######## design 1 ########
Fig. 1: design 1, clock routing
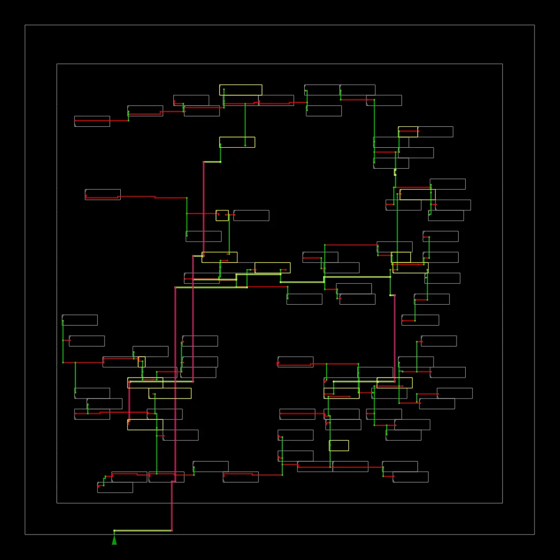
$ cat src/rtl/fall_scheduler.sv
// Falling-character scheduler: steps NSLOT characters down a COLS x ROWS text RAM and resolves typed keys.
// Optional macro SCORE_COUNT_EN enables the saturating hit/miss score counters.
//
// state | meaning
// IDLE  | wait for tick_pending, then key, then spawn
// SCAN  | inspect slot idx; scan ends when idx reaches NSLOT
// ERASE | blank slot idx's cell; free the slot if it sits on the bottom row
// DRAW  | redraw slot idx one row lower
// KCLR  | blank the cell of the slot hit by a key
// SPAWN | draw a new character on row 0
module fall_scheduler #(
    parameter int NSLOT = 2,
    parameter int COLS  = 70,
    parameter int ROWS  = 30
) (
    input  logic        clk,
    input  logic        reset_n,
    input  logic        tick,
    input  logic        spawn_valid,
    output logic        spawn_ready,
    input  logic [7:0]  spawn_ascii,
    input  logic [6:0]  spawn_col,
    input  logic        key_valid,
    output logic        key_ready,
    input  logic [7:0]  key_ascii,
    output logic        wr_en,
    output logic [11:0] wr_addr,
    output logic [7:0]  wr_data,
    output logic        busy,
    output logic        hit_pulse,
    output logic        miss_pulse,
    output logic        wrong_pulse,
    output logic        overrun_pulse,
    output logic [7:0]  hit_count,
    output logic [7:0]  miss_count
);
    localparam int IW = $clog2(NSLOT + 1);
    localparam int SW = (NSLOT > 1) ? $clog2(NSLOT) : 1;
    localparam logic [12:0] LAST_CELL = 13'(COLS * ROWS - 1);

    typedef enum logic [2:0] {IDLE, SCAN, ERASE, DRAW, KCLR, SPAWN} state_t;

    state_t          state;
    logic [IW-1:0]   idx;
    logic            tick_pending;
    logic [NSLOT-1:0] valid;
    logic [7:0]      ascii [NSLOT];
    logic [11:0]     pos   [NSLOT];

    logic [SW-1:0]   sel;
    logic [11:0]     cur_pos;
    logic [12:0]     next_sum;
    logic            fits;
    logic            consume;
    logic [6:0]      col_clamp;
    logic            any_free;
    logic [SW-1:0]   free_idx;
    logic            key_match;
    logic [SW-1:0]   match_idx;

    assign sel       = idx[SW-1:0];
    assign cur_pos   = pos[sel];
    assign next_sum  = {1'b0, cur_pos} + 13'(COLS);
    assign fits      = next_sum <= LAST_CELL;
    assign consume   = (state == IDLE) && tick_pending;
    assign col_clamp = (int'(spawn_col) >= COLS) ? 7'(COLS - 1) : spawn_col;

    // Descending walk so the lowest matching index is the one left standing.
    always_comb begin
        any_free  = 1'b0;
        free_idx  = '0;
        key_match = 1'b0;
        match_idx = '0;
        for (int i = NSLOT - 1; i >= 0; i--) begin
            if (!valid[i]) begin
                any_free = 1'b1;
                free_idx = SW'(i);
            end
            if (valid[i] && ascii[i] == key_ascii) begin
                key_match = 1'b1;
                match_idx = SW'(i);
            end
        end
    end

    assign busy        = (state != IDLE);
    assign key_ready   = (state == IDLE) && !tick_pending;
    assign spawn_ready = key_ready && !key_valid && any_free;

    always_ff @(posedge clk or negedge reset_n) begin
        if (!reset_n) begin
            state         <= IDLE;
            idx           <= '0;
            tick_pending  <= 1'b0;
            valid         <= '0;
            for (int i = 0; i < NSLOT; i++) begin
                ascii[i] <= '0;
                pos[i]   <= '0;
            end
            wr_en         <= 1'b0;
            wr_addr       <= '0;
            wr_data       <= '0;
            hit_pulse     <= 1'b0;
            miss_pulse    <= 1'b0;
            wrong_pulse   <= 1'b0;
            overrun_pulse <= 1'b0;
        end else begin
            wr_en         <= 1'b0;
            hit_pulse     <= 1'b0;
            miss_pulse    <= 1'b0;
            wrong_pulse   <= 1'b0;
            // A tick landing on the consuming IDLE cycle re-arms rather than overruns.
            tick_pending  <= tick | (tick_pending & ~consume);
            overrun_pulse <= tick & tick_pending & ~consume;
            case (state)
                IDLE: begin
                    if (tick_pending) begin
                        idx   <= '0;
                        state <= SCAN;
                    end else if (key_valid) begin
                        if (key_match) begin
                            valid[match_idx] <= 1'b0;
                            wr_en            <= 1'b1;
                            wr_addr          <= pos[match_idx];
                            wr_data          <= 8'h00;
                            hit_pulse        <= 1'b1;
                            state            <= KCLR;
                        end else begin
                            wrong_pulse <= 1'b1;
                        end
                    end else if (spawn_valid && any_free) begin
                        valid[free_idx] <= 1'b1;
                        ascii[free_idx] <= spawn_ascii;
                        pos[free_idx]   <= {5'd0, col_clamp};
                        wr_en           <= 1'b1;
                        wr_addr         <= {5'd0, col_clamp};
                        wr_data         <= spawn_ascii;
                        state           <= SPAWN;
                    end
                end
                SCAN: begin
                    if (idx == IW'(NSLOT)) begin
                        state <= IDLE;
                    end else if (valid[sel]) begin
                        wr_en   <= 1'b1;
                        wr_addr <= cur_pos;
                        wr_data <= 8'h00;
                        state   <= ERASE;
                    end else begin
                        idx <= idx + 1'b1;
                    end
                end
                ERASE: begin
                    if (fits) begin
                        wr_en    <= 1'b1;
                        wr_addr  <= next_sum[11:0];
                        wr_data  <= ascii[sel];
                        pos[sel] <= next_sum[11:0];
                        state    <= DRAW;
                    end else begin
                        valid[sel] <= 1'b0;
                        miss_pulse <= 1'b1;
                        idx        <= idx + 1'b1;
                        state      <= SCAN;
                    end
                end
                DRAW: begin
                    idx   <= idx + 1'b1;
                    state <= SCAN;
                end
                KCLR:    state <= IDLE;
                SPAWN:   state <= IDLE;
                default: state <= IDLE;
            endcase
        end
    end

`ifdef SCORE_COUNT_EN
    always_ff @(posedge clk or negedge reset_n) begin
        if (!reset_n) begin
            hit_count  <= '0;
            miss_count <= '0;
        end else begin
            if (hit_pulse && hit_count != 8'hFF)
                hit_count <= hit_count + 8'd1;
            if (miss_pulse && miss_count != 8'hFF)
                miss_count <= miss_count + 8'd1;
        end
    end
`else
    assign hit_count  = '0;
    assign miss_count = '0;
`endif

endmodule

$ cat config.mk
export PLATFORM = sky130hd
export DESIGN_NAME = fall_scheduler
export DESIGN_NICKNAME = d
export VERILOG_FILES = /design/src/rtl/fall_scheduler.sv
export SDC_FILE = /design/constraint.sdc
export NUM_CORES = 1
export LEC_CHECK = 0
export ABC_AREA = 1
export CAP_MARGIN = 20
export CORE_MARGIN = 8
export CORE_UTILIZATION = 35
export CTS_CLUSTER_DIAMETER = 200
export DETAILED_ROUTE_END_ITERATION = 16
export HOLD_SLACK_MARGIN = 0.05
export SYNTH_ARGS = -nofsm -noshare
export SYNTH_HDL_FRONTEND = slang
export SYNTH_SLANG_ARGS = --single-unit
$ cat constraint.sdc
create_clock -name clk -period 2.9 [get_ports clk]
set_clock_uncertainty 0.1 [all_clocks]
set_input_delay 0.58 -clock clk [delete_from_list [all_inputs] [get_ports clk]]
set_output_delay 0.58 -clock clk [all_outputs]
set_load 0.02 [all_outputs]
==> impl_metrics.py <==
# Auto-generated metrics
metrics = {
    "sta": {
        "finalSetupViolations": 0,
        "total_negative_setup_slacks_ns": 0,
        "timing_worst_slew_pin_value_ns": 0.945,
    },
    "run": {
        "maxCapViolCount": 0,
    },
    "logic_synthesis": {
        "synth_flops": 73,
        "postSynthSeqShare": 0.385,
        "async_reset_ff_frac": 1.00,
        "synthDominantCellAreaShare": 0.385,
        "yosys_most_used_dff": "sky130_fd_sc_hd__dfrtp_1",
        "synth.cellmix.xorXnorShare": 0.00922,
    },
    "routing": {
        "drc_errors": 0,
        "top_layer_used": "met4",
        "route.vias.total": 4928,
    },
    "clocking": {
        "count_of_h_tree_levels_built_during_cts": 3,
        "clkTransAtPathRegs_ns": 0.06,
        "cts_sinks": 73,
    },
    "layout": {
        "finish.instance_area_sq_um": 6100,
        "drive_gt1_frac": 0.120,
        "comb_area_share": 0.412,
        "layout.area.comb_sq_um": 2510,
        "num-nonclk-buffers": 99,
        "largest_registers": "pos (24), ascii (16), wr_addr (12)",
        "mostFrequentLayoutCells": "sky130_fd_sc_hd__nand2_1 (214), sky130_fd_sc_hd__inv_1 (72), sky130_fd_sc_hd__dfrtp_1 (72), sky130_fd_sc_hd__clkdlybuf4s50_1 (53), sky130_fd_sc_hd__nand3_1 (52)",
        "nNetsFinal": 799,
        "final_core_util": 0.460,
    },
    "setup_path": {
        "critPathMaxFanout": 4,
        "startpoint_type": "flip-flop",
        "timing.critical_path.depth": 7,
        "timing.rr.start": "idx[0]",
        "critPathKind": "flip-flop to primary output",
        "cp_top_family": "buffers and inverters",
        "reg2reg_setup_slack_ns": 0.17,
        "worstSetupStartpoint": "state[1]",
    },
    "grt": {
        "grt_start_max_net_pins": 74,
        "grt_util_all_layers": 0.174,
        "first_pass_grt_wire_length_um": 24600,
        "gr-usage-met2": 0.254,
        "grt_pass1_vias": 4640,
    },
    "pwr": {
        "power_switching_w": 0.00297,
        "cellLeakagePower_nw": 2.98,
        "comb-power_w": 0.00351,
        "sequential_power_share": 0.260,
        "powerClk_w": 0.00125,
    },
    "outcome": {
        "run_status": "finished, final reports clean",
    },
    "floorplanning": {
        "chip_area_sq_um": 17600,
    },
}
## Picture notes: Fig. 1
registers: 73
number of buffers added by the clock tree synthesis step: 9


######## design 2 ########
Fig. 2: design 2, clock routing
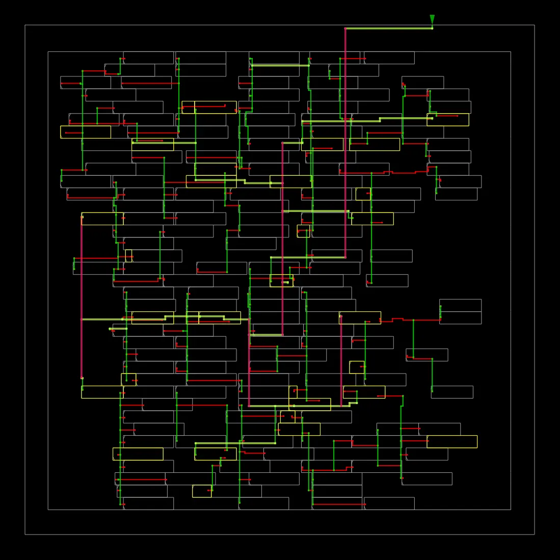
Fig. 3: design 2, wiring by layer
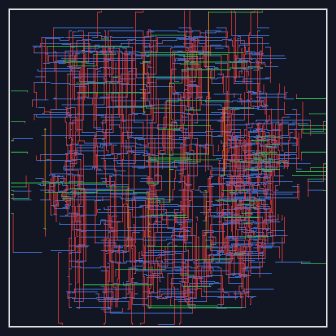
Fig. 4: design 2, wires at chosen ports, followed through buffers
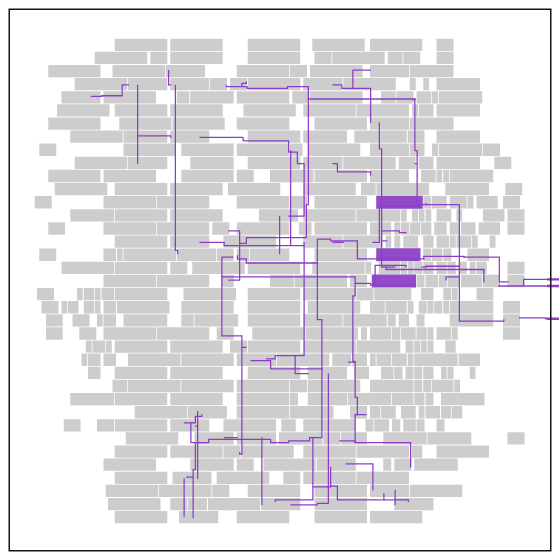
$ cat config.mk
export PLATFORM = sky130hd
export DESIGN_NAME = nco_tone_sequencer
export DESIGN_NICKNAME = d
export VERILOG_FILES = /design/src/rtl/nco_tone_sequencer.sv
export SDC_FILE = /design/constraint.sdc
export NUM_CORES = 1
export LEC_CHECK = 0
export ABC_CLOCK_PERIOD_IN_PS = 4200
export CORE_MARGIN = 5
export CORE_UTILIZATION = 60
export DETAILED_ROUTE_END_ITERATION = 6
export MAX_ROUTING_LAYER = met4
export PLACE_DENSITY = 0.89
export SETUP_SLACK_MARGIN = 0.05
export SLEW_MARGIN = 15
export SYNTH_ARGS = -nofsm -noshare
export SYNTH_HDL_FRONTEND = slang
export SYNTH_SLANG_ARGS = --single-unit
$ cat constraint.sdc
create_clock -name clk -period 4.2 [get_ports clk]
set_clock_uncertainty 0.15 [all_clocks]
set_input_delay 0.84 -clock clk [delete_from_list [all_inputs] [get_ports clk]]
set_output_delay 0.84 -clock clk [all_outputs]
set_load 0.02 [all_outputs]
$ cat src/rtl/nco_tone_sequencer.sv
// Table-driven sequencer that steps the NCO phase increment through (freq, dur) pairs.
// Optional macro NCO_SEQ_RAMP_EN: freq_word slews by +/-1 per PLAY cycle instead of jumping.
module nco_tone_sequencer #(
    parameter  int DEPTH = 8,
    parameter  int FW    = 8,
    parameter  int DW    = 8,
    localparam int IW    = $clog2(DEPTH)
) (
    input  logic          clk,
    input  logic          rst_n,
    input  logic          wr_en,
    input  logic [IW-1:0] wr_addr,
    input  logic [FW-1:0] wr_freq,
    input  logic [DW-1:0] wr_dur,
    input  logic          start,
    input  logic          stop,
    input  logic          loop_en,
    output logic [FW-1:0] freq_word,
    output logic          busy,
    output logic [IW-1:0] step_idx,
    output logic          step_done,
    output logic          seq_done
);

    typedef enum logic [1:0] {IDLE, FETCH, PLAY, DONE} state_t;

    localparam logic [IW-1:0] LAST_IDX = IW'(DEPTH - 1);

    state_t        state, state_n;
    logic [IW-1:0] idx_n;
    logic [DW-1:0] cnt, cnt_n;
    logic [FW-1:0] freq_n;
    logic          end_tbl;

    logic [FW-1:0] tbl_freq [DEPTH];
    logic [DW-1:0] tbl_dur  [DEPTH];
    logic [FW-1:0] rd_freq;
    logic [DW-1:0] rd_dur;

`ifdef NCO_SEQ_RAMP_EN
    logic [FW-1:0] target, target_n;

    function automatic logic [FW-1:0] slew(input logic [FW-1:0] cur, input logic [FW-1:0] tgt);
        if ($signed(cur) < $signed(tgt))
            return cur + FW'(1);
        else if ($signed(cur) > $signed(tgt))
            return cur - FW'(1);
        return cur;
    endfunction
`endif

    // The table has no reset so a programmed sequence survives rst_n.
    always_ff @(posedge clk) begin
        if (wr_en) begin
            tbl_freq[wr_addr] <= wr_freq;
            tbl_dur[wr_addr]  <= wr_dur;
        end
    end

    assign rd_freq = tbl_freq[step_idx];
    assign rd_dur  = tbl_dur[step_idx];

    always_ff @(posedge clk or negedge rst_n) begin
        if (!rst_n) begin
            state     <= IDLE;
            step_idx  <= '0;
            cnt       <= '0;
            freq_word <= '0;
`ifdef NCO_SEQ_RAMP_EN
            target    <= '0;
`endif
        end else begin
            state     <= state_n;
            step_idx  <= idx_n;
            cnt       <= cnt_n;
            freq_word <= freq_n;
`ifdef NCO_SEQ_RAMP_EN
            target    <= target_n;
`endif
        end
    end

    always_comb begin
        state_n  = state;
        idx_n    = step_idx;
        cnt_n    = cnt;
        freq_n   = freq_word;
        end_tbl  = 1'b0;
`ifdef NCO_SEQ_RAMP_EN
        target_n = target;
`endif
        case (state)
            IDLE: begin
                freq_n = '0;
                if (start) begin
                    state_n = FETCH;
                    idx_n   = '0;
                end
            end
            FETCH: begin
                if (rd_dur != '0) begin
                    state_n  = PLAY;
                    cnt_n    = rd_dur;
`ifdef NCO_SEQ_RAMP_EN
                    freq_n   = slew(freq_word, rd_freq);
                    target_n = rd_freq;
`else
                    freq_n   = rd_freq;
`endif
                end else begin
                    end_tbl = 1'b1;
                end
            end
            PLAY: begin
                cnt_n = cnt - 1'b1;
                if (cnt == DW'(1)) begin
                    if (step_idx == LAST_IDX) begin
                        end_tbl = 1'b1;
                    end else begin
                        idx_n   = step_idx + 1'b1;
                        state_n = FETCH;
                    end
                end else begin
`ifdef NCO_SEQ_RAMP_EN
                    freq_n = slew(freq_word, target);
`endif
                end
            end
            DONE: begin
                state_n = IDLE;
                freq_n  = '0;
            end
            default: state_n = IDLE;
        endcase

        // Looping from entry 0 back to entry 0 would spin forever, so it always finishes.
        if (end_tbl) begin
            if (loop_en && step_idx != '0) begin
                idx_n   = '0;
                state_n = FETCH;
            end else begin
                state_n = DONE;
                freq_n  = '0;
            end
        end

        if (stop) begin
            state_n = IDLE;
            idx_n   = '0;
            freq_n  = '0;
        end
    end

    assign busy      = (state == FETCH) || (state == PLAY);
    assign step_done = (state == PLAY) && (cnt == DW'(1));
    assign seq_done  = (state == DONE);

endmodule

==> impl_metrics.py <==
# Auto-generated metrics
metrics = {
    "layout": {
        "area.share.sequential": 0.587,
        "design.seq.count": 149,
        "layout.cells.most_common": "sky130_fd_sc_hd__edfxtp_1",
        "area_share_clock_buf_inv": 0.0863,
        "drive_gt1_frac": 0.202,
    },
    "floorplanning": {
        "core_region_area_sq_um": 10200,
        "num_tap_cells": 136,
    },
    "setup_path": {
        "worstRegToRegCells": 6,
        "worstSetupStartpoint": "step_idx[0]",
        "cp_top_family": "AND-OR/OR-AND gates",
        "critPathMaxStageDelay_ns": 0.83,
        "crit_arrival_ns": 3.84,
        "timing.rr.start": "step_idx[0]",
        "worstSetupEndpointType": "flip-flop",
        "timing.critical_path.required_ns": 4.48,
    },
    "logic_synthesis": {
        "synth-edff-count": 128,
        "yosys_most_used_dff": "sky130_fd_sc_hd__edfxtp_1",
        "synth_flops": 149,
        "synth.cell_area_sq_um": 6230,
        "post_synth_mux_area_share": 0.143,
        "ranking_of_synthesized_cells_by_area": "sky130_fd_sc_hd__edfxtp_1 (62%), sky130_fd_sc_hd__mux4_2 (12%), sky130_fd_sc_hd__dfrtp_1 (8.4%)",
        "netlist.top_cell.by_area": "sky130_fd_sc_hd__edfxtp_1",
    },
    "clocking": {
        "cts_tree": "yes",
    },
    "sta": {
        "post-route-period-util": 0.848,
        "holdWs_ns": 0.380,
        "total_negative_setup_slacks_ns": 0,
    },
    "pwr": {
        "pwr-share-clk": 0.417,
        "switching_share": 0.243,
        "pwr-share-comb": 0.124,
    },
    "routing": {
        "routedLengthMet1_um": 5000,
        "antenna_violating_nets_post_route": 0,
        "drt-pass1-iter-count": 7,
    },
    "place": {
        "worst_setup_timing_slack_at_the_placement_stage_ns": 0.713,
    },
    "grt": {
        "globalRoute.busiestLayer": "met2",
        "grt_start_max_net_pins": 22,
    },
    "outcome": {
        "run_status": "finished, final reports clean",
    },
}
About Fig. 2:
number of buffers added by the clock tree synthesis step: 17
clk pwr: 0.00162 W

About Fig. 3:
Blue stands for met1, wire length 5000 um. Red stands for met2, wire length 6420 um. Green stands for met3, wire length 988 um. Orange stands for met4, wire length 229 um.
GRT Resource Usage Total: 0.225
wire length per cell after detailed routing: 22.7 um
DR vias: 3450
wirelength, routed: 12600 um

About Fig. 4:
Purple stands for step_idx, bits 3, direction output, edge right, end cells 3, wire 1000 um.
Top Ports: 39
number of input and output port buffers inserted: 38


######## design 3 ########
<file path="config.mk">
export PLATFORM = sky130hd
export DESIGN_NAME = uart_rx_deserializer_flat
export DESIGN_NICKNAME = d
export VERILOG_FILES = /design/src/rtl/uart_rx_pkg.sv /design/src/rtl/uart_rx_deserializer_if.sv /design/src/rtl/uart_rx_sampler.sv /design/src/rtl/uart_rx_deserializer.sv /design/src/flat_wrapper.sv
export SDC_FILE = /design/constraint.sdc
export NUM_CORES = 1
export LEC_CHECK = 0
export ABC_AREA = 1
export CAP_MARGIN = 20
export CELL_PAD_IN_SITES_DETAIL_PLACEMENT = 1
export CELL_PAD_IN_SITES_GLOBAL_PLACEMENT = 2
export CORE_MARGIN = 4
export CORE_UTILIZATION = 37
export DETAILED_ROUTE_END_ITERATION = 6
export HOLD_SLACK_MARGIN = 0.12
export PLACE_DENSITY = 0.86
export SYNTH_ARGS = -nofsm -noshare
export SYNTH_HDL_FRONTEND = slang
export SYNTH_HIERARCHICAL = 1
export SYNTH_SLANG_ARGS = --single-unit
</file>
<file path="constraint.sdc">
create_clock -name CLK -period 2.7 [get_ports CLK]
set_clock_uncertainty 0.15 [all_clocks]
set_input_delay 0.675 -clock CLK [delete_from_list [all_inputs] [get_ports CLK]]
set_output_delay 0.675 -clock CLK [all_outputs]
set_load 0.03 [all_outputs]
</file>
<file path="src/rtl/uart_rx_pkg.sv">
// rtl/uart_rx_pkg.sv - shared types and constants for the UART receive deserializer
//
// Contents:
//   rx_state_e : receiver frame state (IDLE, START, DATA, PARITY, STOP)
//   PAR_EVEN   : PAR_TYP value selecting even parity
//   PAR_ODD    : PAR_TYP value selecting odd parity
package uart_rx_pkg;

    typedef enum logic [2:0] {
        IDLE   = 3'd0,
        START  = 3'd1,
        DATA   = 3'd2,
        PARITY = 3'd3,
        STOP   = 3'd4
    } rx_state_e;

    localparam logic PAR_EVEN = 1'b0;
    localparam logic PAR_ODD  = 1'b1;

endpackage

</file>
<file path="src/rtl/uart_rx_deserializer_if.sv">
// rtl/uart_rx_deserializer_if.sv - serial-line and parallel-word bundle of the UART receiver
//
// Signals:
//   RX_IN      serial line, idle high
//   PAR_EN     frame carries a parity bit
//   PAR_TYP    0 = even, 1 = odd parity
//   P_DATA     last good received word
//   Data_Valid one-cycle pulse, P_DATA updated
//   Par_Err    one-cycle pulse, parity mismatch
//   Stp_Err    one-cycle pulse, stop bit sampled low
//   busy       receiver is inside a frame
// Modports: master = pad/system side, slave = receiver side.
interface uart_rx_deserializer_if #(
    parameter int DATA_WIDTH = 8
);
    logic                  RX_IN;
    logic                  PAR_EN;
    logic                  PAR_TYP;
    logic [DATA_WIDTH-1:0] P_DATA;
    logic                  Data_Valid;
    logic                  Par_Err;
    logic                  Stp_Err;
    logic                  busy;

    modport master (
        output RX_IN, PAR_EN, PAR_TYP,
        input  P_DATA, Data_Valid, Par_Err, Stp_Err, busy
    );

    modport slave (
        input  RX_IN, PAR_EN, PAR_TYP,
        output P_DATA, Data_Valid, Par_Err, Stp_Err, busy
    );
endinterface

</file>
<file path="src/rtl/uart_rx_sampler.sv">
// rtl/uart_rx_sampler.sv - per-bit oversampling counter and bit-value sampler
//
// Build option: RX_MAJORITY_VOTE_EN selects a 2-of-3 majority of three
// mid-bit samples; without it a single mid-bit sample is used.
//
// Ports:
//   CLK, RST     oversampling clock, asynchronous active-high reset
//   i_active     receiver is inside a frame (counter runs)
//   i_rx_sync    synchronized serial line
//   o_edge_cnt   position within the current bit, 0..OVERSAMPLE-1
//   o_bit        decided bit value, valid while o_decide is high
//   o_decide     decision strobe, edge_cnt == OVERSAMPLE/2+1
module uart_rx_sampler #(
    parameter int OVERSAMPLE = 8,
    parameter int CNT_W      = 3
) (
    input  logic             CLK,
    input  logic             RST,
    input  logic             i_active,
    input  logic             i_rx_sync,
    output logic [CNT_W-1:0] o_edge_cnt,
    output logic             o_bit,
    output logic             o_decide
);

    localparam logic [CNT_W-1:0] C_LAST = CNT_W'(OVERSAMPLE - 1);
    localparam logic [CNT_W-1:0] C_MID  = CNT_W'(OVERSAMPLE / 2);
    localparam logic [CNT_W-1:0] C_DEC  = CNT_W'(OVERSAMPLE / 2 + 1);

    logic [CNT_W-1:0] r_edge_cnt;

    // Held at zero while idle, so every frame starts counting from 0.
    always_ff @(posedge CLK or posedge RST) begin
        if (RST) begin
            r_edge_cnt <= '0;
        end else if (!i_active || (r_edge_cnt == C_LAST)) begin
            r_edge_cnt <= '0;
        end else begin
            r_edge_cnt <= r_edge_cnt + CNT_W'(1);
        end
    end

`ifdef RX_MAJORITY_VOTE_EN
    localparam logic [CNT_W-1:0] C_EARLY = CNT_W'(OVERSAMPLE / 2 - 1);

    logic r_smp_early;
    logic r_smp_mid;

    always_ff @(posedge CLK or posedge RST) begin
        if (RST) begin
            r_smp_early <= 1'b1;
            r_smp_mid   <= 1'b1;
        end else begin
            if (r_edge_cnt == C_EARLY) r_smp_early <= i_rx_sync;
            if (r_edge_cnt == C_MID)   r_smp_mid   <= i_rx_sync;
        end
    end

    // Third vote is the live synchronized line during the decision cycle,
    // which keeps the decision point identical to the single-sample build.
    assign o_bit = (r_smp_early & r_smp_mid) |
                   (r_smp_early & i_rx_sync) |
                   (r_smp_mid   & i_rx_sync);
`else
    logic r_smp_mid;

    always_ff @(posedge CLK or posedge RST) begin
        if (RST) begin
            r_smp_mid <= 1'b1;
        end else if (r_edge_cnt == C_MID) begin
            r_smp_mid <= i_rx_sync;
        end
    end

    assign o_bit = r_smp_mid;
`endif

    assign o_edge_cnt = r_edge_cnt;
    assign o_decide   = (r_edge_cnt == C_DEC);

endmodule

</file>
<file path="src/rtl/uart_rx_deserializer.sv">
// rtl/uart_rx_deserializer.sv - UART receive deserializer: start qualify, data shift, parity/stop check
//
// Build option: RX_MAJORITY_VOTE_EN (see uart_rx_sampler) selects majority-vote
// bit sampling; latencies are the same in both builds.
//
// Ports:
//   CLK   oversampling clock (OVERSAMPLE cycles per bit)
//   RST   asynchronous active-high reset
//   bus   uart_rx_deserializer_if.slave: RX_IN, PAR_EN, PAR_TYP in;
//         P_DATA, Data_Valid, Par_Err, Stp_Err, busy out (all registered)
module uart_rx_deserializer
    import uart_rx_pkg::*;
#(
    parameter int DATA_WIDTH = 8,
    parameter int OVERSAMPLE = 8
) (
    input  logic                    CLK,
    input  logic                    RST,
    uart_rx_deserializer_if.slave   bus
);

    localparam int CNT_W = $clog2(OVERSAMPLE);
    localparam int BIT_W = (DATA_WIDTH > 1) ? $clog2(DATA_WIDTH) : 1;

    localparam logic [CNT_W-1:0] C_LAST     = CNT_W'(OVERSAMPLE - 1);
    localparam logic [BIT_W-1:0] C_LAST_BIT = BIT_W'(DATA_WIDTH - 1);

    logic                  r_sync1;
    logic                  r_sync2;
    rx_state_e             r_state;
    logic                  r_busy;
    logic [BIT_W-1:0]      r_bit_cnt;
    logic [DATA_WIDTH-1:0] r_shift;
    logic                  r_par_en;
    logic                  r_par_typ;
    logic                  r_par_bad;
    logic [DATA_WIDTH-1:0] r_p_data;
    logic                  r_data_valid;
    logic                  r_par_err;
    logic                  r_stp_err;

    logic [CNT_W-1:0]      w_edge_cnt;
    logic                  w_bit;
    logic                  w_decide;
    logic                  w_bit_end;
    logic                  w_par_exp;

    // Two-flop synchronizer; resets to the idle (high) line level.
    always_ff @(posedge CLK or posedge RST) begin
        if (RST) begin
            r_sync1 <= 1'b1;
            r_sync2 <= 1'b1;
        end else begin
            r_sync1 <= bus.RX_IN;
            r_sync2 <= r_sync1;
        end
    end

    uart_rx_sampler #(
        .OVERSAMPLE (OVERSAMPLE),
        .CNT_W      (CNT_W)
    ) u_sampler (
        .CLK        (CLK),
        .RST        (RST),
        .i_active   (r_state != IDLE),
        .i_rx_sync  (r_sync2),
        .o_edge_cnt (w_edge_cnt),
        .o_bit      (w_bit),
        .o_decide   (w_decide)
    );

    assign w_bit_end = (w_edge_cnt == C_LAST);
    assign w_par_exp = (^r_shift) ^ (r_par_typ == PAR_ODD);

    always_ff @(posedge CLK or posedge RST) begin
        if (RST) begin
            r_state      <= IDLE;
            r_busy       <= 1'b0;
            r_bit_cnt    <= '0;
            r_shift      <= '0;
            r_par_en     <= 1'b0;
            r_par_typ    <= 1'b0;
            r_par_bad    <= 1'b0;
            r_p_data     <= '0;
            r_data_valid <= 1'b0;
            r_par_err    <= 1'b0;
            r_stp_err    <= 1'b0;
        end else begin
            r_data_valid <= 1'b0;
            r_par_err    <= 1'b0;
            r_stp_err    <= 1'b0;

            case (r_state)
                IDLE: begin
                    if (!r_sync2) begin
                        // Frame format is frozen for the whole frame here.
                        r_state   <= START;
                        r_busy    <= 1'b1;
                        r_par_en  <= bus.PAR_EN;
                        r_par_typ <= bus.PAR_TYP;
                        r_par_bad <= 1'b0;
                        r_bit_cnt <= '0;
                    end
                end

                START: begin
                    if (w_decide && w_bit) begin
                        // Line back high at mid-bit: a glitch, not a start bit.
                        r_state <= IDLE;
                        r_busy  <= 1'b0;
                    end else if (w_bit_end) begin
                        r_state <= DATA;
                    end
                end

                DATA: begin
                    if (w_decide) begin
                        r_shift <= {w_bit, r_shift[DATA_WIDTH-1:1]};
                    end
                    if (w_bit_end) begin
                        if (r_bit_cnt == C_LAST_BIT) begin
                            r_bit_cnt <= '0;
                            r_state   <= r_par_en ? PARITY : STOP;
                        end else begin
                            r_bit_cnt <= r_bit_cnt + BIT_W'(1);
                        end
                    end
                end

                PARITY: begin
                    if (w_decide && (w_bit != w_par_exp)) begin
                        r_par_bad <= 1'b1;
                        r_par_err <= 1'b1;
                    end
                    if (w_bit_end) begin
                        r_state <= STOP;
                    end
                end

                STOP: begin
                    // Leave at mid-stop-bit so a following start edge is not missed.
                    if (w_decide) begin
                        r_state <= IDLE;
                        r_busy  <= 1'b0;
                        if (!w_bit) begin
                            r_stp_err <= 1'b1;
                        end else if (!r_par_bad) begin
                            r_p_data     <= r_shift;
                            r_data_valid <= 1'b1;
                        end
                    end
                end

                default: begin
                    r_state <= IDLE;
                    r_busy  <= 1'b0;
                end
            endcase
        end
    end

    assign bus.P_DATA     = r_p_data;
    assign bus.Data_Valid = r_data_valid;
    assign bus.Par_Err    = r_par_err;
    assign bus.Stp_Err    = r_stp_err;
    assign bus.busy       = r_busy;

endmodule

</file>
<file path="src/flat_wrapper.sv">
// flat-port wrapper written by rule: the top's interface ports become plain ports
module uart_rx_deserializer_flat import uart_rx_pkg::*;
#(
    parameter int DATA_WIDTH = 8,
    parameter int OVERSAMPLE = 8
)
  (CLK, RST, bus_RX_IN, bus_PAR_EN, bus_PAR_TYP, bus_P_DATA, bus_Data_Valid, bus_Par_Err, bus_Stp_Err, bus_busy);
  uart_rx_deserializer_if #(.DATA_WIDTH(DATA_WIDTH)) bus_i ();
  input  logic CLK;
  input  logic RST;
  input wire logic [$bits(bus_i.RX_IN)-1:0] bus_RX_IN;
  input wire logic [$bits(bus_i.PAR_EN)-1:0] bus_PAR_EN;
  input wire logic [$bits(bus_i.PAR_TYP)-1:0] bus_PAR_TYP;
  output wire logic [$bits(bus_i.P_DATA)-1:0] bus_P_DATA;
  output wire logic [$bits(bus_i.Data_Valid)-1:0] bus_Data_Valid;
  output wire logic [$bits(bus_i.Par_Err)-1:0] bus_Par_Err;
  output wire logic [$bits(bus_i.Stp_Err)-1:0] bus_Stp_Err;
  output wire logic [$bits(bus_i.busy)-1:0] bus_busy;
  assign bus_i.RX_IN = bus_RX_IN;
  assign bus_i.PAR_EN = bus_PAR_EN;
  assign bus_i.PAR_TYP = bus_PAR_TYP;
  assign bus_P_DATA = bus_i.P_DATA;
  assign bus_Data_Valid = bus_i.Data_Valid;
  assign bus_Par_Err = bus_i.Par_Err;
  assign bus_Stp_Err = bus_i.Stp_Err;
  assign bus_busy = bus_i.busy;
  uart_rx_deserializer #(.DATA_WIDTH(DATA_WIDTH), .OVERSAMPLE(OVERSAMPLE)) u_core (.CLK(CLK), .RST(RST), .bus(bus_i));
endmodule
</file>
Fig. 5: design 3, wiring by layer
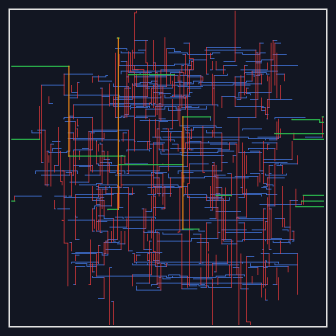
Red stands for met2, wire length 1760 um. Green stands for met3, wire length 123 um. Blue stands for met1, wire length 1690 um. Orange stands for met4, wire length 90.4 um.
DR vias: 1338
GRT Resource Usage Total: 0.138

Fig. 6: design 3, clock wires, drivers and flops
Scale bar: 20 um.
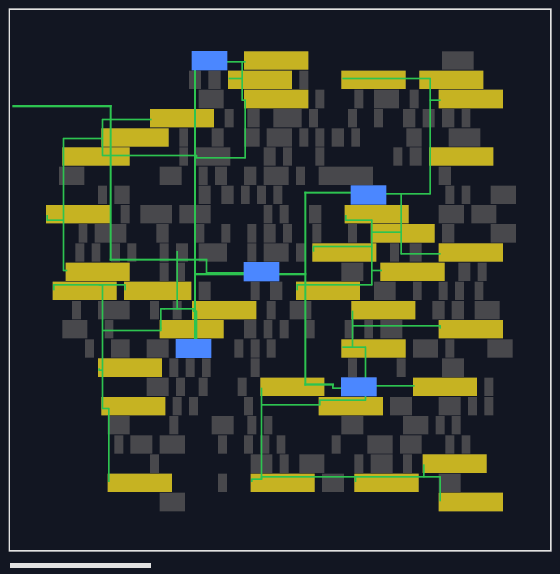
Yellow stands for flip-flops, count 35. Green stands for clock wires, length 496 um. Blue stands for cells driving clock nets, count 5.
There are 6 routed clock nets. Position of the flops: all over the die.
clock insertion delay at the later pin of the skew report: 0.29 ns
clk pwr: 0.000384 W
clock share of power: 0.237

Fig. 7: design 3, gate families picked out
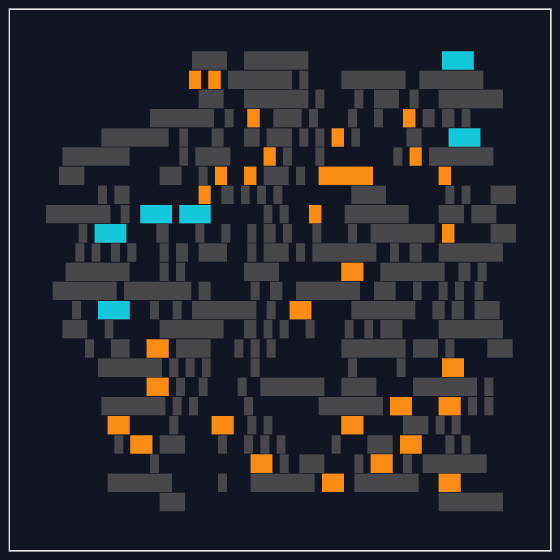
Cyan stands for adder and majority cells, cells 6. Orange stands for inverting AOI/OAI gates, cells 30.
top logic cell by instance count in the layout: sky130_fd_sc_hd__nand2_1
final instance count without filler cells: 270
combinational share of cell area: 0.348

==> impl_metrics.py <==
# Auto-generated metrics
metrics = {
    "outcome": {
        "run_status": "finished, final reports clean",
    },
    "logic_synthesis": {
        "yosys.area_share.simple": 0.224,
        "syn_nets": 207,
        "netlist_top_cells_count": "sky130_fd_sc_hd__nand2_1 (58), sky130_fd_sc_hd__dfrtp_1 (32), sky130_fd_sc_hd__inv_1 (32), sky130_fd_sc_hd__o21ai_2 (16), sky130_fd_sc_hd__nand3_1 (11)",
    },
    "layout": {
        "final-seq-area_sq_um": 880,
        "num-nonclk-buffers": 17,
        "area_share_clock_buf_inv": 0.0430,
    },
    "routing": {
        "met3WireLength_um": 122,
        "initialDrtViolationCount": 55,
    },
    "clocking": {
        "ctsRootBufferMaster": "sky130_fd_sc_hd__clkbuf_8",
        "count_of_h_tree_levels_built_during_cts": 2,
    },
    "place": {
        "worst_setup_timing_slack_at_the_placement_stage_ns": 0.780,
    },
    "setup_path": {
        "worstRegToRegCells": 9,
        "cp_top_family": "buffers and inverters",
    },
    "pwr": {
        "sequential_power_share": 0.454,
        "p_per_area_nw_per_um2": 795,
        "comb-power_w": 0.000499,
    },
    "grt": {
        "gr-usage-met2": 0.220,
    },
    "sta": {
        "post-route-period-util": 0.793,
    },
}

######## design 4 ########
--- src/rtl/exu_issue_ctrl.sv ---
// Issue controller: ID handshake, 32-entry busy scoreboard, in-flight writer limit, one-entry EX register.
// Latency: accepted instruction appears on ex_* one cycle after the accept edge.
// Backpressure: id_ready_o drops on hazard, full counter, flush or a held EX entry that EXU is not taking.
module exu_issue_ctrl #(
    parameter int MAX_INFLIGHT = 4,
    parameter int CNT_WIDTH    = 4
) (
    input  logic                 clk_i,
    input  logic                 rst_n_i,
    input  logic                 id_valid_i,
    output logic                 id_ready_o,
    input  logic                 id_ers1_i,
    input  logic                 id_ers2_i,
    input  logic [2:0]           id_specinst_i,
    input  logic [4:0]           id_rs1_i,
    input  logic [4:0]           id_rs2_i,
    input  logic [4:0]           id_rd_i,
    input  logic                 id_rd_we_i,
    output logic                 ex_valid_o,
    input  logic                 ex_ready_i,
    output logic                 ex_ers1_o,
    output logic                 ex_ers2_o,
    output logic [2:0]           ex_specinst_o,
    output logic [4:0]           ex_rd_o,
    output logic                 ex_rd_we_o,
    input  logic                 wb_valid_i,
    input  logic [4:0]           wb_rd_i,
    input  logic                 flush_i,
    output logic [CNT_WIDTH-1:0] inflight_o
);

    localparam logic [0:0] EMPTY     = 1'b0;
    localparam logic [0:0] HELD      = 1'b1;
    localparam logic [2:0] SPEC_JALR = 3'd2;

    logic [0:0]           state;
    logic [0:0]           state_nxt;
    logic [31:0]          busy;
    logic [31:0]          busy_nxt;
    logic [CNT_WIDTH-1:0] cnt;
    logic [CNT_WIDTH-1:0] cnt_nxt;

    logic       use1;
    logic       use2;
    logic       hazard;
    logic       full;
    logic       accept;
    logic       id_set;
    logic       wb_clr;
    logic       wb_dec;
    logic       fl_clr;
    logic [1:0] dec;

    assign use1   = id_ers1_i | (id_specinst_i == SPEC_JALR);
    assign use2   = id_ers2_i;
    assign hazard = (use1 & busy[id_rs1_i]) | (use2 & busy[id_rs2_i]);
    assign full   = (cnt == CNT_WIDTH'(MAX_INFLIGHT)) & id_rd_we_i;

    assign id_ready_o = rst_n_i & ~hazard & ~full & ~flush_i & ((state == EMPTY) | ex_ready_i);
    assign accept     = id_valid_i & id_ready_o;

    assign id_set = accept & id_rd_we_i & (id_rd_i != 5'd0);
    assign wb_clr = wb_valid_i & (wb_rd_i != 5'd0);
    assign wb_dec = wb_clr & (cnt != '0);
    // A flushed writer never reaches writeback, so it must release its own slot.
    assign fl_clr = flush_i & (state == HELD) & ex_rd_we_o & (ex_rd_o != 5'd0);
    assign dec    = {1'b0, wb_dec} + {1'b0, fl_clr};

    always_comb begin
        busy_nxt = busy;
        if (wb_clr) busy_nxt[wb_rd_i] = 1'b0;
        if (fl_clr) busy_nxt[ex_rd_o] = 1'b0;
        // Set after clears: a new writer of the same rd owns the bit.
        if (id_set) busy_nxt[id_rd_i] = 1'b1;
        busy_nxt[0] = 1'b0;
    end

    always_comb begin
        cnt_nxt = cnt;
        if (id_set) begin
            if (dec == 2'd0)
                cnt_nxt = cnt + CNT_WIDTH'(1);
            else if (dec == 2'd2)
                cnt_nxt = cnt - CNT_WIDTH'(1);
        end else if (cnt > CNT_WIDTH'(dec)) begin
            cnt_nxt = cnt - CNT_WIDTH'(dec);
        end else begin
            cnt_nxt = '0;
        end
    end

    always_comb begin
        state_nxt = state;
        if (flush_i)
            state_nxt = EMPTY;
        else if (accept)
            state_nxt = HELD;
        else if (ex_ready_i)
            state_nxt = EMPTY;
    end

    always_ff @(posedge clk_i or negedge rst_n_i) begin
        if (!rst_n_i) begin
            state <= EMPTY;
            busy  <= '0;
            cnt   <= '0;
        end else begin
            state <= state_nxt;
            busy  <= busy_nxt;
            cnt   <= cnt_nxt;
        end
    end

    always_ff @(posedge clk_i or negedge rst_n_i) begin
        if (!rst_n_i) begin
            ex_ers1_o     <= 1'b0;
            ex_ers2_o     <= 1'b0;
            ex_specinst_o <= 3'd0;
            ex_rd_o       <= 5'd0;
            ex_rd_we_o    <= 1'b0;
        end else if (accept) begin
            ex_ers1_o     <= id_ers1_i;
            ex_ers2_o     <= id_ers2_i;
            ex_specinst_o <= id_specinst_i;
            ex_rd_o       <= id_rd_i;
            ex_rd_we_o    <= id_rd_we_i;
        end
    end

    assign ex_valid_o = (state == HELD);
    assign inflight_o = cnt;

endmodule

--- config.mk ---
export PLATFORM = sky130hd
export DESIGN_NAME = exu_issue_ctrl
export DESIGN_NICKNAME = d
export VERILOG_FILES = /design/src/rtl/exu_issue_ctrl.sv
export SDC_FILE = /design/constraint.sdc
export NUM_CORES = 1
export LEC_CHECK = 0
export CORE_MARGIN = 1.5
export CORE_UTILIZATION = 38
export DETAILED_ROUTE_END_ITERATION = 16
export SYNTH_ARGS = -nofsm -noshare
export SYNTH_HDL_FRONTEND = slang
export SYNTH_SLANG_ARGS = --single-unit
export TNS_END_PERCENT = 100
--- constraint.sdc ---
create_clock -name clk_i -period 3.4 [get_ports clk_i]
set_input_delay 0.85 -clock clk_i [delete_from_list [all_inputs] [get_ports clk_i]]
set_output_delay 0.85 -clock clk_i [all_outputs]
set_load 0.02 [all_outputs]
Fig. 8: design 4, gate families picked out
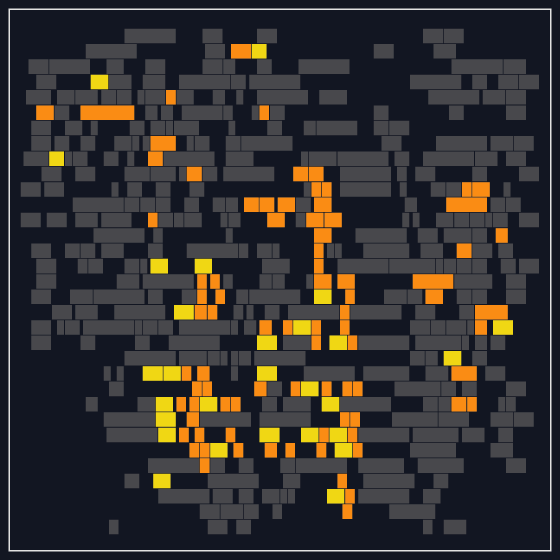
Yellow stands for AND-OR and OR-AND gates, cells 28. Orange stands for inverting AOI/OAI gates, cells 83.

Fig. 9: design 4, clock routing
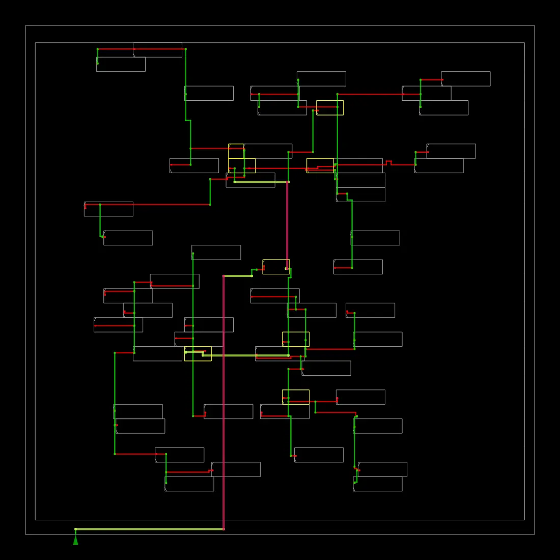
layout clock buffer count: 7
registers: 47

Fig. 10: design 4, wiring by layer
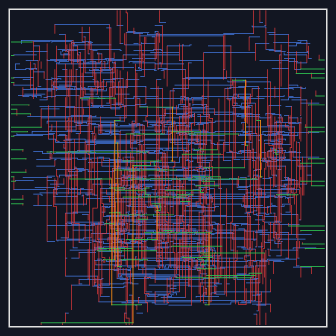
Red stands for met2, wire length 5010 um. Orange stands for met4, wire length 250 um. Green stands for met3, wire length 695 um. Blue stands for met1, wire length 4600 um.

==> impl_metrics.py <==
# Auto-generated metrics
metrics = {
    "sta": {
        "post-route-min-period_ns": 3.34,
        "total_negative_setup_slacks_ns": 0,
        "timing.final.hold_violations": 0,
    },
    "place": {
        "placed_cells": 520,
        "gpl.final_weighted_congestion": 0.846,
    },
    "layout": {
        "final_core_util": 0.540,
        "flip_flop_count_of_the_largest_register_after_layout": 31,
        "antenna_cells": 0,
        "mostFrequentLayoutCells": "sky130_fd_sc_hd__buf_4 (65), sky130_fd_sc_hd__dfrtp_1 (47), sky130_fd_sc_hd__clkdlybuf4s50_1 (41), sky130_fd_sc_hd__o21ai_0 (29), sky130_fd_sc_hd__a21oi_1 (20)",
        "final-seq-area_sq_um": 1180,
    },
    "pwr": {
        "pwr-share-comb": 0.457,
        "powerClk_w": 0.000384,
        "comb-power_w": 0.000973,
        "p_per_area_nw_per_um2": 478,
        "worst_ir_drop_on_vdd_mv": 0.418,
        "pwr-share-clk": 0.180,
    },
    "outcome": {
        "run_status": "finished, final reports clean",
    },
    "logic_synthesis": {
        "synth-cells-yosys": 326,
        "ranking_of_synthesized_cells_by_area": "sky130_fd_sc_hd__dfrtp_1 (36%), sky130_fd_sc_hd__mux4_2 (7.6%), sky130_fd_sc_hd__mux2_2 (6.2%)",
        "syn_inst": 326,
        "yosys_most_used_dff": "sky130_fd_sc_hd__dfrtp_1",
        "yosys.area_share.simple": 0.146,
    },
    "floorplanning": {
        "num_io_pins": 49,
        "core_region_area_sq_um": 8260,
        "initial_standard_cell_utilization_of_the_core": 0.396,
    },
    "routing": {
        "met3WireLength_um": 694,
        "initialDrtViolationCount": 232,
    },
    "setup_path": {
        "timing.critical_path.required_ns": 2.55,
        "timing.rr.start": "inflight_o[2]",
    },
    "grt": {
        "grtUsageMet1": 0.320,
        "grt_util_all_layers": 0.237,
        "grt_pass1_vias": 3154,
    },
}

######## design 5 ########
--- config.mk ---
export PLATFORM = sky130hd
export DESIGN_NAME = lcs_pipe
export DESIGN_NICKNAME = d
export VERILOG_FILES = /design/src/rtl/lcs_pkg.sv /design/src/rtl/lcs_half.sv /design/src/rtl/lcs_pipe.sv
export SDC_FILE = /design/constraint.sdc
export NUM_CORES = 1
export LEC_CHECK = 0
export ABC_CLOCK_PERIOD_IN_PS = 7100
export CAP_MARGIN = 20
export CORE_MARGIN = 2
export CORE_UTILIZATION = 30
export DETAILED_ROUTE_END_ITERATION = 8
export GPL_ROUTABILITY_DRIVEN = 0
export SYNTH_ARGS = -nofsm -noshare
export SYNTH_HDL_FRONTEND = slang
export SYNTH_SLANG_ARGS = --single-unit
--- constraint.sdc ---
create_clock -name clk -period 7.1 [get_ports clk]
set_clock_uncertainty 0.05 [all_clocks]
set_input_delay 1.065 -clock clk [delete_from_list [all_inputs] [get_ports clk]]
set_output_delay 1.065 -clock clk [all_outputs]
set_load 0.01 [all_outputs]
--- src/rtl/lcs_pkg.sv ---
// Shared types and constants for the lcs_pipe lookahead subtractor.
package lcs_pkg;

    localparam int WIDTH_DEF = 16;
    localparam int GRP       = 4;

    typedef logic [WIDTH_DEF-1:0]   word_t;
    typedef logic [WIDTH_DEF/2-1:0] half_t;

endpackage : lcs_pkg

--- src/rtl/lcs_half.sv ---
// Combinational W-bit borrow-lookahead subtractor slice: d = x - y - bi, bo = borrow out.
// Bits are grouped GRP at a time; each group forms a group generate/propagate to skip the borrow.
module lcs_half
    import lcs_pkg::*;
#(
    parameter int W = 8
) (
    input  logic [W-1:0] x,
    input  logic [W-1:0] y,
    input  logic         bi,
    output logic [W-1:0] d,
    output logic         bo
);

    localparam int NGRP = (W + GRP - 1) / GRP;

    logic [W-1:0] g;
    logic [W-1:0] p;
    logic         bc;
    logic         bb;
    logic         gg;
    logic         gp;

    // Borrow generate where x=0,y=1; borrow propagates through equal bits.
    assign g = ~x & y;
    assign p = ~(x ^ y);

    always_comb begin
        // NOTE: every variable gets a default before any conditional code so no latch is inferred;
        // blocking assignments are used here because the loop chains each value into the next.
        d  = '0;
        bc = bi;
        bb = 1'b0;
        gg = 1'b0;
        gp = 1'b1;
        for (int k = 0; k < NGRP; k++) begin
            bb = bc;
            gg = 1'b0;
            gp = 1'b1;
            for (int j = 0; j < GRP; j++) begin
                if (k * GRP + j < W) begin
                    d[k*GRP+j] = x[k*GRP+j] ^ y[k*GRP+j] ^ bb;
                    bb = g[k*GRP+j] | (p[k*GRP+j] & bb);
                    gg = g[k*GRP+j] | (p[k*GRP+j] & gg);
                    gp = gp & p[k*GRP+j];
                end
            end
            // Group-level lookahead: the next group's borrow-in skips the in-group chain.
            bc = gg | (gp & bc);
        end
    end

    assign bo = bc;

endmodule : lcs_half

--- src/rtl/lcs_pipe.sv ---
// Two-stage pipelined lookahead subtractor (diff = a - b - bin) with valid/ready on both sides.
// Optional macro LCS_OVF_EN adds a registered signed-overflow output 'ovf'.
module lcs_pipe
    import lcs_pkg::*;
#(
    parameter int WIDTH = WIDTH_DEF
) (
    input  logic             clk,
    input  logic             rst,
    input  logic             in_valid,
    output logic             in_ready,
    input  logic [WIDTH-1:0] a,
    input  logic [WIDTH-1:0] b,
    input  logic             bin,
    output logic             out_valid,
    input  logic             out_ready,
    output logic [WIDTH-1:0] diff,
    output logic             bout
`ifdef LCS_OVF_EN
    ,
    output logic             ovf
`endif
);

    localparam int HALF = WIDTH / 2;

    logic            s1_valid_q, s1_valid_d;
    logic [HALF-1:0] s1_lo_q,    s1_lo_d;
    logic            s1_bmid_q,  s1_bmid_d;
    logic [HALF-1:0] s1_ahi_q,   s1_ahi_d;
    logic [HALF-1:0] s1_bhi_q,   s1_bhi_d;
    logic            s2_valid_q, s2_valid_d;
    logic [WIDTH-1:0] diff_q,    diff_d;
    logic            bout_q,     bout_d;
    logic            ovf_q,      ovf_d;

    logic [HALF-1:0] lo_diff;
    logic            lo_bout;
    logic [HALF-1:0] hi_diff;
    logic            hi_bout;
    logic            s1_adv;
    logic            s2_adv;

    lcs_half #(.W(HALF)) u_lo (
        .x  (a[HALF-1:0]),
        .y  (b[HALF-1:0]),
        .bi (bin),
        .d  (lo_diff),
        .bo (lo_bout)
    );

    lcs_half #(.W(HALF)) u_hi (
        .x  (s1_ahi_q),
        .y  (s1_bhi_q),
        .bi (s1_bmid_q),
        .d  (hi_diff),
        .bo (hi_bout)
    );

    // Stage 2 drains when empty or when downstream takes its result; stage 1 follows.
    assign s2_adv   = s1_valid_q & (~s2_valid_q | out_ready);
    assign in_ready = ~s1_valid_q | s2_adv;
    assign s1_adv   = in_valid & in_ready;

    always_comb begin
        s1_valid_d = s1_valid_q;
        s1_lo_d    = s1_lo_q;
        s1_bmid_d  = s1_bmid_q;
        s1_ahi_d   = s1_ahi_q;
        s1_bhi_d   = s1_bhi_q;
        s2_valid_d = s2_valid_q;
        diff_d     = diff_q;
        bout_d     = bout_q;
        ovf_d      = ovf_q;

        if (s1_adv) begin
            s1_valid_d = 1'b1;
            s1_lo_d    = lo_diff;
            s1_bmid_d  = lo_bout;
            s1_ahi_d   = a[WIDTH-1:HALF];
            s1_bhi_d   = b[WIDTH-1:HALF];
        end else if (s2_adv) begin
            s1_valid_d = 1'b0;
        end

        if (s2_adv) begin
            s2_valid_d = 1'b1;
            diff_d     = {hi_diff, s1_lo_q};
            bout_d     = hi_bout;
            ovf_d      = (s1_ahi_q[HALF-1] ^ s1_bhi_q[HALF-1]) & (hi_diff[HALF-1] ^ s1_ahi_q[HALF-1]);
        end else if (out_ready) begin
            s2_valid_d = 1'b0;
        end
    end

    always_ff @(posedge clk) begin
        // NOTE: sequential state uses non-blocking assignments so all flops update together at the edge.
        if (rst) begin
            // NOTE: datapath registers are cleared as well as the valids so diff/bout read 0 after reset.
            s1_valid_q <= 1'b0;
            s1_lo_q    <= '0;
            s1_bmid_q  <= 1'b0;
            s1_ahi_q   <= '0;
            s1_bhi_q   <= '0;
            s2_valid_q <= 1'b0;
            diff_q     <= '0;
            bout_q     <= 1'b0;
            ovf_q      <= 1'b0;
        end else begin
            s1_valid_q <= s1_valid_d;
            s1_lo_q    <= s1_lo_d;
            s1_bmid_q  <= s1_bmid_d;
            s1_ahi_q   <= s1_ahi_d;
            s1_bhi_q   <= s1_bhi_d;
            s2_valid_q <= s2_valid_d;
            diff_q     <= diff_d;
            bout_q     <= bout_d;
            ovf_q      <= ovf_d;
        end
    end

    assign out_valid = s2_valid_q;
    assign diff      = diff_q;
    assign bout      = bout_q;

`ifdef LCS_OVF_EN
    assign ovf = ovf_q;
`else
    // Overflow is only exported when the feature is enabled.
    logic unused_ovf;
    assign unused_ovf = ovf_q;
`endif

endmodule : lcs_pipe

Fig. 11: design 5, clock wires, drivers and flops
Scale bar: 20 um.
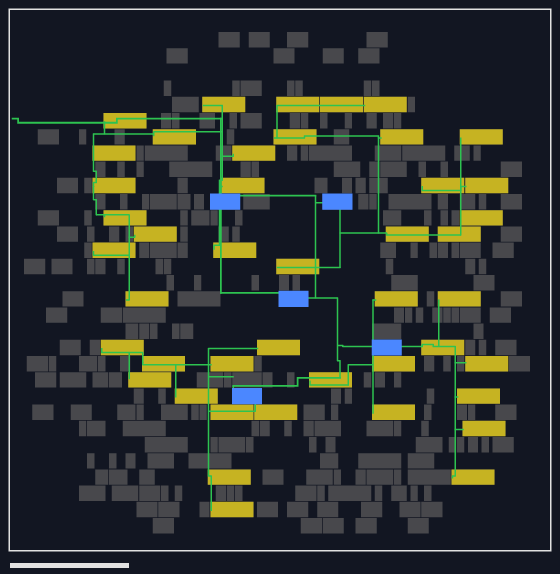
Green stands for clock wires, length 548 um. Yellow stands for flip-flops, count 44. Blue stands for cells driving clock nets, count 5.
There are 6 routed clock nets.

==> impl_metrics.py <==
# Auto-generated metrics
metrics = {
    "floorplanning": {
        "dieHeight_um": 90.7,
    },
    "logic_synthesis": {
        "netlist_top_cells_count": "sky130_fd_sc_hd__nand2_1 (65), sky130_fd_sc_hd__dfxtp_1 (44), sky130_fd_sc_hd__a21oi_1 (39), sky130_fd_sc_hd__inv_1 (25), sky130_fd_sc_hd__ha_1 (16)",
        "postSynthSeqShare": 0.391,
        "ys_chip_area_sq_um": 2250,
        "synth.cellmix.xorXnorShare": 0.0155,
        "async_reset_ff_frac": 0,
        "synth.cell_area_sq_um": 2250,
        "syn_nets": 324,
        "synthDominantCellAreaShare": 0.391,
        "synth-compound-area-share": 0.158,
    },
    "layout": {
        "layout.area.comb_sq_um": 1210,
        "area.share.sequential": 0.299,
        "drive_gt1_frac": 0.0550,
    },
    "grt": {
        "gr-usage-met2": 0.186,
        "grt.met3_usage": 0.0351,
        "grt_antenna_before_repair": 0,
        "grt_pass1_vias": 1737,
    },
    "setup_path": {
        "cpMostUsedCell": "sky130_fd_sc_hd__fa_1",
        "worst-path-buf-inv": 2,
        "critPathMaxStageDelay_ns": 0.52,
        "critical_path.slowest_cell": "sky130_fd_sc_hd__clkdlybuf4s50_1",
        "timing.rr.start": "s1_ahi_q[0]",
        "worstRegToRegCells": 11,
        "cp_top_family": "adder cells",
    },
    "sta": {
        "grt_setup_unrepaired": "false",
        "slew_violations": 0,
        "timing.final.hold_violations": 0,
    },
    "place": {
        "post-dp-hpwl_um": 3430,
        "placed_cells": 401,
    },
    "pwr": {
        "p_per_area_nw_per_um2": 191,
        "sequential_power_share": 0.486,
        "finalPower_w": 0.000563,
        "comb-power_w": 0.000124,
        "power.sequential.total_w": 0.000273,
        "switching_share": 0.262,
    },
    "clocking": {
        "cts_sinks": 44,
        "count_of_h_tree_levels_built_during_cts": 2,
    },
    "routing": {
        "detail_route.wirelength_um": 4590,
    },
    "outcome": {
        "run_status": "finished, final reports clean",
    },
}

######## design 6 ########
Fig. 12: design 6, clock routing
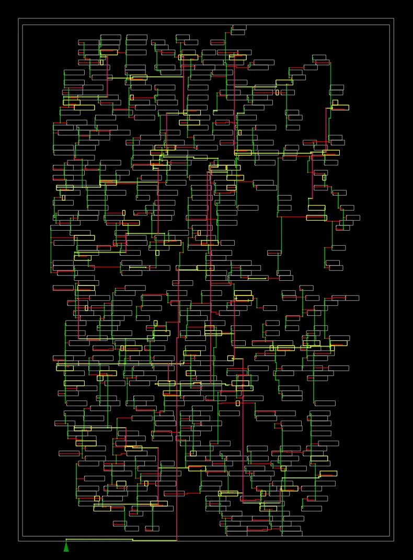
Fig. 13: design 6, wiring by layer
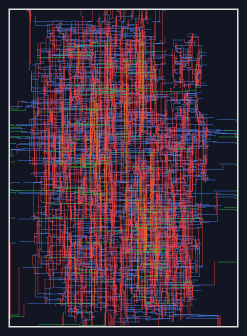
<file path="src/rtl/fdiv_seq_pkg.sv">
// Shared definitions for the tone/rate sequencer: FSM encoding and table markers.
package fdiv_seq_pkg;

    typedef enum logic {
        ST_IDLE = 1'b0,
        ST_PLAY = 1'b1
    } state_t;

    // A divisor of zero means "rest": the divider output is gated off.
    localparam logic [31:0] REST_DIVN = 32'd0;

    // A duration of zero terminates the sequence at that entry.
    localparam int unsigned END_DUR = 0;

    // Width of a 0..td-1 counter, never narrower than one bit.
    function automatic int tick_width(input int td);
        return (td > 1) ? $clog2(td) : 1;
    endfunction

endpackage

</file>
<file path="src/rtl/fdiv_seq_tick_gen.sv">
// Duration-unit prescaler: counts 0..TICK_DIV-1 and flags the wrap cycle.
module tick_gen
    import fdiv_seq_pkg::*;
#(
    parameter int TICK_DIV = 4
) (
    input  logic i_clk,
    input  logic i_rst,
    input  logic i_clr,
    output logic o_tick
);

    localparam int TW = tick_width(TICK_DIV);
    localparam logic [TW-1:0] LAST = TW'(TICK_DIV - 1);

    logic [TW-1:0] r_cnt;

    // Free-running prescaler, restarted at every step entry and while idle.
    always_ff @(posedge i_clk) begin
        if (i_rst || i_clr) begin
            r_cnt <= {TW{1'b0}};
        end else if (r_cnt == LAST) begin
            r_cnt <= {TW{1'b0}};
        end else begin
            r_cnt <= r_cnt + TW'(1);
        end
    end

    assign o_tick = (r_cnt == LAST);

endmodule

</file>
<file path="src/rtl/fdiv_seq.sv">
// Programmable tone/rate sequencer feeding the divisor of the frequency divider.
// Plays a table of (divisor, duration) steps; every output is registered.
module fdiv_seq
    import fdiv_seq_pkg::*;
#(
    parameter  int STEPS    = 8,
    parameter  int TICK_DIV = 50000,
    parameter  int DUR_W    = 16,
    localparam int AW       = $clog2(STEPS)
) (
    input  logic             fin,
    input  logic             rst,
    input  logic             cfg_we,
    input  logic [AW-1:0]    cfg_addr,
    input  logic [31:0]      cfg_divn,
    input  logic [DUR_W-1:0] cfg_dur,
    input  logic             start,
    input  logic             stop,
    input  logic             loop,
    output logic [31:0]      DIVN,
    output logic             mute,
    output logic [AW-1:0]    step,
    output logic             busy,
    output logic             done
);

    localparam logic [DUR_W-1:0] END_D = DUR_W'(END_DUR);

    logic [31:0]      r_tbl_divn [STEPS];
    logic [DUR_W-1:0] r_tbl_dur  [STEPS];

    state_t           r_state;
    state_t           w_state_nxt;
    logic [DUR_W-1:0] r_dur;
    logic [DUR_W-1:0] r_unit;
    logic             w_tick;
    logic             w_last;
    logic             w_has_next;
    logic             w_load;
    logic [AW-1:0]    w_load_idx;
    logic [AW-1:0]    w_next_idx;
    logic             w_done_nxt;
    logic             w_clr;

    tick_gen #(.TICK_DIV(TICK_DIV)) u_tick (
        .i_clk  (fin),
        .i_rst  (rst),
        .i_clr  (w_clr),
        .o_tick (w_tick)
    );

    // Step table: writable at any time, deliberately not reset.
    always_ff @(posedge fin) begin
        if (cfg_we) begin
            r_tbl_divn[cfg_addr] <= cfg_divn;
            r_tbl_dur[cfg_addr]  <= cfg_dur;
        end
    end

    assign w_next_idx = step + AW'(1);
    assign w_has_next = (step != AW'(STEPS - 1)) && (r_tbl_dur[w_next_idx] != END_D);
    // r_dur is at least 1 in PLAY, so dur-1 is the final unit of the step.
    assign w_last     = w_tick && (r_unit == (r_dur - DUR_W'(1)));
    assign w_clr      = w_load || (w_state_nxt != ST_PLAY);

    // Next-state logic: start/stop/advance/loop decisions and done request.
    always_comb begin
        w_state_nxt = r_state;
        w_load      = 1'b0;
        w_load_idx  = {AW{1'b0}};
        w_done_nxt  = 1'b0;
        case (r_state)
            ST_IDLE: begin
                if (start && !stop) begin
                    if (r_tbl_dur[0] != END_D) begin
                        w_state_nxt = ST_PLAY;
                        w_load      = 1'b1;
                    end else begin
                        w_done_nxt = 1'b1;
                    end
                end else begin
                    w_state_nxt = ST_IDLE;
                end
            end
            ST_PLAY: begin
                if (stop) begin
                    w_state_nxt = ST_IDLE;
                end else if (w_last) begin
                    if (w_has_next) begin
                        w_load     = 1'b1;
                        w_load_idx = w_next_idx;
                    end else if (loop && (r_tbl_dur[0] != END_D)) begin
                        w_load = 1'b1;
                    end else begin
                        w_state_nxt = ST_IDLE;
                        w_done_nxt  = 1'b1;
                    end
                end else begin
                    w_state_nxt = ST_PLAY;
                end
            end
            default: begin
                w_state_nxt = ST_IDLE;
            end
        endcase
    end

    // State register plus registered outputs and the duration-unit counter.
    always_ff @(posedge fin) begin
        if (rst) begin
            r_state <= ST_IDLE;
            DIVN    <= REST_DIVN;
            mute    <= 1'b1;
            step    <= {AW{1'b0}};
            busy    <= 1'b0;
            done    <= 1'b0;
            r_dur   <= {DUR_W{1'b0}};
            r_unit  <= {DUR_W{1'b0}};
        end else begin
            r_state <= w_state_nxt;
            done    <= w_done_nxt;
            busy    <= (w_state_nxt == ST_PLAY);
            if (w_load) begin
                DIVN   <= r_tbl_divn[w_load_idx];
                mute   <= (r_tbl_divn[w_load_idx] == REST_DIVN);
                step   <= w_load_idx;
                r_dur  <= r_tbl_dur[w_load_idx];
                r_unit <= {DUR_W{1'b0}};
            end else if (w_state_nxt != ST_PLAY) begin
                DIVN   <= REST_DIVN;
                mute   <= 1'b1;
                step   <= {AW{1'b0}};
                r_dur  <= {DUR_W{1'b0}};
                r_unit <= {DUR_W{1'b0}};
            end else if (w_tick) begin
                r_unit <= r_unit + DUR_W'(1);
            end
        end
    end

endmodule
</file>
<file path="config.mk">
export PLATFORM = sky130hd
export DESIGN_NAME = fdiv_seq
export DESIGN_NICKNAME = d
export VERILOG_FILES = /design/src/rtl/fdiv_seq_pkg.sv /design/src/rtl/fdiv_seq_tick_gen.sv /design/src/rtl/fdiv_seq.sv
export SDC_FILE = /design/constraint.sdc
export NUM_CORES = 1
export LEC_CHECK = 0
export CORE_ASPECT_RATIO = 1.4
export CORE_MARGIN = 2
export CORE_UTILIZATION = 35
export CTS_CLUSTER_DIAMETER = 200
export DETAILED_ROUTE_END_ITERATION = 12
export GPL_TIMING_DRIVEN = 0
export PLACE_DENSITY = 0.53
export SLEW_MARGIN = 40
export SYNTH_ARGS = -nofsm -noshare
export SYNTH_HDL_FRONTEND = slang
export SYNTH_SLANG_ARGS = --single-unit
export TNS_END_PERCENT = 10
</file>
<file path="constraint.sdc">
create_clock -name fin -period 12.77 [get_ports fin]
set_input_delay 1.9155 -clock fin [delete_from_list [all_inputs] [get_ports fin]]
set_output_delay 1.9155 -clock fin [all_outputs]
set_load 0.02 [all_outputs]
</file>
==> impl_metrics.py <==
# Auto-generated metrics
metrics = {
    "layout": {
        "layout.cells.most_common": "sky130_fd_sc_hd__edfxtp_1",
        "largest_registers": "r_tbl_divn (256), r_tbl_dur (128), DIVN (32)",
        "non_clock_inverter_count": 12,
        "area_share_clock_buf_inv": 0.0696,
        "final-seq-area_sq_um": 13300,
        "logic_gate_count": 941,
        "layout.area.comb_sq_um": 6050,
        "num-nonclk-buffers": 209,
        "areaGrowthSynthToFinish_pct": 21.0,
    },
    "outcome": {
        "run_status": "finished, final reports clean",
    },
    "logic_synthesis": {
        "yosys.area_share.simple": 0.128,
        "postSynthSeqShare": 0.678,
        "synth.cellmix.xorXnorShare": 0.0219,
        "ys_chip_area_sq_um": 19600,
        "post_synth_mux_area_share": 0.0617,
        "syn_nets": 1562,
        "netlist.top_cell.by_area": "sky130_fd_sc_hd__edfxtp_1",
        "yosys_most_used_dff": "sky130_fd_sc_hd__edfxtp_1",
    },
    "run": {
        "maxCapViolCount": 0,
    },
    "pwr": {
        "sequential_power_share": 0.517,
        "switching_share": 0.211,
        "cellLeakagePower_nw": 7.58,
        "pwr-share-comb": 0.039,
        "power.sequential.total_w": 0.00172,
        "power_switching_w": 0.000702,
    },
    "sta": {
        "timing_worst_slew_pin_value_ns": 0.872,
        "post-route-min-period_ns": 6.18,
        "timing.final.hold_violations": 0,
    },
    "clocking": {
        "clkTransAtPathRegs_ns": 0.07,
        "cts_sinks": 470,
        "cts.hold.buffers_added": 0,
    },
    "place": {
        "worst_setup_timing_slack_at_the_placement_stage_ns": 6.13,
        "placed_cells": 2360,
        "placement.cell_area_sq_um": 22000,
        "post-dp-hpwl_um": 44000,
    },
    "setup_path": {
        "setup.worst_path.end": "mute",
        "critical_path.slowest_cell": "sky130_fd_sc_hd__nand3_1",
        "timing.critical_path.depth": 15,
    },
    "floorplanning": {
        "dieHeight_um": 284,
        "num_io_pins": 95,
    },
    "grt": {
        "first_pass_grt_wire_length_um": 90200,
        "grt_pass1_vias": 13900,
    },
    "routing": {
        "met2RoutedLength_um": 32100,
    },
}
About Fig. 12:
layout clock buffer count: 61
clock insertion delay at the later pin of the skew report: 0.58 ns
clk pwr: 0.00148 W

About Fig. 13:
Green stands for met3, wire length 2780 um. Red stands for met2, wire length 32.1 mm. Orange stands for met4, wire length 2420 um. Blue stands for met1, wire length 23.6 mm.


######## design 7 ########
`src/rtl/soc_uart_pkg.sv`:
```
// Shared types and constants for the UART transmit port.
// Holds the frame FSM encoding, default timing/depth and status word layout.
package soc_uart_pkg;

    typedef enum logic [1:0] {
        ST_IDLE  = 2'd0,
        ST_START = 2'd1,
        ST_DATA  = 2'd2,
        ST_STOP  = 2'd3
    } tx_state_t;

    // 100 MHz system clock at 115200 baud
    localparam int unsigned DEF_BAUD_DIV   = 868;
    localparam int unsigned DEF_FIFO_DEPTH = 8;

    // Status word: flags in the top bits, occupancy in the low bits
    localparam int unsigned STAT_OVF_BIT  = 31;
    localparam int unsigned STAT_FULL_BIT = 30;
    localparam int unsigned STAT_BUSY_BIT = 29;

endpackage

```
`src/rtl/uart_tx_port_if.sv`:
```
// Bus-facing signal bundle of the UART transmit port.
// The master side is the bus/CPU, the slave side is the transmitter.
interface uart_tx_port_if
    import soc_uart_pkg::*;
#(
    parameter int unsigned FIFO_DEPTH = DEF_FIFO_DEPTH
);
    localparam int unsigned CW = $clog2(FIFO_DEPTH) + 1;

    logic          uart_we;
    logic [7:0]    uart_data;
    logic          ovf_clr;
    logic          tx;
    logic          busy;
    logic          fifo_full;
    logic [CW-1:0] fifo_cnt;
    logic          overflow;
    logic [31:0]   status;

    modport master (
        output uart_we, uart_data, ovf_clr,
        input  tx, busy, fifo_full, fifo_cnt, overflow, status
    );

    modport slave (
        input  uart_we, uart_data, ovf_clr,
        output tx, busy, fifo_full, fifo_cnt, overflow, status
    );

endinterface

```
`src/rtl/uart_tx_fifo.sv`:
```
// Byte FIFO feeding the UART transmitter; occupancy is kept in its own counter
// so a full FIFO is never confused with an empty one when the pointers meet.
module uart_tx_fifo #(
    parameter int unsigned DEPTH = 8,
    parameter int unsigned CW    = $clog2(DEPTH) + 1
) (
    input  logic          clk,
    input  logic          RSTN,
    input  logic          push,
    input  logic          pop,
    input  logic [7:0]    wdata,
    output logic [7:0]    rdata,
    output logic [CW-1:0] count,
    output logic          full,
    output logic          empty
);
    localparam int unsigned AW = $clog2(DEPTH);
    localparam logic [CW-1:0] DEPTH_C = CW'(DEPTH);

    logic [7:0]    mem_r [DEPTH];
    logic [AW-1:0] wr_ptr_r;
    logic [AW-1:0] rd_ptr_r;
    logic [CW-1:0] count_r;
    logic [CW-1:0] count_next_s;
    logic          full_r;
    logic          empty_r;
    logic          push_ok_s;
    logic          pop_ok_s;

    // Qualify requests and compute the next occupancy
    always_comb begin
        pop_ok_s     = pop && (count_r != {CW{1'b0}});
        push_ok_s    = push && ((count_r != DEPTH_C) || pop_ok_s);
        count_next_s = count_r;
        case ({push_ok_s, pop_ok_s})
            2'b10:   count_next_s = count_r + CW'(1);
            2'b01:   count_next_s = count_r - CW'(1);
            default: count_next_s = count_r;
        endcase
    end

    // Pointers, occupancy and registered full/empty flags
    always_ff @(posedge clk or negedge RSTN) begin
        if (!RSTN) begin
            wr_ptr_r <= {AW{1'b0}};
            rd_ptr_r <= {AW{1'b0}};
            count_r  <= {CW{1'b0}};
            full_r   <= 1'b0;
            empty_r  <= 1'b1;
        end else begin
            if (push_ok_s) begin
                wr_ptr_r <= wr_ptr_r + AW'(1);
            end
            if (pop_ok_s) begin
                rd_ptr_r <= rd_ptr_r + AW'(1);
            end
            count_r <= count_next_s;
            full_r  <= (count_next_s == DEPTH_C);
            empty_r <= (count_next_s == {CW{1'b0}});
        end
    end

    // Storage needs no reset: an empty count makes stale bytes unreachable
    always_ff @(posedge clk) begin
        if (push_ok_s) begin
            mem_r[wr_ptr_r] <= wdata;
        end
    end

    assign rdata = mem_r[rd_ptr_r];
    assign count = count_r;
    assign full  = full_r;
    assign empty = empty_r;

endmodule

```
`src/rtl/uart_tx_port.sv`:
```
// 8N1 UART transmitter with a byte FIFO, sticky overflow flag and status word.
// The line output lags the FSM state by one register stage.
module uart_tx_port
    import soc_uart_pkg::*;
#(
    parameter int unsigned BAUD_DIV   = DEF_BAUD_DIV,
    parameter int unsigned FIFO_DEPTH = DEF_FIFO_DEPTH
) (
    input  logic          clk,
    input  logic          RSTN,
    uart_tx_port_if.slave bus
);
    localparam int unsigned CW = $clog2(FIFO_DEPTH) + 1;
    localparam int unsigned BW = (BAUD_DIV > 1) ? $clog2(BAUD_DIV) : 1;
    localparam logic [BW-1:0] BAUD_LAST = BW'(BAUD_DIV - 1);

    tx_state_t     state_r;
    logic [BW-1:0] baud_cnt_r;
    logic [2:0]    bit_cnt_r;
    logic [7:0]    shift_r;
    logic          tx_r;
    logic          busy_r;
    logic          overflow_r;

    logic          baud_end_s;
    logic          pop_s;
    logic          push_s;
    logic          drop_s;
    logic          tx_next_s;
    logic [7:0]    fifo_rdata_s;
    logic [CW-1:0] fifo_cnt_s;
    logic          fifo_full_s;
    logic          fifo_empty_s;
    logic [31:0]   status_s;

    uart_tx_fifo #(
        .DEPTH (FIFO_DEPTH),
        .CW    (CW)
    ) u_fifo (
        .clk   (clk),
        .RSTN  (RSTN),
        .push  (push_s),
        .pop   (pop_s),
        .wdata (bus.uart_data),
        .rdata (fifo_rdata_s),
        .count (fifo_cnt_s),
        .full  (fifo_full_s),
        .empty (fifo_empty_s)
    );

    // A pop in the same cycle frees a slot, so a write into a full FIFO still lands
    always_comb begin
        baud_end_s = (baud_cnt_r == BAUD_LAST);
        pop_s      = !fifo_empty_s &&
                     ((state_r == ST_IDLE) || ((state_r == ST_STOP) && baud_end_s));
        push_s     = bus.uart_we && (!fifo_full_s || pop_s);
        drop_s     = bus.uart_we && fifo_full_s && !pop_s;
    end

    // Line level for the current state
    always_comb begin
        tx_next_s = 1'b1;
        case (state_r)
            ST_START: tx_next_s = 1'b0;
            ST_DATA:  tx_next_s = shift_r[0];
            ST_STOP:  tx_next_s = 1'b1;
            default:  tx_next_s = 1'b1;
        endcase
    end

    // Frame sequencer with baud/bit counters and registered outputs
    always_ff @(posedge clk or negedge RSTN) begin
        if (!RSTN) begin
            state_r    <= ST_IDLE;
            baud_cnt_r <= {BW{1'b0}};
            bit_cnt_r  <= 3'd0;
            shift_r    <= 8'h00;
            tx_r       <= 1'b1;
            busy_r     <= 1'b0;
            overflow_r <= 1'b0;
        end else begin
            tx_r   <= tx_next_s;
            busy_r <= (state_r != ST_IDLE) || !fifo_empty_s;

            // A dropped write in the same cycle as a clear keeps the flag set
            if (drop_s) begin
                overflow_r <= 1'b1;
            end else if (bus.ovf_clr) begin
                overflow_r <= 1'b0;
            end else begin
                overflow_r <= overflow_r;
            end

            case (state_r)
                ST_IDLE: begin
                    baud_cnt_r <= {BW{1'b0}};
                    bit_cnt_r  <= 3'd0;
                    if (!fifo_empty_s) begin
                        shift_r <= fifo_rdata_s;
                        state_r <= ST_START;
                    end else begin
                        state_r <= ST_IDLE;
                    end
                end
                ST_START: begin
                    if (baud_end_s) begin
                        baud_cnt_r <= {BW{1'b0}};
                        state_r    <= ST_DATA;
                    end else begin
                        baud_cnt_r <= baud_cnt_r + BW'(1);
                    end
                end
                ST_DATA: begin
                    if (baud_end_s) begin
                        baud_cnt_r <= {BW{1'b0}};
                        shift_r    <= {1'b0, shift_r[7:1]};
                        bit_cnt_r  <= bit_cnt_r + 3'd1;
                        if (bit_cnt_r == 3'd7) begin
                            state_r <= ST_STOP;
                        end else begin
                            state_r <= ST_DATA;
                        end
                    end else begin
                        baud_cnt_r <= baud_cnt_r + BW'(1);
                    end
                end
                ST_STOP: begin
                    if (baud_end_s) begin
                        baud_cnt_r <= {BW{1'b0}};
                        if (!fifo_empty_s) begin
                            shift_r <= fifo_rdata_s;
                            state_r <= ST_START;
                        end else begin
                            state_r <= ST_IDLE;
                        end
                    end else begin
                        baud_cnt_r <= baud_cnt_r + BW'(1);
                    end
                end
                default: begin
                    state_r    <= ST_IDLE;
                    baud_cnt_r <= {BW{1'b0}};
                    bit_cnt_r  <= 3'd0;
                end
            endcase
        end
    end

    // Status readback word assembled from registered flags
    always_comb begin
        status_s                = 32'h0000_0000;
        status_s[CW-1:0]        = fifo_cnt_s;
        status_s[STAT_BUSY_BIT] = busy_r;
        status_s[STAT_FULL_BIT] = fifo_full_s;
        status_s[STAT_OVF_BIT]  = overflow_r;
    end

    assign bus.tx        = tx_r;
    assign bus.busy      = busy_r;
    assign bus.fifo_full = fifo_full_s;
    assign bus.fifo_cnt  = fifo_cnt_s;
    assign bus.overflow  = overflow_r;
    assign bus.status    = status_s;

endmodule
```
`src/flat_wrapper.sv`:
```
// flat-port wrapper written by rule: the top's interface ports become plain ports
module uart_tx_port_flat import soc_uart_pkg::*;
#(
    parameter int unsigned BAUD_DIV   = DEF_BAUD_DIV,
    parameter int unsigned FIFO_DEPTH = DEF_FIFO_DEPTH
)
  (clk, RSTN, bus_uart_we, bus_uart_data, bus_ovf_clr, bus_tx, bus_busy, bus_fifo_full, bus_fifo_cnt, bus_overflow, bus_status);
  uart_tx_port_if #(.FIFO_DEPTH(FIFO_DEPTH)) bus_i ();
  input  logic clk;
  input  logic RSTN;
  input wire logic [$bits(bus_i.uart_we)-1:0] bus_uart_we;
  input wire logic [$bits(bus_i.uart_data)-1:0] bus_uart_data;
  input wire logic [$bits(bus_i.ovf_clr)-1:0] bus_ovf_clr;
  output wire logic [$bits(bus_i.tx)-1:0] bus_tx;
  output wire logic [$bits(bus_i.busy)-1:0] bus_busy;
  output wire logic [$bits(bus_i.fifo_full)-1:0] bus_fifo_full;
  output wire logic [$bits(bus_i.fifo_cnt)-1:0] bus_fifo_cnt;
  output wire logic [$bits(bus_i.overflow)-1:0] bus_overflow;
  output wire logic [$bits(bus_i.status)-1:0] bus_status;
  assign bus_i.uart_we = bus_uart_we;
  assign bus_i.uart_data = bus_uart_data;
  assign bus_i.ovf_clr = bus_ovf_clr;
  assign bus_tx = bus_i.tx;
  assign bus_busy = bus_i.busy;
  assign bus_fifo_full = bus_i.fifo_full;
  assign bus_fifo_cnt = bus_i.fifo_cnt;
  assign bus_overflow = bus_i.overflow;
  assign bus_status = bus_i.status;
  uart_tx_port #(.BAUD_DIV(BAUD_DIV), .FIFO_DEPTH(FIFO_DEPTH)) u_core (.clk(clk), .RSTN(RSTN), .bus(bus_i));
endmodule
```
`config.mk`:
```
export PLATFORM = sky130hd
export DESIGN_NAME = uart_tx_port_flat
export DESIGN_NICKNAME = d
export VERILOG_FILES = /design/src/rtl/soc_uart_pkg.sv /design/src/rtl/uart_tx_port_if.sv /design/src/rtl/uart_tx_fifo.sv /design/src/rtl/uart_tx_port.sv /design/src/flat_wrapper.sv
export SDC_FILE = /design/constraint.sdc
export NUM_CORES = 1
export LEC_CHECK = 0
export ABC_CLOCK_PERIOD_IN_PS = 4400
export CAP_MARGIN = 20
export CORE_MARGIN = 3
export CORE_UTILIZATION = 39
export DETAILED_ROUTE_END_ITERATION = 10
export SLEW_MARGIN = 10
export SYNTH_ARGS = -nofsm -noshare
export SYNTH_HDL_FRONTEND = slang
export SYNTH_SLANG_ARGS = --single-unit
```
`constraint.sdc`:
```
create_clock -name clk -period 4.4 [get_ports clk]
set_clock_uncertainty 0.05 [all_clocks]
set_input_delay 0.88 -clock clk [delete_from_list [all_inputs] [get_ports clk]]
set_output_delay 0.88 -clock clk [all_outputs]
set_load 0.01 [all_outputs]
```
Fig. 14: design 7, clock wires, drivers and flops
Scale bar: 20 um.
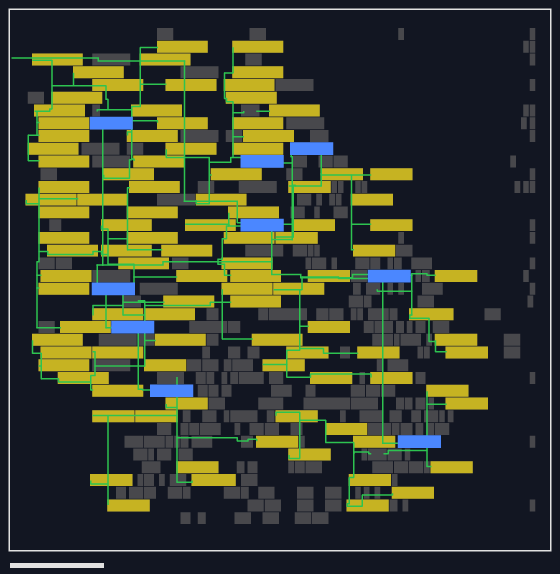
Yellow stands for flip-flops, count 102. Blue stands for cells driving clock nets, count 9. Green stands for clock wires, length 1160 um.
There are 10 routed clock nets.
clock insertion delay at the later pin of the skew report: 0.35 ns
clk pwr: 0.000786 W

==> impl_metrics.py <==
# Auto-generated metrics
metrics = {
    "outcome": {
        "run_status": "finished, final reports clean",
    },
    "sta": {
        "slew_violations": 0,
        "post-route-min-period_ns": 3.60,
    },
    "grt": {
        "grt.met3_usage": 0.0321,
        "gr-usage-met2": 0.207,
        "grt_pass1_vias": 2454,
    },
    "routing": {
        "antenna_violating_nets_post_route": 0,
    },
    "setup_path": {
        "worstSetupStartpoint": "u_core.baud_cnt_r[3]",
        "timing.rr.start": "u_core.baud_cnt_r[3]",
    },
    "clocking": {
        "post_cts.resized_instances": 0,
    },
    "layout": {
        "logic_gate_count": 190,
    },
    "place": {
        "post-dp-hpwl_um": 5410,
        "io_buffer_count": 26,
    },
    "run": {
        "warnings": 30,
    },
    "pwr": {
        "intPower_w": 0.00229,
        "pwr-share-comb": 0.360,
    },
}
Fig. 15: design 7, clock routing
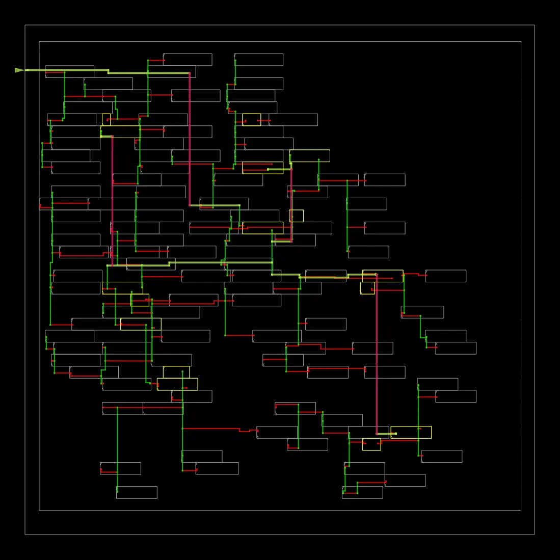
TritonCTS sink count: 102
number of buffers added by the clock tree synthesis step: 9


######## design 8 ########
Fig. 16: design 8, wiring by layer
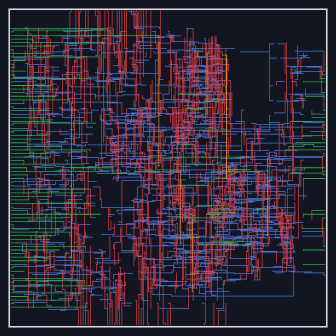
Fig. 17: design 8, wires at chosen ports, followed through buffers
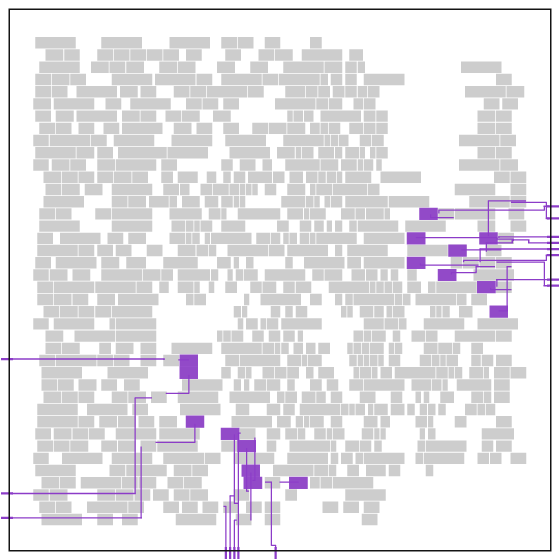
Fig. 18: design 8, clock routing
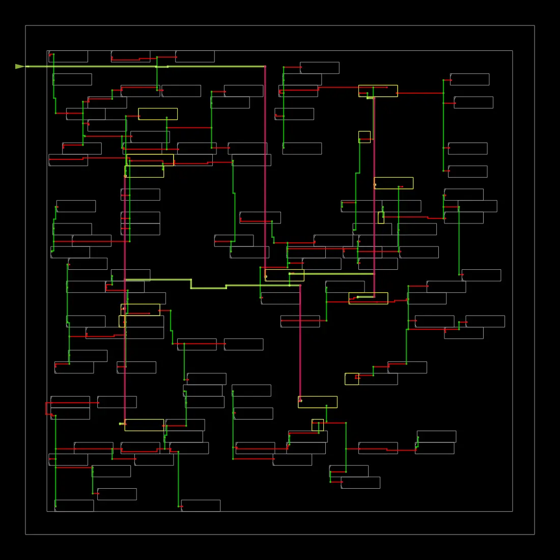
<file path="src/rtl/skeleton_sequencer.sv">
`default_nettype none
// ============================================================================
// Module   : skeleton_sequencer
// Purpose  : Runs one skeleton core (echo or model) for a host-driven test.
//            Takes a burst of CMD_LEN words from the host input stream. For
//            each word it pulses START once and waits for DATA_VALID, with a
//            timeout. It returns each result on the output stream. The
//            skeleton header is latched once per run.
// Ports    : CLK_SYS / nRST         clock, async active-low reset
//            CMD_START/ABORT/LEN    run control from the host bridge
//            IN_*                   host input stream (valid/ready)
//            OUT_*                  result output stream (valid/ready)
//            SKL_*                  skeleton core interface
//            HEAD_REG               header captured at run start
//            BUSY/DONE/ERR_TIMEOUT  status; WORD_CNT words completed
// Revision : 1.0 - initial release
// ============================================================================
module skeleton_sequencer #(
  parameter int BITWIDTH_SYS  = 16,
  parameter int BITWIDTH_HEAD = 32,
  parameter int LEN_BITS      = 16,
  parameter int TIMEOUT       = 1024
) (
  input  logic                     CLK_SYS,
  input  logic                     nRST,
  input  logic                     CMD_START,
  input  logic                     CMD_ABORT,
  input  logic [LEN_BITS-1:0]      CMD_LEN,
  input  logic [BITWIDTH_SYS-1:0]  IN_DATA,
  input  logic                     IN_VALID,
  output logic                     IN_READY,
  output logic [BITWIDTH_SYS-1:0]  OUT_DATA,
  output logic                     OUT_VALID,
  input  logic                     OUT_READY,
  output logic                     SKL_EN,
  output logic                     SKL_START,
  output logic [BITWIDTH_SYS-1:0]  SKL_DATA_IN,
  input  logic [BITWIDTH_SYS-1:0]  SKL_DATA_OUT,
  input  logic [BITWIDTH_HEAD-7:0] SKL_DATA_HEAD,
  input  logic                     SKL_DATA_VALID,
  output logic [BITWIDTH_HEAD-7:0] HEAD_REG,
  output logic                     BUSY,
  output logic                     DONE,
  output logic                     ERR_TIMEOUT,
  output logic [LEN_BITS-1:0]      WORD_CNT
);

  localparam int c_CNT_W = $clog2(TIMEOUT) + 1;
  // Counter value whose arrival ends the wait. Because of it, the timeout
  // flag is visible exactly TIMEOUT cycles after the START cycle.
  localparam logic [c_CNT_W-1:0] c_TMO_LAST = c_CNT_W'(TIMEOUT - 1);

  typedef enum logic [2:0] {
    S_IDLE  = 3'd0,
    S_HEAD  = 3'd1,
    S_LOAD  = 3'd2,
    S_START = 3'd3,
    S_WAIT  = 3'd4,
    S_OUT   = 3'd5,
    S_DONE  = 3'd6
  } state_t;

  state_t                     r_state;
  state_t                     w_next;
  logic                       w_timeout;
  logic [LEN_BITS-1:0]        r_len;
  logic [LEN_BITS-1:0]        r_word_cnt;
  logic [LEN_BITS-1:0]        w_wcnt_inc;
  logic [c_CNT_W-1:0]         r_cnt;
  logic [c_CNT_W-1:0]         w_cnt_inc;
  logic [BITWIDTH_SYS-1:0]    r_skl_din;
  logic [BITWIDTH_SYS-1:0]    r_out_data;
  logic [BITWIDTH_HEAD-7:0]   r_head;
  logic                       r_err;

  assign w_cnt_inc  = r_cnt + c_CNT_W'(1);
  assign w_wcnt_inc = r_word_cnt + LEN_BITS'(1);

  // State register
  always_ff @(posedge CLK_SYS or negedge nRST) begin
    if (!nRST) begin
      r_state <= S_IDLE;
    end else begin
      r_state <= w_next;
    end
  end

  // Next-state logic
  always_comb begin
    w_next    = r_state;
    w_timeout = 1'b0;
    case (r_state)
      S_IDLE:  if (CMD_START) w_next = S_HEAD;
      S_HEAD:  w_next = (r_len == '0) ? S_DONE : S_LOAD;
      S_LOAD:  if (IN_VALID) w_next = S_START;
      S_START: w_next = S_WAIT;
      S_WAIT: begin
        // A valid result wins over a timeout in the same cycle.
        if (SKL_DATA_VALID) begin
          w_next = S_OUT;
        end else if (w_cnt_inc == c_TMO_LAST) begin
          w_timeout = 1'b1;
          w_next    = S_IDLE;
        end
      end
      S_OUT: begin
        if (OUT_READY) w_next = (w_wcnt_inc == r_len) ? S_DONE : S_LOAD;
      end
      S_DONE:  w_next = S_IDLE;
      default: w_next = S_IDLE;
    endcase
    // Abort overrides everything, including a coincident START in IDLE.
    if (CMD_ABORT) begin
      w_next    = S_IDLE;
      w_timeout = 1'b0;
    end
  end

  // Datapath registers. During an abort cycle they all hold, so WORD_CNT,
  // HEAD_REG and the error flag keep what the interrupted run left.
  always_ff @(posedge CLK_SYS or negedge nRST) begin
    if (!nRST) begin
      r_len      <= '0;
      r_word_cnt <= '0;
      r_cnt      <= '0;
      r_skl_din  <= '0;
      r_out_data <= '0;
      r_head     <= '0;
      r_err      <= 1'b0;
    end else if (!CMD_ABORT) begin
      case (r_state)
        S_IDLE: begin
          if (CMD_START) begin
            r_len      <= CMD_LEN;
            r_word_cnt <= '0;
            r_err      <= 1'b0;
          end
        end
        S_HEAD:  r_head <= SKL_DATA_HEAD;
        S_LOAD:  if (IN_VALID) r_skl_din <= IN_DATA;
        S_START: r_cnt <= '0;
        S_WAIT: begin
          if (SKL_DATA_VALID) begin
            r_out_data <= SKL_DATA_OUT;
          end else if (w_timeout) begin
            r_err <= 1'b1;
          end else begin
            r_cnt <= w_cnt_inc;
          end
        end
        S_OUT:   if (OUT_READY) r_word_cnt <= w_wcnt_inc;
        default: ;
      endcase
    end
  end

  // Control outputs are decoded from the state register only. LOAD keeps
  // SKL_EN low, which clears the skeleton's run state between words.
  assign SKL_EN      = (r_state == S_HEAD) || (r_state == S_START) ||
                       (r_state == S_WAIT) || (r_state == S_OUT);
  assign SKL_START   = (r_state == S_START);
  assign IN_READY    = (r_state == S_LOAD);
  assign OUT_VALID   = (r_state == S_OUT);
  assign BUSY        = (r_state != S_IDLE);
  assign DONE        = (r_state == S_DONE);
  assign ERR_TIMEOUT = r_err;
  assign WORD_CNT    = r_word_cnt;
  assign HEAD_REG    = r_head;
  assign OUT_DATA    = r_out_data;
  assign SKL_DATA_IN = r_skl_din;

endmodule
`default_nettype wire

</file>
<file path="config.mk">
export PLATFORM = sky130hd
export DESIGN_NAME = skeleton_sequencer
export DESIGN_NICKNAME = d
export VERILOG_FILES = /design/src/rtl/skeleton_sequencer.sv
export SDC_FILE = /design/constraint.sdc
export NUM_CORES = 1
export LEC_CHECK = 0
export CAP_MARGIN = 20
export CORE_MARGIN = 5
export CORE_UTILIZATION = 42
export DETAILED_ROUTE_END_ITERATION = 7
export GPL_ROUTABILITY_DRIVEN = 0
export HOLD_SLACK_MARGIN = 0.1
export PLACE_DENSITY_LB_ADDON = 0.2
export SLEW_MARGIN = 20
export SYNTH_ARGS = -nofsm -noshare
export SYNTH_HDL_FRONTEND = slang
export SYNTH_SLANG_ARGS = --single-unit
export TNS_END_PERCENT = 100
</file>
<file path="constraint.sdc">
create_clock -name CLK_SYS -period 2.2 [get_ports CLK_SYS]
set_input_delay 0.33 -clock CLK_SYS [delete_from_list [all_inputs] [get_ports CLK_SYS]]
set_output_delay 0.33 -clock CLK_SYS [all_outputs]
set_load 0.01 [all_outputs]
</file>
==> impl_metrics.py <==
# Auto-generated metrics
metrics = {
    "floorplanning": {
        "core_region_area_sq_um": 12000,
        "dieHeight_um": 120,
    },
    "outcome": {
        "run_status": "complete, but fails checks",
        "failed_checks": "setup timing",
    },
    "layout": {
        "final_core_util": 0.661,
        "layout.area.comb_sq_um": 2520,
        "final-seq-area_sq_um": 2630,
        "design.seq.count": 105,
        "areaGrowthSynthToFinish_pct": 55.1,
        "mostFrequentLayoutCells": "sky130_fd_sc_hd__clkdlybuf4s50_1 (157), sky130_fd_sc_hd__dfrtp_1 (103), sky130_fd_sc_hd__mux2_2 (75), sky130_fd_sc_hd__buf_4 (71)",
    },
    "setup_path": {
        "worst-path-buf-inv": 0,
        "worstSetupEndpointType": "flip-flop",
        "critPathMaxStageDelay_ns": 0.43,
        "timing.critical_path.depth": 7,
    },
    "sta": {
        "final.setup.worst_slack_ns": -0.118,
        "post-route-period-util": 1.05,
        "finalSetupViolations": 12,
    },
    "logic_synthesis": {
        "synthDominantCellAreaShare": 0.515,
        "synth-edff-count": 0,
    },
    "clocking": {
        "cts_tree": "yes",
        "post_cts.resized_instances": 11,
    },
    "grt": {
        "grtUsageMet1": 0.239,
        "grt.met3_usage": 0.0903,
    },
    "pwr": {
        "finalPower_w": 0.00686,
        "intPower_w": 0.00486,
        "comb-power_w": 0.00243,
        "pwr-share-comb": 0.354,
        "powerClk_w": 0.00159,
    },
    "run": {
        "maxCapViolCount": 0,
    },
    "routing": {
        "route.vias.total": 4513,
    },
}
Notes on Fig. 16 above:
Red stands for met2, wire length 7170 um. Green stands for met3, wire length 1650 um. Blue stands for met1, wire length 5640 um. Orange stands for met4, wire length 262 um.

Notes on Fig. 17 above:
Purple stands for CMD_LEN, bits 16, direction input, edge 8 right, 5 bottom, 3 left, end cells 16, wire 507 um.
number of input and output port buffers inserted: 161
Top Ports: 162

Notes on Fig. 18 above:
clock insertion delay at the later pin of the skew report: 0.35 ns
layout clock buffer count: 11
number of buffers added by the clock tree synthesis step: 9
Setup Skew: 0.00624 ns
TritonCTS sink count: 105


######## design 9 ########
Fig. 19: design 9, gate families picked out
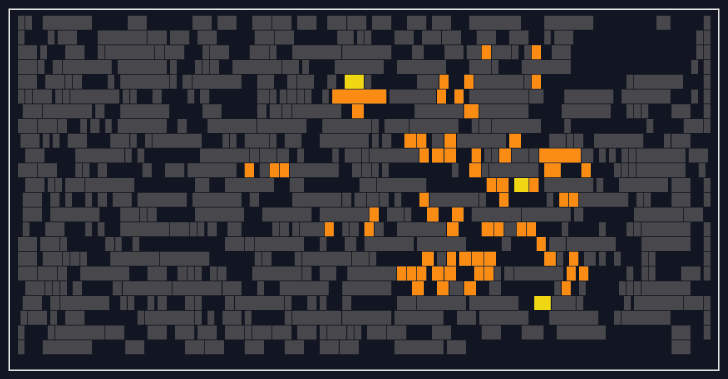
Fig. 20: design 9, clock routing
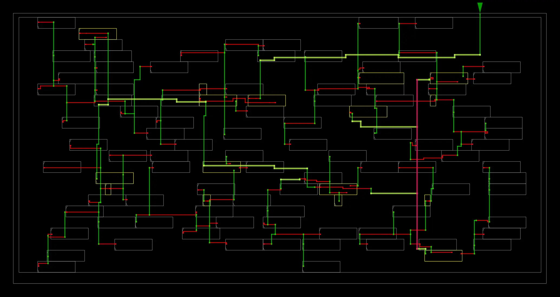
File: src/rtl/boot_sequencer.sv
// Boot sequencer for MIPS_core: holds the core in reset, zero-fills IMEM/DMEM, streams a
// program into IMEM, then releases the core. Optional BOOT_CHECKSUM_EN adds a load checksum.

`ifndef DATA_MEM_DEPTH
`define DATA_MEM_DEPTH 1024
`endif

module boot_sequencer #(
  parameter int IMEM_DEPTH = 512,
  parameter int DMEM_DEPTH = `DATA_MEM_DEPTH,
  localparam int IMEM_AW = $clog2(IMEM_DEPTH),
  localparam int DMEM_AW = $clog2(DMEM_DEPTH)
) (
  input  logic               clk,
  input  logic               rst,
  input  logic               ld_valid,
  input  logic [31:0]        ld_data,
  input  logic               ld_last,
`ifdef BOOT_CHECKSUM_EN
  input  logic [31:0]        ld_csum,
`endif
  output logic               ld_ready,
  input  logic               reload,
  output logic               imem_we,
  output logic [IMEM_AW-1:0] imem_addr,
  output logic [31:0]        imem_wdata,
  output logic               dmem_we,
  output logic [DMEM_AW-1:0] dmem_addr,
  output logic [31:0]        dmem_wdata,
  output logic               core_rst,
  output logic               boot_done,
  output logic               boot_err,
  output logic [IMEM_AW:0]   load_count
);

  localparam logic [1:0] S_CLEAR = 2'd0;
  localparam logic [1:0] S_LOAD  = 2'd1;
  localparam logic [1:0] S_RUN   = 2'd2;
  localparam logic [1:0] S_ERR   = 2'd3;

  localparam int MAX_DEPTH = (IMEM_DEPTH > DMEM_DEPTH) ? IMEM_DEPTH : DMEM_DEPTH;
  localparam int CW        = (MAX_DEPTH > 1) ? $clog2(MAX_DEPTH) : 1;

  localparam logic [CW:0]        IMEM_END  = (CW+1)'(IMEM_DEPTH);
  localparam logic [CW:0]        DMEM_END  = (CW+1)'(DMEM_DEPTH);
  localparam logic [CW-1:0]      C_LAST    = CW'(MAX_DEPTH - 1);
  localparam logic [IMEM_AW-1:0] ADDR_LAST = IMEM_AW'(IMEM_DEPTH - 1);

  logic [1:0]         state;
  logic [CW-1:0]      c;
  logic [IMEM_AW-1:0] load_addr;
  logic               xfer;
  logic               csum_ok;

  assign xfer       = ld_valid && ld_ready;
  assign dmem_wdata = '0;

`ifdef BOOT_CHECKSUM_EN
  logic [31:0] csum_acc;

  // The final word is part of the sum, so compare against the post-add value.
  assign csum_ok = ((csum_acc + ld_data) == ld_csum);

  always_ff @(posedge clk or negedge rst) begin
    if (!rst) begin
      csum_acc <= '0;
    end else if (state == S_CLEAR) begin
      csum_acc <= '0;
    end else if (state == S_LOAD && xfer) begin
      csum_acc <= csum_acc + ld_data;
    end
  end
`else
  assign csum_ok = 1'b1;
`endif

  always_ff @(posedge clk or negedge rst) begin
    if (!rst) begin
      state      <= S_CLEAR;
      c          <= '0;
      load_addr  <= '0;
      load_count <= '0;
      ld_ready   <= 1'b0;
      imem_we    <= 1'b0;
      imem_addr  <= '0;
      imem_wdata <= '0;
      dmem_we    <= 1'b0;
      dmem_addr  <= '0;
      core_rst   <= 1'b1;
      boot_done  <= 1'b0;
      boot_err   <= 1'b0;
    end else begin
      // NOTE: non-blocking assignments throughout; later assignments in this block
      // override the defaults below within the same clock edge.
      imem_we  <= 1'b0;
      dmem_we  <= 1'b0;
      ld_ready <= 1'b0;

      case (state)
        S_CLEAR: begin
          imem_we    <= ({1'b0, c} < IMEM_END);
          dmem_we    <= ({1'b0, c} < DMEM_END);
          imem_addr  <= c[IMEM_AW-1:0];
          dmem_addr  <= c[DMEM_AW-1:0];
          imem_wdata <= '0;
          if (c == C_LAST) begin
            c     <= '0;
            state <= S_LOAD;
          end else begin
            c <= c + 1'b1;
          end
        end

        S_LOAD: begin
          ld_ready <= 1'b1;
          if (xfer) begin
            imem_we    <= 1'b1;
            imem_addr  <= load_addr;
            imem_wdata <= ld_data;
            load_addr  <= load_addr + 1'b1;
            load_count <= load_count + 1'b1;
            if (ld_last) begin
              ld_ready <= 1'b0;
              state    <= csum_ok ? S_RUN : S_ERR;
            end else if (load_addr == ADDR_LAST) begin
              // Program does not fit: the last slot is still written before failing.
              ld_ready <= 1'b0;
              state    <= S_ERR;
            end
          end
        end

        S_RUN: begin
          core_rst  <= 1'b0;
          boot_done <= 1'b1;
        end

        default: begin
          core_rst <= 1'b1;
          boot_err <= 1'b1;
        end
      endcase

      if (reload && (state == S_RUN || state == S_ERR)) begin
        state      <= S_CLEAR;
        c          <= '0;
        load_addr  <= '0;
        load_count <= '0;
        core_rst   <= 1'b1;
        boot_done  <= 1'b0;
        boot_err   <= 1'b0;
      end
    end
  end

endmodule

File: config.mk
export PLATFORM = sky130hd
export DESIGN_NAME = boot_sequencer
export DESIGN_NICKNAME = d
export VERILOG_FILES = /design/src/rtl/boot_sequencer.sv
export SDC_FILE = /design/constraint.sdc
export NUM_CORES = 1
export LEC_CHECK = 0
export ABC_AREA = 0
export CORE_ASPECT_RATIO = 0.5
export CORE_MARGIN = 1
export CORE_UTILIZATION = 50
export DETAILED_ROUTE_END_ITERATION = 8
export PLACE_DENSITY_LB_ADDON = 0.15
export SETUP_SLACK_MARGIN = 0.5
export SYNTH_ARGS = -nofsm -noshare
export SYNTH_HDL_FRONTEND = slang
export SYNTH_SLANG_ARGS = --single-unit
File: constraint.sdc
create_clock -name clk -period 3.2 [get_ports clk]
set_clock_uncertainty 0.05 [all_clocks]
set_input_delay 0.32 -clock clk [delete_from_list [all_inputs] [get_ports clk]]
set_output_delay 0.32 -clock clk [all_outputs]
set_load 0.05 [all_outputs]
==> impl_metrics.py <==
# Auto-generated metrics
metrics = {
    "setup_path": {
        "reg2reg_setup_slack_ns": 0.93,
        "worstRegToRegCells": 5,
        "critPathKind": "flip-flop to flip-flop",
    },
    "logic_synthesis": {
        "yosysWarningCount": 0,
        "synth-cells-yosys": 444,
        "post_synth_mux_area_share": 0.00272,
        "netlist_top_cells_count": "sky130_fd_sc_hd__nand2_1 (113), sky130_fd_sc_hd__dfrtp_1 (87), sky130_fd_sc_hd__nand3_1 (46), sky130_fd_sc_hd__buf_4 (33), sky130_fd_sc_hd__nor2_1 (22)",
        "synth_flops": 88,
        "async_reset_ff_frac": 1.00,
        "fraction_of_the_mapped_netlist_area_in_adder_cells": 0.0121,
        "ys_chip_area_sq_um": 4130,
    },
    "layout": {
        "layout.cells.most_common": "sky130_fd_sc_hd__nand2_1",
        "areaGrowthSynthToFinish_pct": 29.1,
        "final-instance-count-excl-fill": 651,
        "area_share_clock_buf_inv": 0.0528,
        "drive_gt1_frac": 0.0538,
        "comb_area_share": 0.305,
    },
    "place": {
        "gpl.final_weighted_congestion": 0.801,
    },
    "pwr": {
        "pwr-share-clk": 0.257,
        "p_per_area_nw_per_um2": 736,
        "power.largest_group": "sequential cells",
        "intPower_w": 0.00237,
        "comb-power_w": 0.00136,
    },
    "sta": {
        "finalSetupViolations": 0,
        "slew_violations": 0,
        "final.setup.worst_slack_ns": 0.927,
        "achievable_freq_mhz": 440,
        "total_negative_setup_slacks_ns": 0,
        "timing.final.hold_violations": 0,
    },
    "run": {
        "maxCapViolCount": 0,
        "warnings": 26,
    },
    "outcome": {
        "run_status": "finished, final reports clean",
    },
    "floorplanning": {
        "dieHeight_um": 66.3,
    },
    "clocking": {
        "cts_post_setup_buffers_inserted": 0,
    },
}
Notes on Fig. 19 above:
Yellow stands for AND-OR and OR-AND gates, cells 3. Orange stands for inverting AOI/OAI gates, cells 64.

Notes on Fig. 20 above:
number of buffers added by the clock tree synthesis step: 9
clock insertion delay at the later pin of the skew report: 0.34 ns
clk pwr: 0.00101 W
registers: 88


######## design 10 ########
Fig. 21: design 10, clock routing
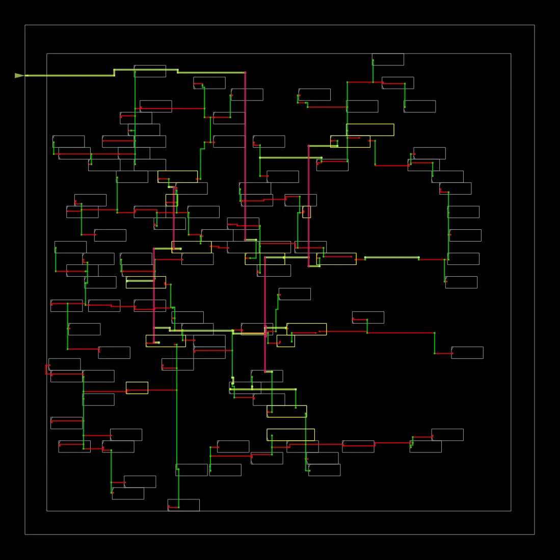
Fig. 22: design 10, wires at chosen ports, followed through buffers
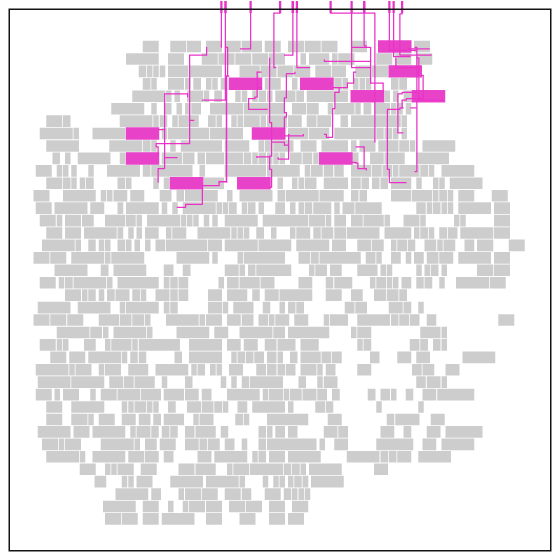
`src/rtl/scope_capture_ctrl_if.sv`:
```
// Capture controller bus: CPU control, sample stream,
// RAM write port and status back to the CPU.
interface scope_capture_ctrl_if #(
    parameter int N = 12,
    parameter int A = 10
);
    logic         start;
    logic         abort;
    logic         force_trig;
    logic         sample_valid;
    logic [N-1:0] sample;
    logic [N-1:0] trig_level;
    logic         trig_slope;
    logic [A-1:0] pretrig_len;
    logic         wr_en;
    logic [A-1:0] wr_addr;
    logic [N-1:0] wr_data;
    logic         busy;
    logic         done;
    logic [A-1:0] trig_addr;
    logic [A-1:0] rd_base;
    logic [2:0]   state;

    modport master (
        output start, abort, force_trig, sample_valid, sample,
        output trig_level, trig_slope, pretrig_len,
        input  wr_en, wr_addr, wr_data, busy, done,
        input  trig_addr, rd_base, state
    );

    modport slave (
        input  start, abort, force_trig, sample_valid, sample,
        input  trig_level, trig_slope, pretrig_len,
        output wr_en, wr_addr, wr_data, busy, done,
        output trig_addr, rd_base, state
    );
endinterface

```
`src/rtl/scope_capture_ctrl.sv`:
```
// Scope capture controller: pre/post-trigger window
// written into a circular sample RAM.
module scope_capture_ctrl #(
    parameter int N = 12,
    parameter int A = 10
) (
    input  logic                 clk,
    input  logic                 reset,
    scope_capture_ctrl_if.slave  bus
);
    typedef enum logic [2:0] {
        S_IDLE  = 3'd0,
        S_FILL  = 3'd1,
        S_ARMED = 3'd2,
        S_POST  = 3'd3,
        S_DONE  = 3'd4
    } state_t;

    state_t       state_q, state_d;
    logic [A-1:0] ptr_q, ptr_d;
    logic [A-1:0] cnt_q, cnt_d;
    logic [N-1:0] prev_q, prev_d;
    logic         prev_vld_q, prev_vld_d;
    logic         force_q, force_d;
    logic [N-1:0] level_q, level_d;
    logic         slope_q, slope_d;
    logic [A-1:0] plen_q, plen_d;
    logic         wr_en_q, wr_en_d;
    logic [A-1:0] wr_addr_q, wr_addr_d;
    logic [N-1:0] wr_data_q, wr_data_d;
    logic [A-1:0] trig_addr_q, trig_addr_d;
    logic [A-1:0] rd_base_q, rd_base_d;
    logic         busy_q, busy_d;
    logic         done_q, done_d;

    logic accept;
    logic hit;
    logic trig;

    // Sample acceptance and level-crossing detection
    always_comb begin
        accept = bus.sample_valid && !bus.abort &&
                 (state_q == S_FILL || state_q == S_ARMED ||
                  state_q == S_POST);
        if (slope_q)
            hit = (prev_q > level_q) && (bus.sample <= level_q);
        else
            hit = (prev_q < level_q) && (bus.sample >= level_q);
        trig = accept && (state_q == S_ARMED) &&
               (force_q || bus.force_trig || (prev_vld_q && hit));
    end

    // Next-state and datapath update
    always_comb begin
        state_d     = state_q;
        ptr_d       = ptr_q;
        cnt_d       = cnt_q;
        prev_d      = prev_q;
        prev_vld_d  = prev_vld_q;
        force_d     = force_q;
        level_d     = level_q;
        slope_d     = slope_q;
        plen_d      = plen_q;
        wr_en_d     = accept;
        wr_addr_d   = wr_addr_q;
        wr_data_d   = wr_data_q;
        trig_addr_d = trig_addr_q;
        rd_base_d   = rd_base_q;

        if (accept) begin
            wr_addr_d  = ptr_q;
            wr_data_d  = bus.sample;
            ptr_d      = ptr_q + A'(1);
            prev_d     = bus.sample;
            prev_vld_d = 1'b1;
        end

        case (state_q)
            S_IDLE, S_DONE: begin
                if (bus.start) begin
                    level_d    = bus.trig_level;
                    slope_d    = bus.trig_slope;
                    plen_d     = bus.pretrig_len;
                    ptr_d      = '0;
                    cnt_d      = '0;
                    prev_vld_d = 1'b0;
                    force_d    = 1'b0;
                    state_d    = (bus.pretrig_len != '0) ? S_FILL : S_ARMED;
                end
            end
            S_FILL: begin
                if (accept) begin
                    if (cnt_q + A'(1) == plen_q)
                        state_d = S_ARMED;
                    else
                        cnt_d = cnt_q + A'(1);
                end
            end
            S_ARMED: begin
                if (bus.force_trig && !accept)
                    force_d = 1'b1;
                if (trig) begin
                    trig_addr_d = ptr_q;
                    rd_base_d   = ptr_q - plen_q;
                    cnt_d       = ~plen_q;
                    force_d     = 1'b0;
                    state_d     = (~plen_q == '0) ? S_DONE : S_POST;
                end
            end
            S_POST: begin
                if (accept) begin
                    if (cnt_q == A'(1))
                        state_d = S_DONE;
                    else
                        cnt_d = cnt_q - A'(1);
                end
            end
            default: state_d = S_IDLE;
        endcase

        if (bus.abort)
            state_d = S_IDLE;

        busy_d = (state_d == S_FILL) || (state_d == S_ARMED) ||
                 (state_d == S_POST);
        done_d = (state_d == S_DONE);
    end

    // State and datapath registers
    always_ff @(posedge clk) begin
        if (reset) begin
            state_q     <= S_IDLE;
            ptr_q       <= '0;
            cnt_q       <= '0;
            prev_q      <= '0;
            prev_vld_q  <= 1'b0;
            force_q     <= 1'b0;
            level_q     <= '0;
            slope_q     <= 1'b0;
            plen_q      <= '0;
            wr_en_q     <= 1'b0;
            wr_addr_q   <= '0;
            wr_data_q   <= '0;
            trig_addr_q <= '0;
            rd_base_q   <= '0;
            busy_q      <= 1'b0;
            done_q      <= 1'b0;
        end else begin
            state_q     <= state_d;
            ptr_q       <= ptr_d;
            cnt_q       <= cnt_d;
            prev_q      <= prev_d;
            prev_vld_q  <= prev_vld_d;
            force_q     <= force_d;
            level_q     <= level_d;
            slope_q     <= slope_d;
            plen_q      <= plen_d;
            wr_en_q     <= wr_en_d;
            wr_addr_q   <= wr_addr_d;
            wr_data_q   <= wr_data_d;
            trig_addr_q <= trig_addr_d;
            rd_base_q   <= rd_base_d;
            busy_q      <= busy_d;
            done_q      <= done_d;
        end
    end

    assign bus.wr_en     = wr_en_q;
    assign bus.wr_addr   = wr_addr_q;
    assign bus.wr_data   = wr_data_q;
    assign bus.trig_addr = trig_addr_q;
    assign bus.rd_base   = rd_base_q;
    assign bus.busy      = busy_q;
    assign bus.done      = done_q;
    assign bus.state     = state_q;
endmodule
```
`src/flat_wrapper.sv`:
```
// flat-port wrapper written by rule: the top's interface ports become plain ports
module scope_capture_ctrl_flat 
#(
    parameter int N = 12,
    parameter int A = 10
)
  (clk, reset, bus_start, bus_abort, bus_force_trig, bus_sample_valid, bus_sample, bus_trig_level, bus_trig_slope, bus_pretrig_len, bus_wr_en, bus_wr_addr, bus_wr_data, bus_busy, bus_done, bus_trig_addr, bus_rd_base, bus_state);
  scope_capture_ctrl_if #(.N(N), .A(A)) bus_i ();
  input  logic clk;
  input  logic reset;
  input wire logic [$bits(bus_i.start)-1:0] bus_start;
  input wire logic [$bits(bus_i.abort)-1:0] bus_abort;
  input wire logic [$bits(bus_i.force_trig)-1:0] bus_force_trig;
  input wire logic [$bits(bus_i.sample_valid)-1:0] bus_sample_valid;
  input wire logic [$bits(bus_i.sample)-1:0] bus_sample;
  input wire logic [$bits(bus_i.trig_level)-1:0] bus_trig_level;
  input wire logic [$bits(bus_i.trig_slope)-1:0] bus_trig_slope;
  input wire logic [$bits(bus_i.pretrig_len)-1:0] bus_pretrig_len;
  output wire logic [$bits(bus_i.wr_en)-1:0] bus_wr_en;
  output wire logic [$bits(bus_i.wr_addr)-1:0] bus_wr_addr;
  output wire logic [$bits(bus_i.wr_data)-1:0] bus_wr_data;
  output wire logic [$bits(bus_i.busy)-1:0] bus_busy;
  output wire logic [$bits(bus_i.done)-1:0] bus_done;
  output wire logic [$bits(bus_i.trig_addr)-1:0] bus_trig_addr;
  output wire logic [$bits(bus_i.rd_base)-1:0] bus_rd_base;
  output wire logic [$bits(bus_i.state)-1:0] bus_state;
  assign bus_i.start = bus_start;
  assign bus_i.abort = bus_abort;
  assign bus_i.force_trig = bus_force_trig;
  assign bus_i.sample_valid = bus_sample_valid;
  assign bus_i.sample = bus_sample;
  assign bus_i.trig_level = bus_trig_level;
  assign bus_i.trig_slope = bus_trig_slope;
  assign bus_i.pretrig_len = bus_pretrig_len;
  assign bus_wr_en = bus_i.wr_en;
  assign bus_wr_addr = bus_i.wr_addr;
  assign bus_wr_data = bus_i.wr_data;
  assign bus_busy = bus_i.busy;
  assign bus_done = bus_i.done;
  assign bus_trig_addr = bus_i.trig_addr;
  assign bus_rd_base = bus_i.rd_base;
  assign bus_state = bus_i.state;
  scope_capture_ctrl #(.N(N), .A(A)) u_core (.clk(clk), .reset(reset), .bus(bus_i));
endmodule
```
`config.mk`:
```
export PLATFORM = sky130hd
export DESIGN_NAME = scope_capture_ctrl_flat
export DESIGN_NICKNAME = d
export VERILOG_FILES = /design/src/rtl/scope_capture_ctrl_if.sv /design/src/rtl/scope_capture_ctrl.sv /design/src/flat_wrapper.sv
export SDC_FILE = /design/constraint.sdc
export NUM_CORES = 1
export LEC_CHECK = 0
export ABC_AREA = 0
export ABC_CLOCK_PERIOD_IN_PS = 2900
export CORE_MARGIN = 5
export CORE_UTILIZATION = 45
export CTS_CLUSTER_DIAMETER = 30
export DETAILED_ROUTE_END_ITERATION = 8
export GPL_TIMING_DRIVEN = 0
export HOLD_SLACK_MARGIN = 0.12
export PLACE_DENSITY = 0.8
export SYNTH_ARGS = -nofsm -noshare
export SYNTH_HDL_FRONTEND = slang
export SYNTH_SLANG_ARGS = --single-unit
```
`constraint.sdc`:
```
create_clock -name clk -period 2.9 [get_ports clk]
set_input_delay 0.435 -clock clk [delete_from_list [all_inputs] [get_ports clk]]
set_output_delay 0.435 -clock clk [all_outputs]
set_load 0.01 [all_outputs]
```
==> impl_metrics.py <==
# Auto-generated metrics
metrics = {
    "logic_synthesis": {
        "syn_inst": 647,
        "yosys.cell_types.count": 69,
        "ranking_of_synthesized_cells_by_area": "sky130_fd_sc_hd__dfxtp_1 (35%), sky130_fd_sc_hd__ha_1 (8.8%), sky130_fd_sc_hd__nand2_1 (7.9%)",
        "avgSynthCellArea_sq_um": 8.14,
        "synth.cell_area_sq_um": 5260,
    },
    "routing": {
        "route.vias.total": 5205,
        "avgViaCountPerCell": 5.76,
    },
    "outcome": {
        "run_status": "finished, final reports clean",
    },
    "clocking": {
        "cts_tree": "yes",
        "cts_sinks": 93,
        "post_cts.resized_instances": 8,
    },
    "floorplanning": {
        "die_wd_um": 118,
        "chip_area_sq_um": 14000,
    },
    "sta": {
        "post-route-period-util": 0.975,
        "slew_violations": 0,
        "timing.final.hold_violations": 0,
        "total_negative_setup_slacks_ns": 0,
    },
    "layout": {
        "num-nonclk-buffers": 131,
        "comb_area_share": 0.471,
        "drive_gt1_frac": 0.0920,
        "areaGrowthSynthToFinish_pct": 31.3,
    },
    "grt": {
        "globalRoute.busiestLayer": "met2",
        "grt_start_max_net_pins": 16,
    },
    "pwr": {
        "power.largest_group": "sequential cells",
        "cellLeakagePower_nw": 2.54,
    },
    "hold_path": {
        "hold_end": "u_core.prev_q[8]",
    },
    "setup_path": {
        "crit_arrival_ns": 3.04,
        "critPathKind": "primary input to flip-flop",
    },
    "place": {
        "placed_cells": 877,
        "placement.cell_area_sq_um": 6310,
    },
}
## Picture notes: Fig. 21
number of buffers added by the clock tree synthesis step: 9
clock insertion delay at the later pin of the skew report: 0.34 ns
Setup Skew: 0.00729 ns
registers: 93

## Picture notes: Fig. 22
Magenta stands for bus_wr_data, bits 12, direction output, edge top, end cells 12, wire 556 um.
number of input and output port buffers inserted: 87
Top Ports: 89


######## design 11 ########
Fig. 23: design 11, gate families picked out
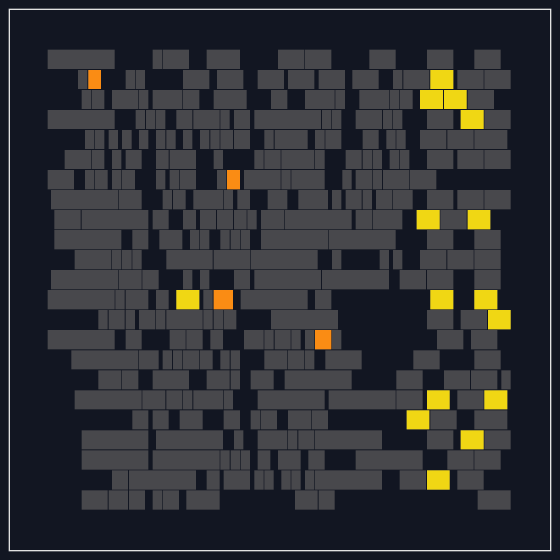
### src/rtl/decap_stage_sequencer.sv
// decap_stage_sequencer: runs FFT, syndrome, BM and locator stages with watchdog, abort and P-port arbitration.
// Optional feature macro DECAP_PROFILE_EN adds per-stage cycle counters.
module decap_stage_sequencer #(
    parameter int unsigned m = 13,
    parameter int unsigned TO_W = 20,
    parameter logic [TO_W-1:0] STAGE_TIMEOUT = 20'hFFFFF
) (
    input  logic         clk,
    input  logic         rst_n,
    input  logic         start,
    input  logic         abort,
    output logic         busy,
    output logic         done,
    output logic         fail,
    output logic [2:0]   fail_code,
    output logic [2:0]   stage,
    output logic         fft_start,
    output logic         synd_start,
    output logic         bm_start,
    output logic         loc_start,
    input  logic         fft_done,
    input  logic         synd_done,
    input  logic         bm_done,
    input  logic         loc_done,
    input  logic         loc_fail,
    input  logic         fft_rd_en,
    input  logic [m-1:0] fft_rd_addr,
    input  logic         loc_rd_en,
    input  logic [m-1:0] loc_rd_addr,
`ifdef DECAP_PROFILE_EN
    output logic [31:0]  cyc_total,
    output logic [31:0]  cyc_fft,
    output logic [31:0]  cyc_synd,
    output logic [31:0]  cyc_bm,
    output logic [31:0]  cyc_loc,
`endif
    output logic         P_rd_en,
    output logic [m-1:0] P_rd_addr
);
    typedef enum logic [2:0] {IDLE = 3'd0, FFT = 3'd1, SYND = 3'd2, BM = 3'd3, LOC = 3'd4, FIN = 3'd5} state_t;
    state_t st, nx;
    logic [TO_W-1:0] wd;
    logic active, adv;
    logic [2:0] code;
    assign active = st == FFT || st == SYND || st == BM || st == LOC;
    assign busy = active;
    assign done = st == FIN;
    assign stage = st;
    assign P_rd_en = (st == FFT || st == SYND) ? fft_rd_en : st == LOC ? loc_rd_en : 1'b0;
    assign P_rd_addr = (st == FFT || st == SYND) ? fft_rd_addr : st == LOC ? loc_rd_addr : '0;
    // A done coinciding with its own start pulse is ignored; priority is abort, then done, then timeout.
    always_comb begin
        adv = (st == FFT && fft_done && !fft_start) || (st == SYND && synd_done && !synd_start)
           || (st == BM && bm_done && !bm_start) || (st == LOC && loc_done && !loc_start);
        code = abort ? 3'd3 : adv ? {2'b00, loc_fail} : 3'd2;
        nx = st;
        if (st == IDLE) nx = start ? FFT : IDLE;
        else if (st == FIN) nx = IDLE;
        else if (abort) nx = FIN;
        else if (adv) nx = state_t'(st + 3'd1);
        else if (wd == STAGE_TIMEOUT) nx = FIN;
    end
    always_ff @(posedge clk or negedge rst_n) begin
        if (!rst_n) begin
            st <= IDLE;
            wd <= '0;
            fail <= 1'b0;
            fail_code <= 3'd0;
            fft_start <= 1'b0;
            synd_start <= 1'b0;
            bm_start <= 1'b0;
            loc_start <= 1'b0;
        end else begin
            st <= nx;
            wd <= (nx != st || !active) ? '0 : wd + TO_W'(1);
            fft_start <= st == IDLE && start;
            synd_start <= st == FFT && nx == SYND;
            bm_start <= st == SYND && nx == BM;
            loc_start <= st == BM && nx == LOC;
            if (st == IDLE && start) begin
                fail <= 1'b0;
                fail_code <= 3'd0;
            end else if (active && nx == FIN) begin
                fail <= code != 3'd0;
                fail_code <= code;
            end
        end
    end
`ifdef DECAP_PROFILE_EN
    always_ff @(posedge clk or negedge rst_n) begin
        if (!rst_n) begin
            cyc_total <= '0;
            cyc_fft <= '0;
            cyc_synd <= '0;
            cyc_bm <= '0;
            cyc_loc <= '0;
        end else if (st == IDLE && start) begin
            cyc_total <= '0;
            cyc_fft <= '0;
            cyc_synd <= '0;
            cyc_bm <= '0;
            cyc_loc <= '0;
        end else begin
            if (st != IDLE) cyc_total <= cyc_total + 32'd1;
            if (st == FFT) cyc_fft <= cyc_fft + 32'd1;
            if (st == SYND) cyc_synd <= cyc_synd + 32'd1;
            if (st == BM) cyc_bm <= cyc_bm + 32'd1;
            if (st == LOC) cyc_loc <= cyc_loc + 32'd1;
        end
    end
`endif
endmodule

### config.mk
export PLATFORM = sky130hd
export DESIGN_NAME = decap_stage_sequencer
export DESIGN_NICKNAME = d
export VERILOG_FILES = /design/src/rtl/decap_stage_sequencer.sv
export SDC_FILE = /design/constraint.sdc
export NUM_CORES = 1
export LEC_CHECK = 0
export ABC_AREA = 1
export CAP_MARGIN = 20
export CORE_MARGIN = 5
export CORE_UTILIZATION = 50
export CTS_CLUSTER_DIAMETER = 200
export DETAILED_ROUTE_END_ITERATION = 6
export PLACE_DENSITY_LB_ADDON = 0.2
export REMOVE_ABC_BUFFERS = 1
export SLEW_MARGIN = 15
export SYNTH_ARGS = -nofsm -noshare
export SYNTH_HDL_FRONTEND = slang
export SYNTH_SLANG_ARGS = --single-unit
export TNS_END_PERCENT = 5
### constraint.sdc
create_clock -name clk -period 3.04 [get_ports clk]
set_clock_uncertainty 0.05 [all_clocks]
set_input_delay 0.608 -clock clk [delete_from_list [all_inputs] [get_ports clk]]
set_output_delay 0.608 -clock clk [all_outputs]
set_load 0.02 [all_outputs]
==> impl_metrics.py <==
# Auto-generated metrics
metrics = {
    "sta": {
        "post-route-min-period_ns": 2.92,
    },
    "layout": {
        "areaGrowthSynthToFinish_pct": 39.0,
        "final-instance-count-excl-fill": 363,
        "largest_register_by_flop_count": "wd",
        "flip_flop_count_of_the_largest_register_after_layout": 20,
    },
    "pwr": {
        "pwr-share-clk": 0.135,
        "power_switching_w": 0.00113,
        "power.sequential.total_w": 0.000503,
        "p_per_area_nw_per_um2": 862,
    },
    "setup_path": {
        "critPathMaxStageDelay_ns": 0.54,
        "critical_path.slowest_cell": "sky130_fd_sc_hd__clkdlybuf4s50_1",
        "critPathMaxFanout": 16,
    },
    "clocking": {
        "clkTransAtPathRegs_ns": 0.07,
    },
    "logic_synthesis": {
        "postSynthSeqShare": 0.374,
        "synth.cell_area_sq_um": 2010,
        "synth.cellmix.xorXnorShare": 0.0611,
    },
    "hold_path": {
        "hold_path_depth": 1,
    },
    "grt": {
        "globalRoute.busiestLayer": "met2",
        "total_congestion_overflow": 0,
        "grt_util_all_layers": 0.188,
        "grt_antenna_before_repair": 0,
    },
    "outcome": {
        "run_status": "finished, final reports clean",
    },
}
About Fig. 23:
Orange stands for inverting AOI/OAI gates, cells 4. Yellow stands for AND-OR and OR-AND gates, cells 15.



==> screenshots <==
Clock wires, drivers and flops.
shot_01.png
Scale bar: 20 um.
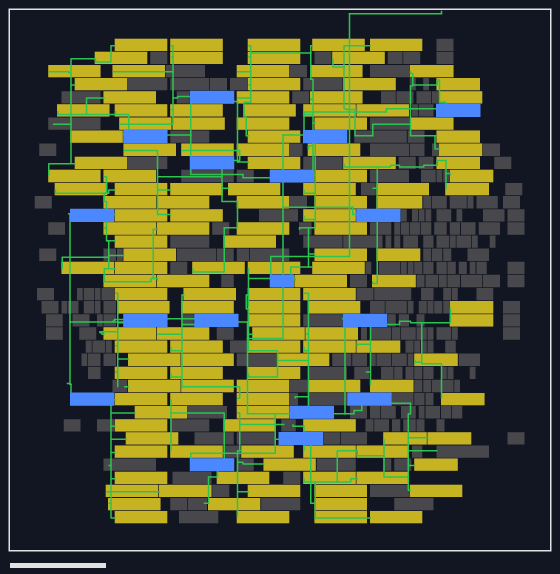
shot_02.png
Scale bar: 50 um.
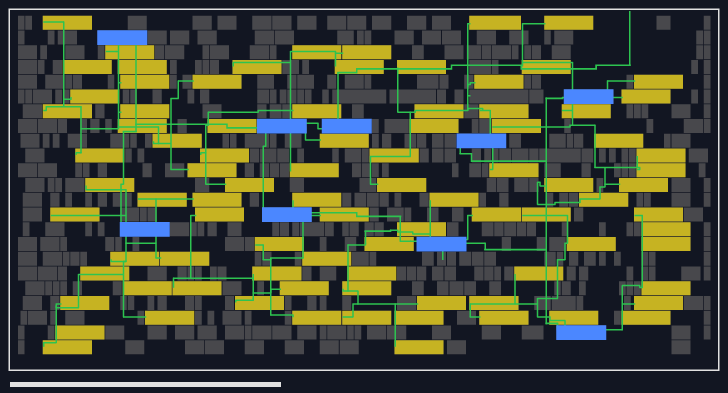
shot_03.png
Scale bar: 50 um.
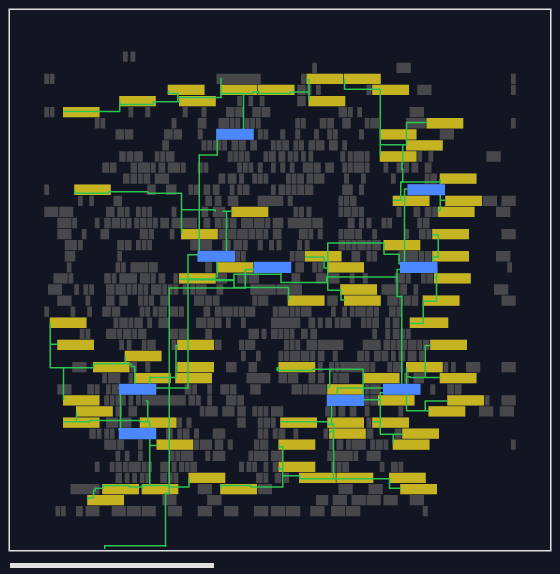
shot_04.png
Scale bar: 50 um.
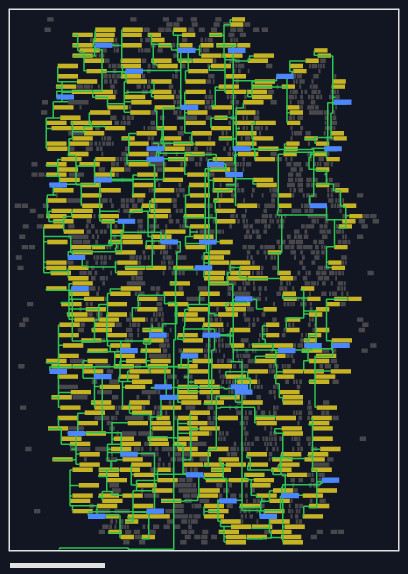
shot_05.png
Scale bar: 20 um.
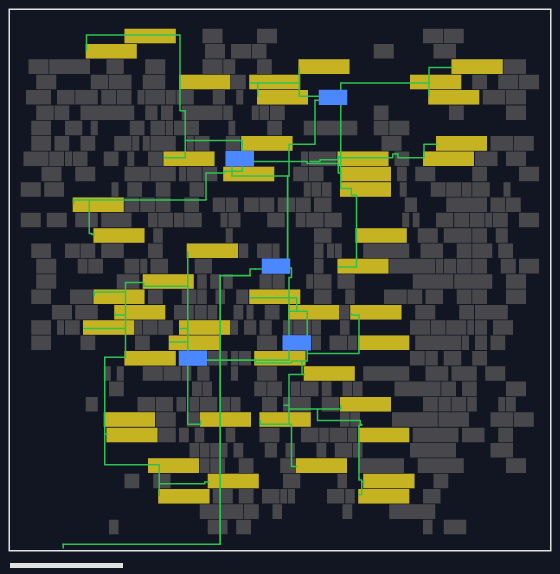
shot_06.png
Scale bar: 20 um.
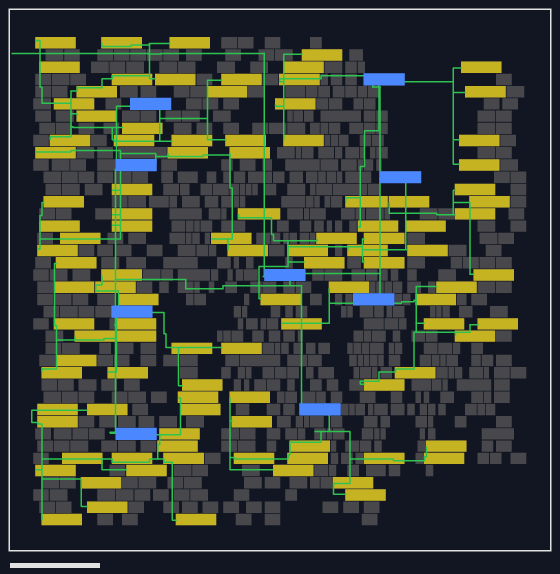
shot_02.png -> design 9
shot_05.png -> design 4
shot_01.png -> design 2
shot_04.png -> design 6
shot_06.png -> design 8
shot_03.png -> design 1
The one with the most sequential cells is shot_04.png.
The one with the largest die is shot_04.png.


## Gallery

Wiring by layer.
image #1
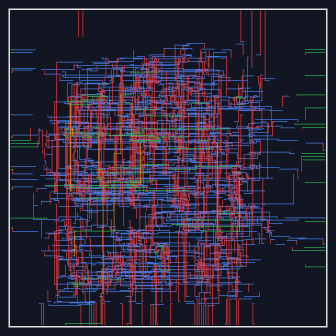
image #2
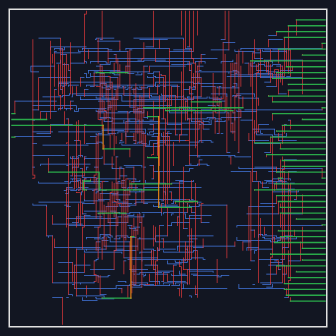
image #3
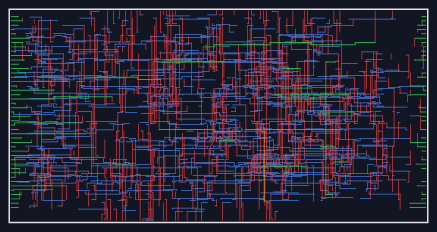
image #4
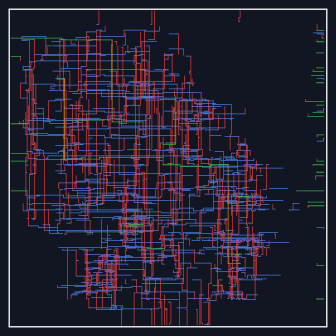
image #5
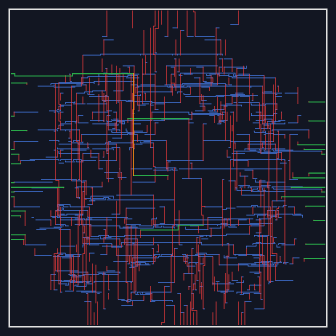
image #6
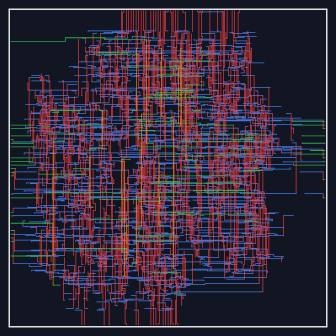
design 5: image #5
design 9: image #3
design 7: image #4
design 1: image #1
design 11: image #2
design 10: image #6

Key to image #6:
Red stands for met2, wire length 7990 um. Orange stands for met4, wire length 495 um. Green stands for met3, wire length 1070 um. Blue stands for met1, wire length 6950 um.

Power figures rest on the tool's default switching activity, not on a simulated workload.
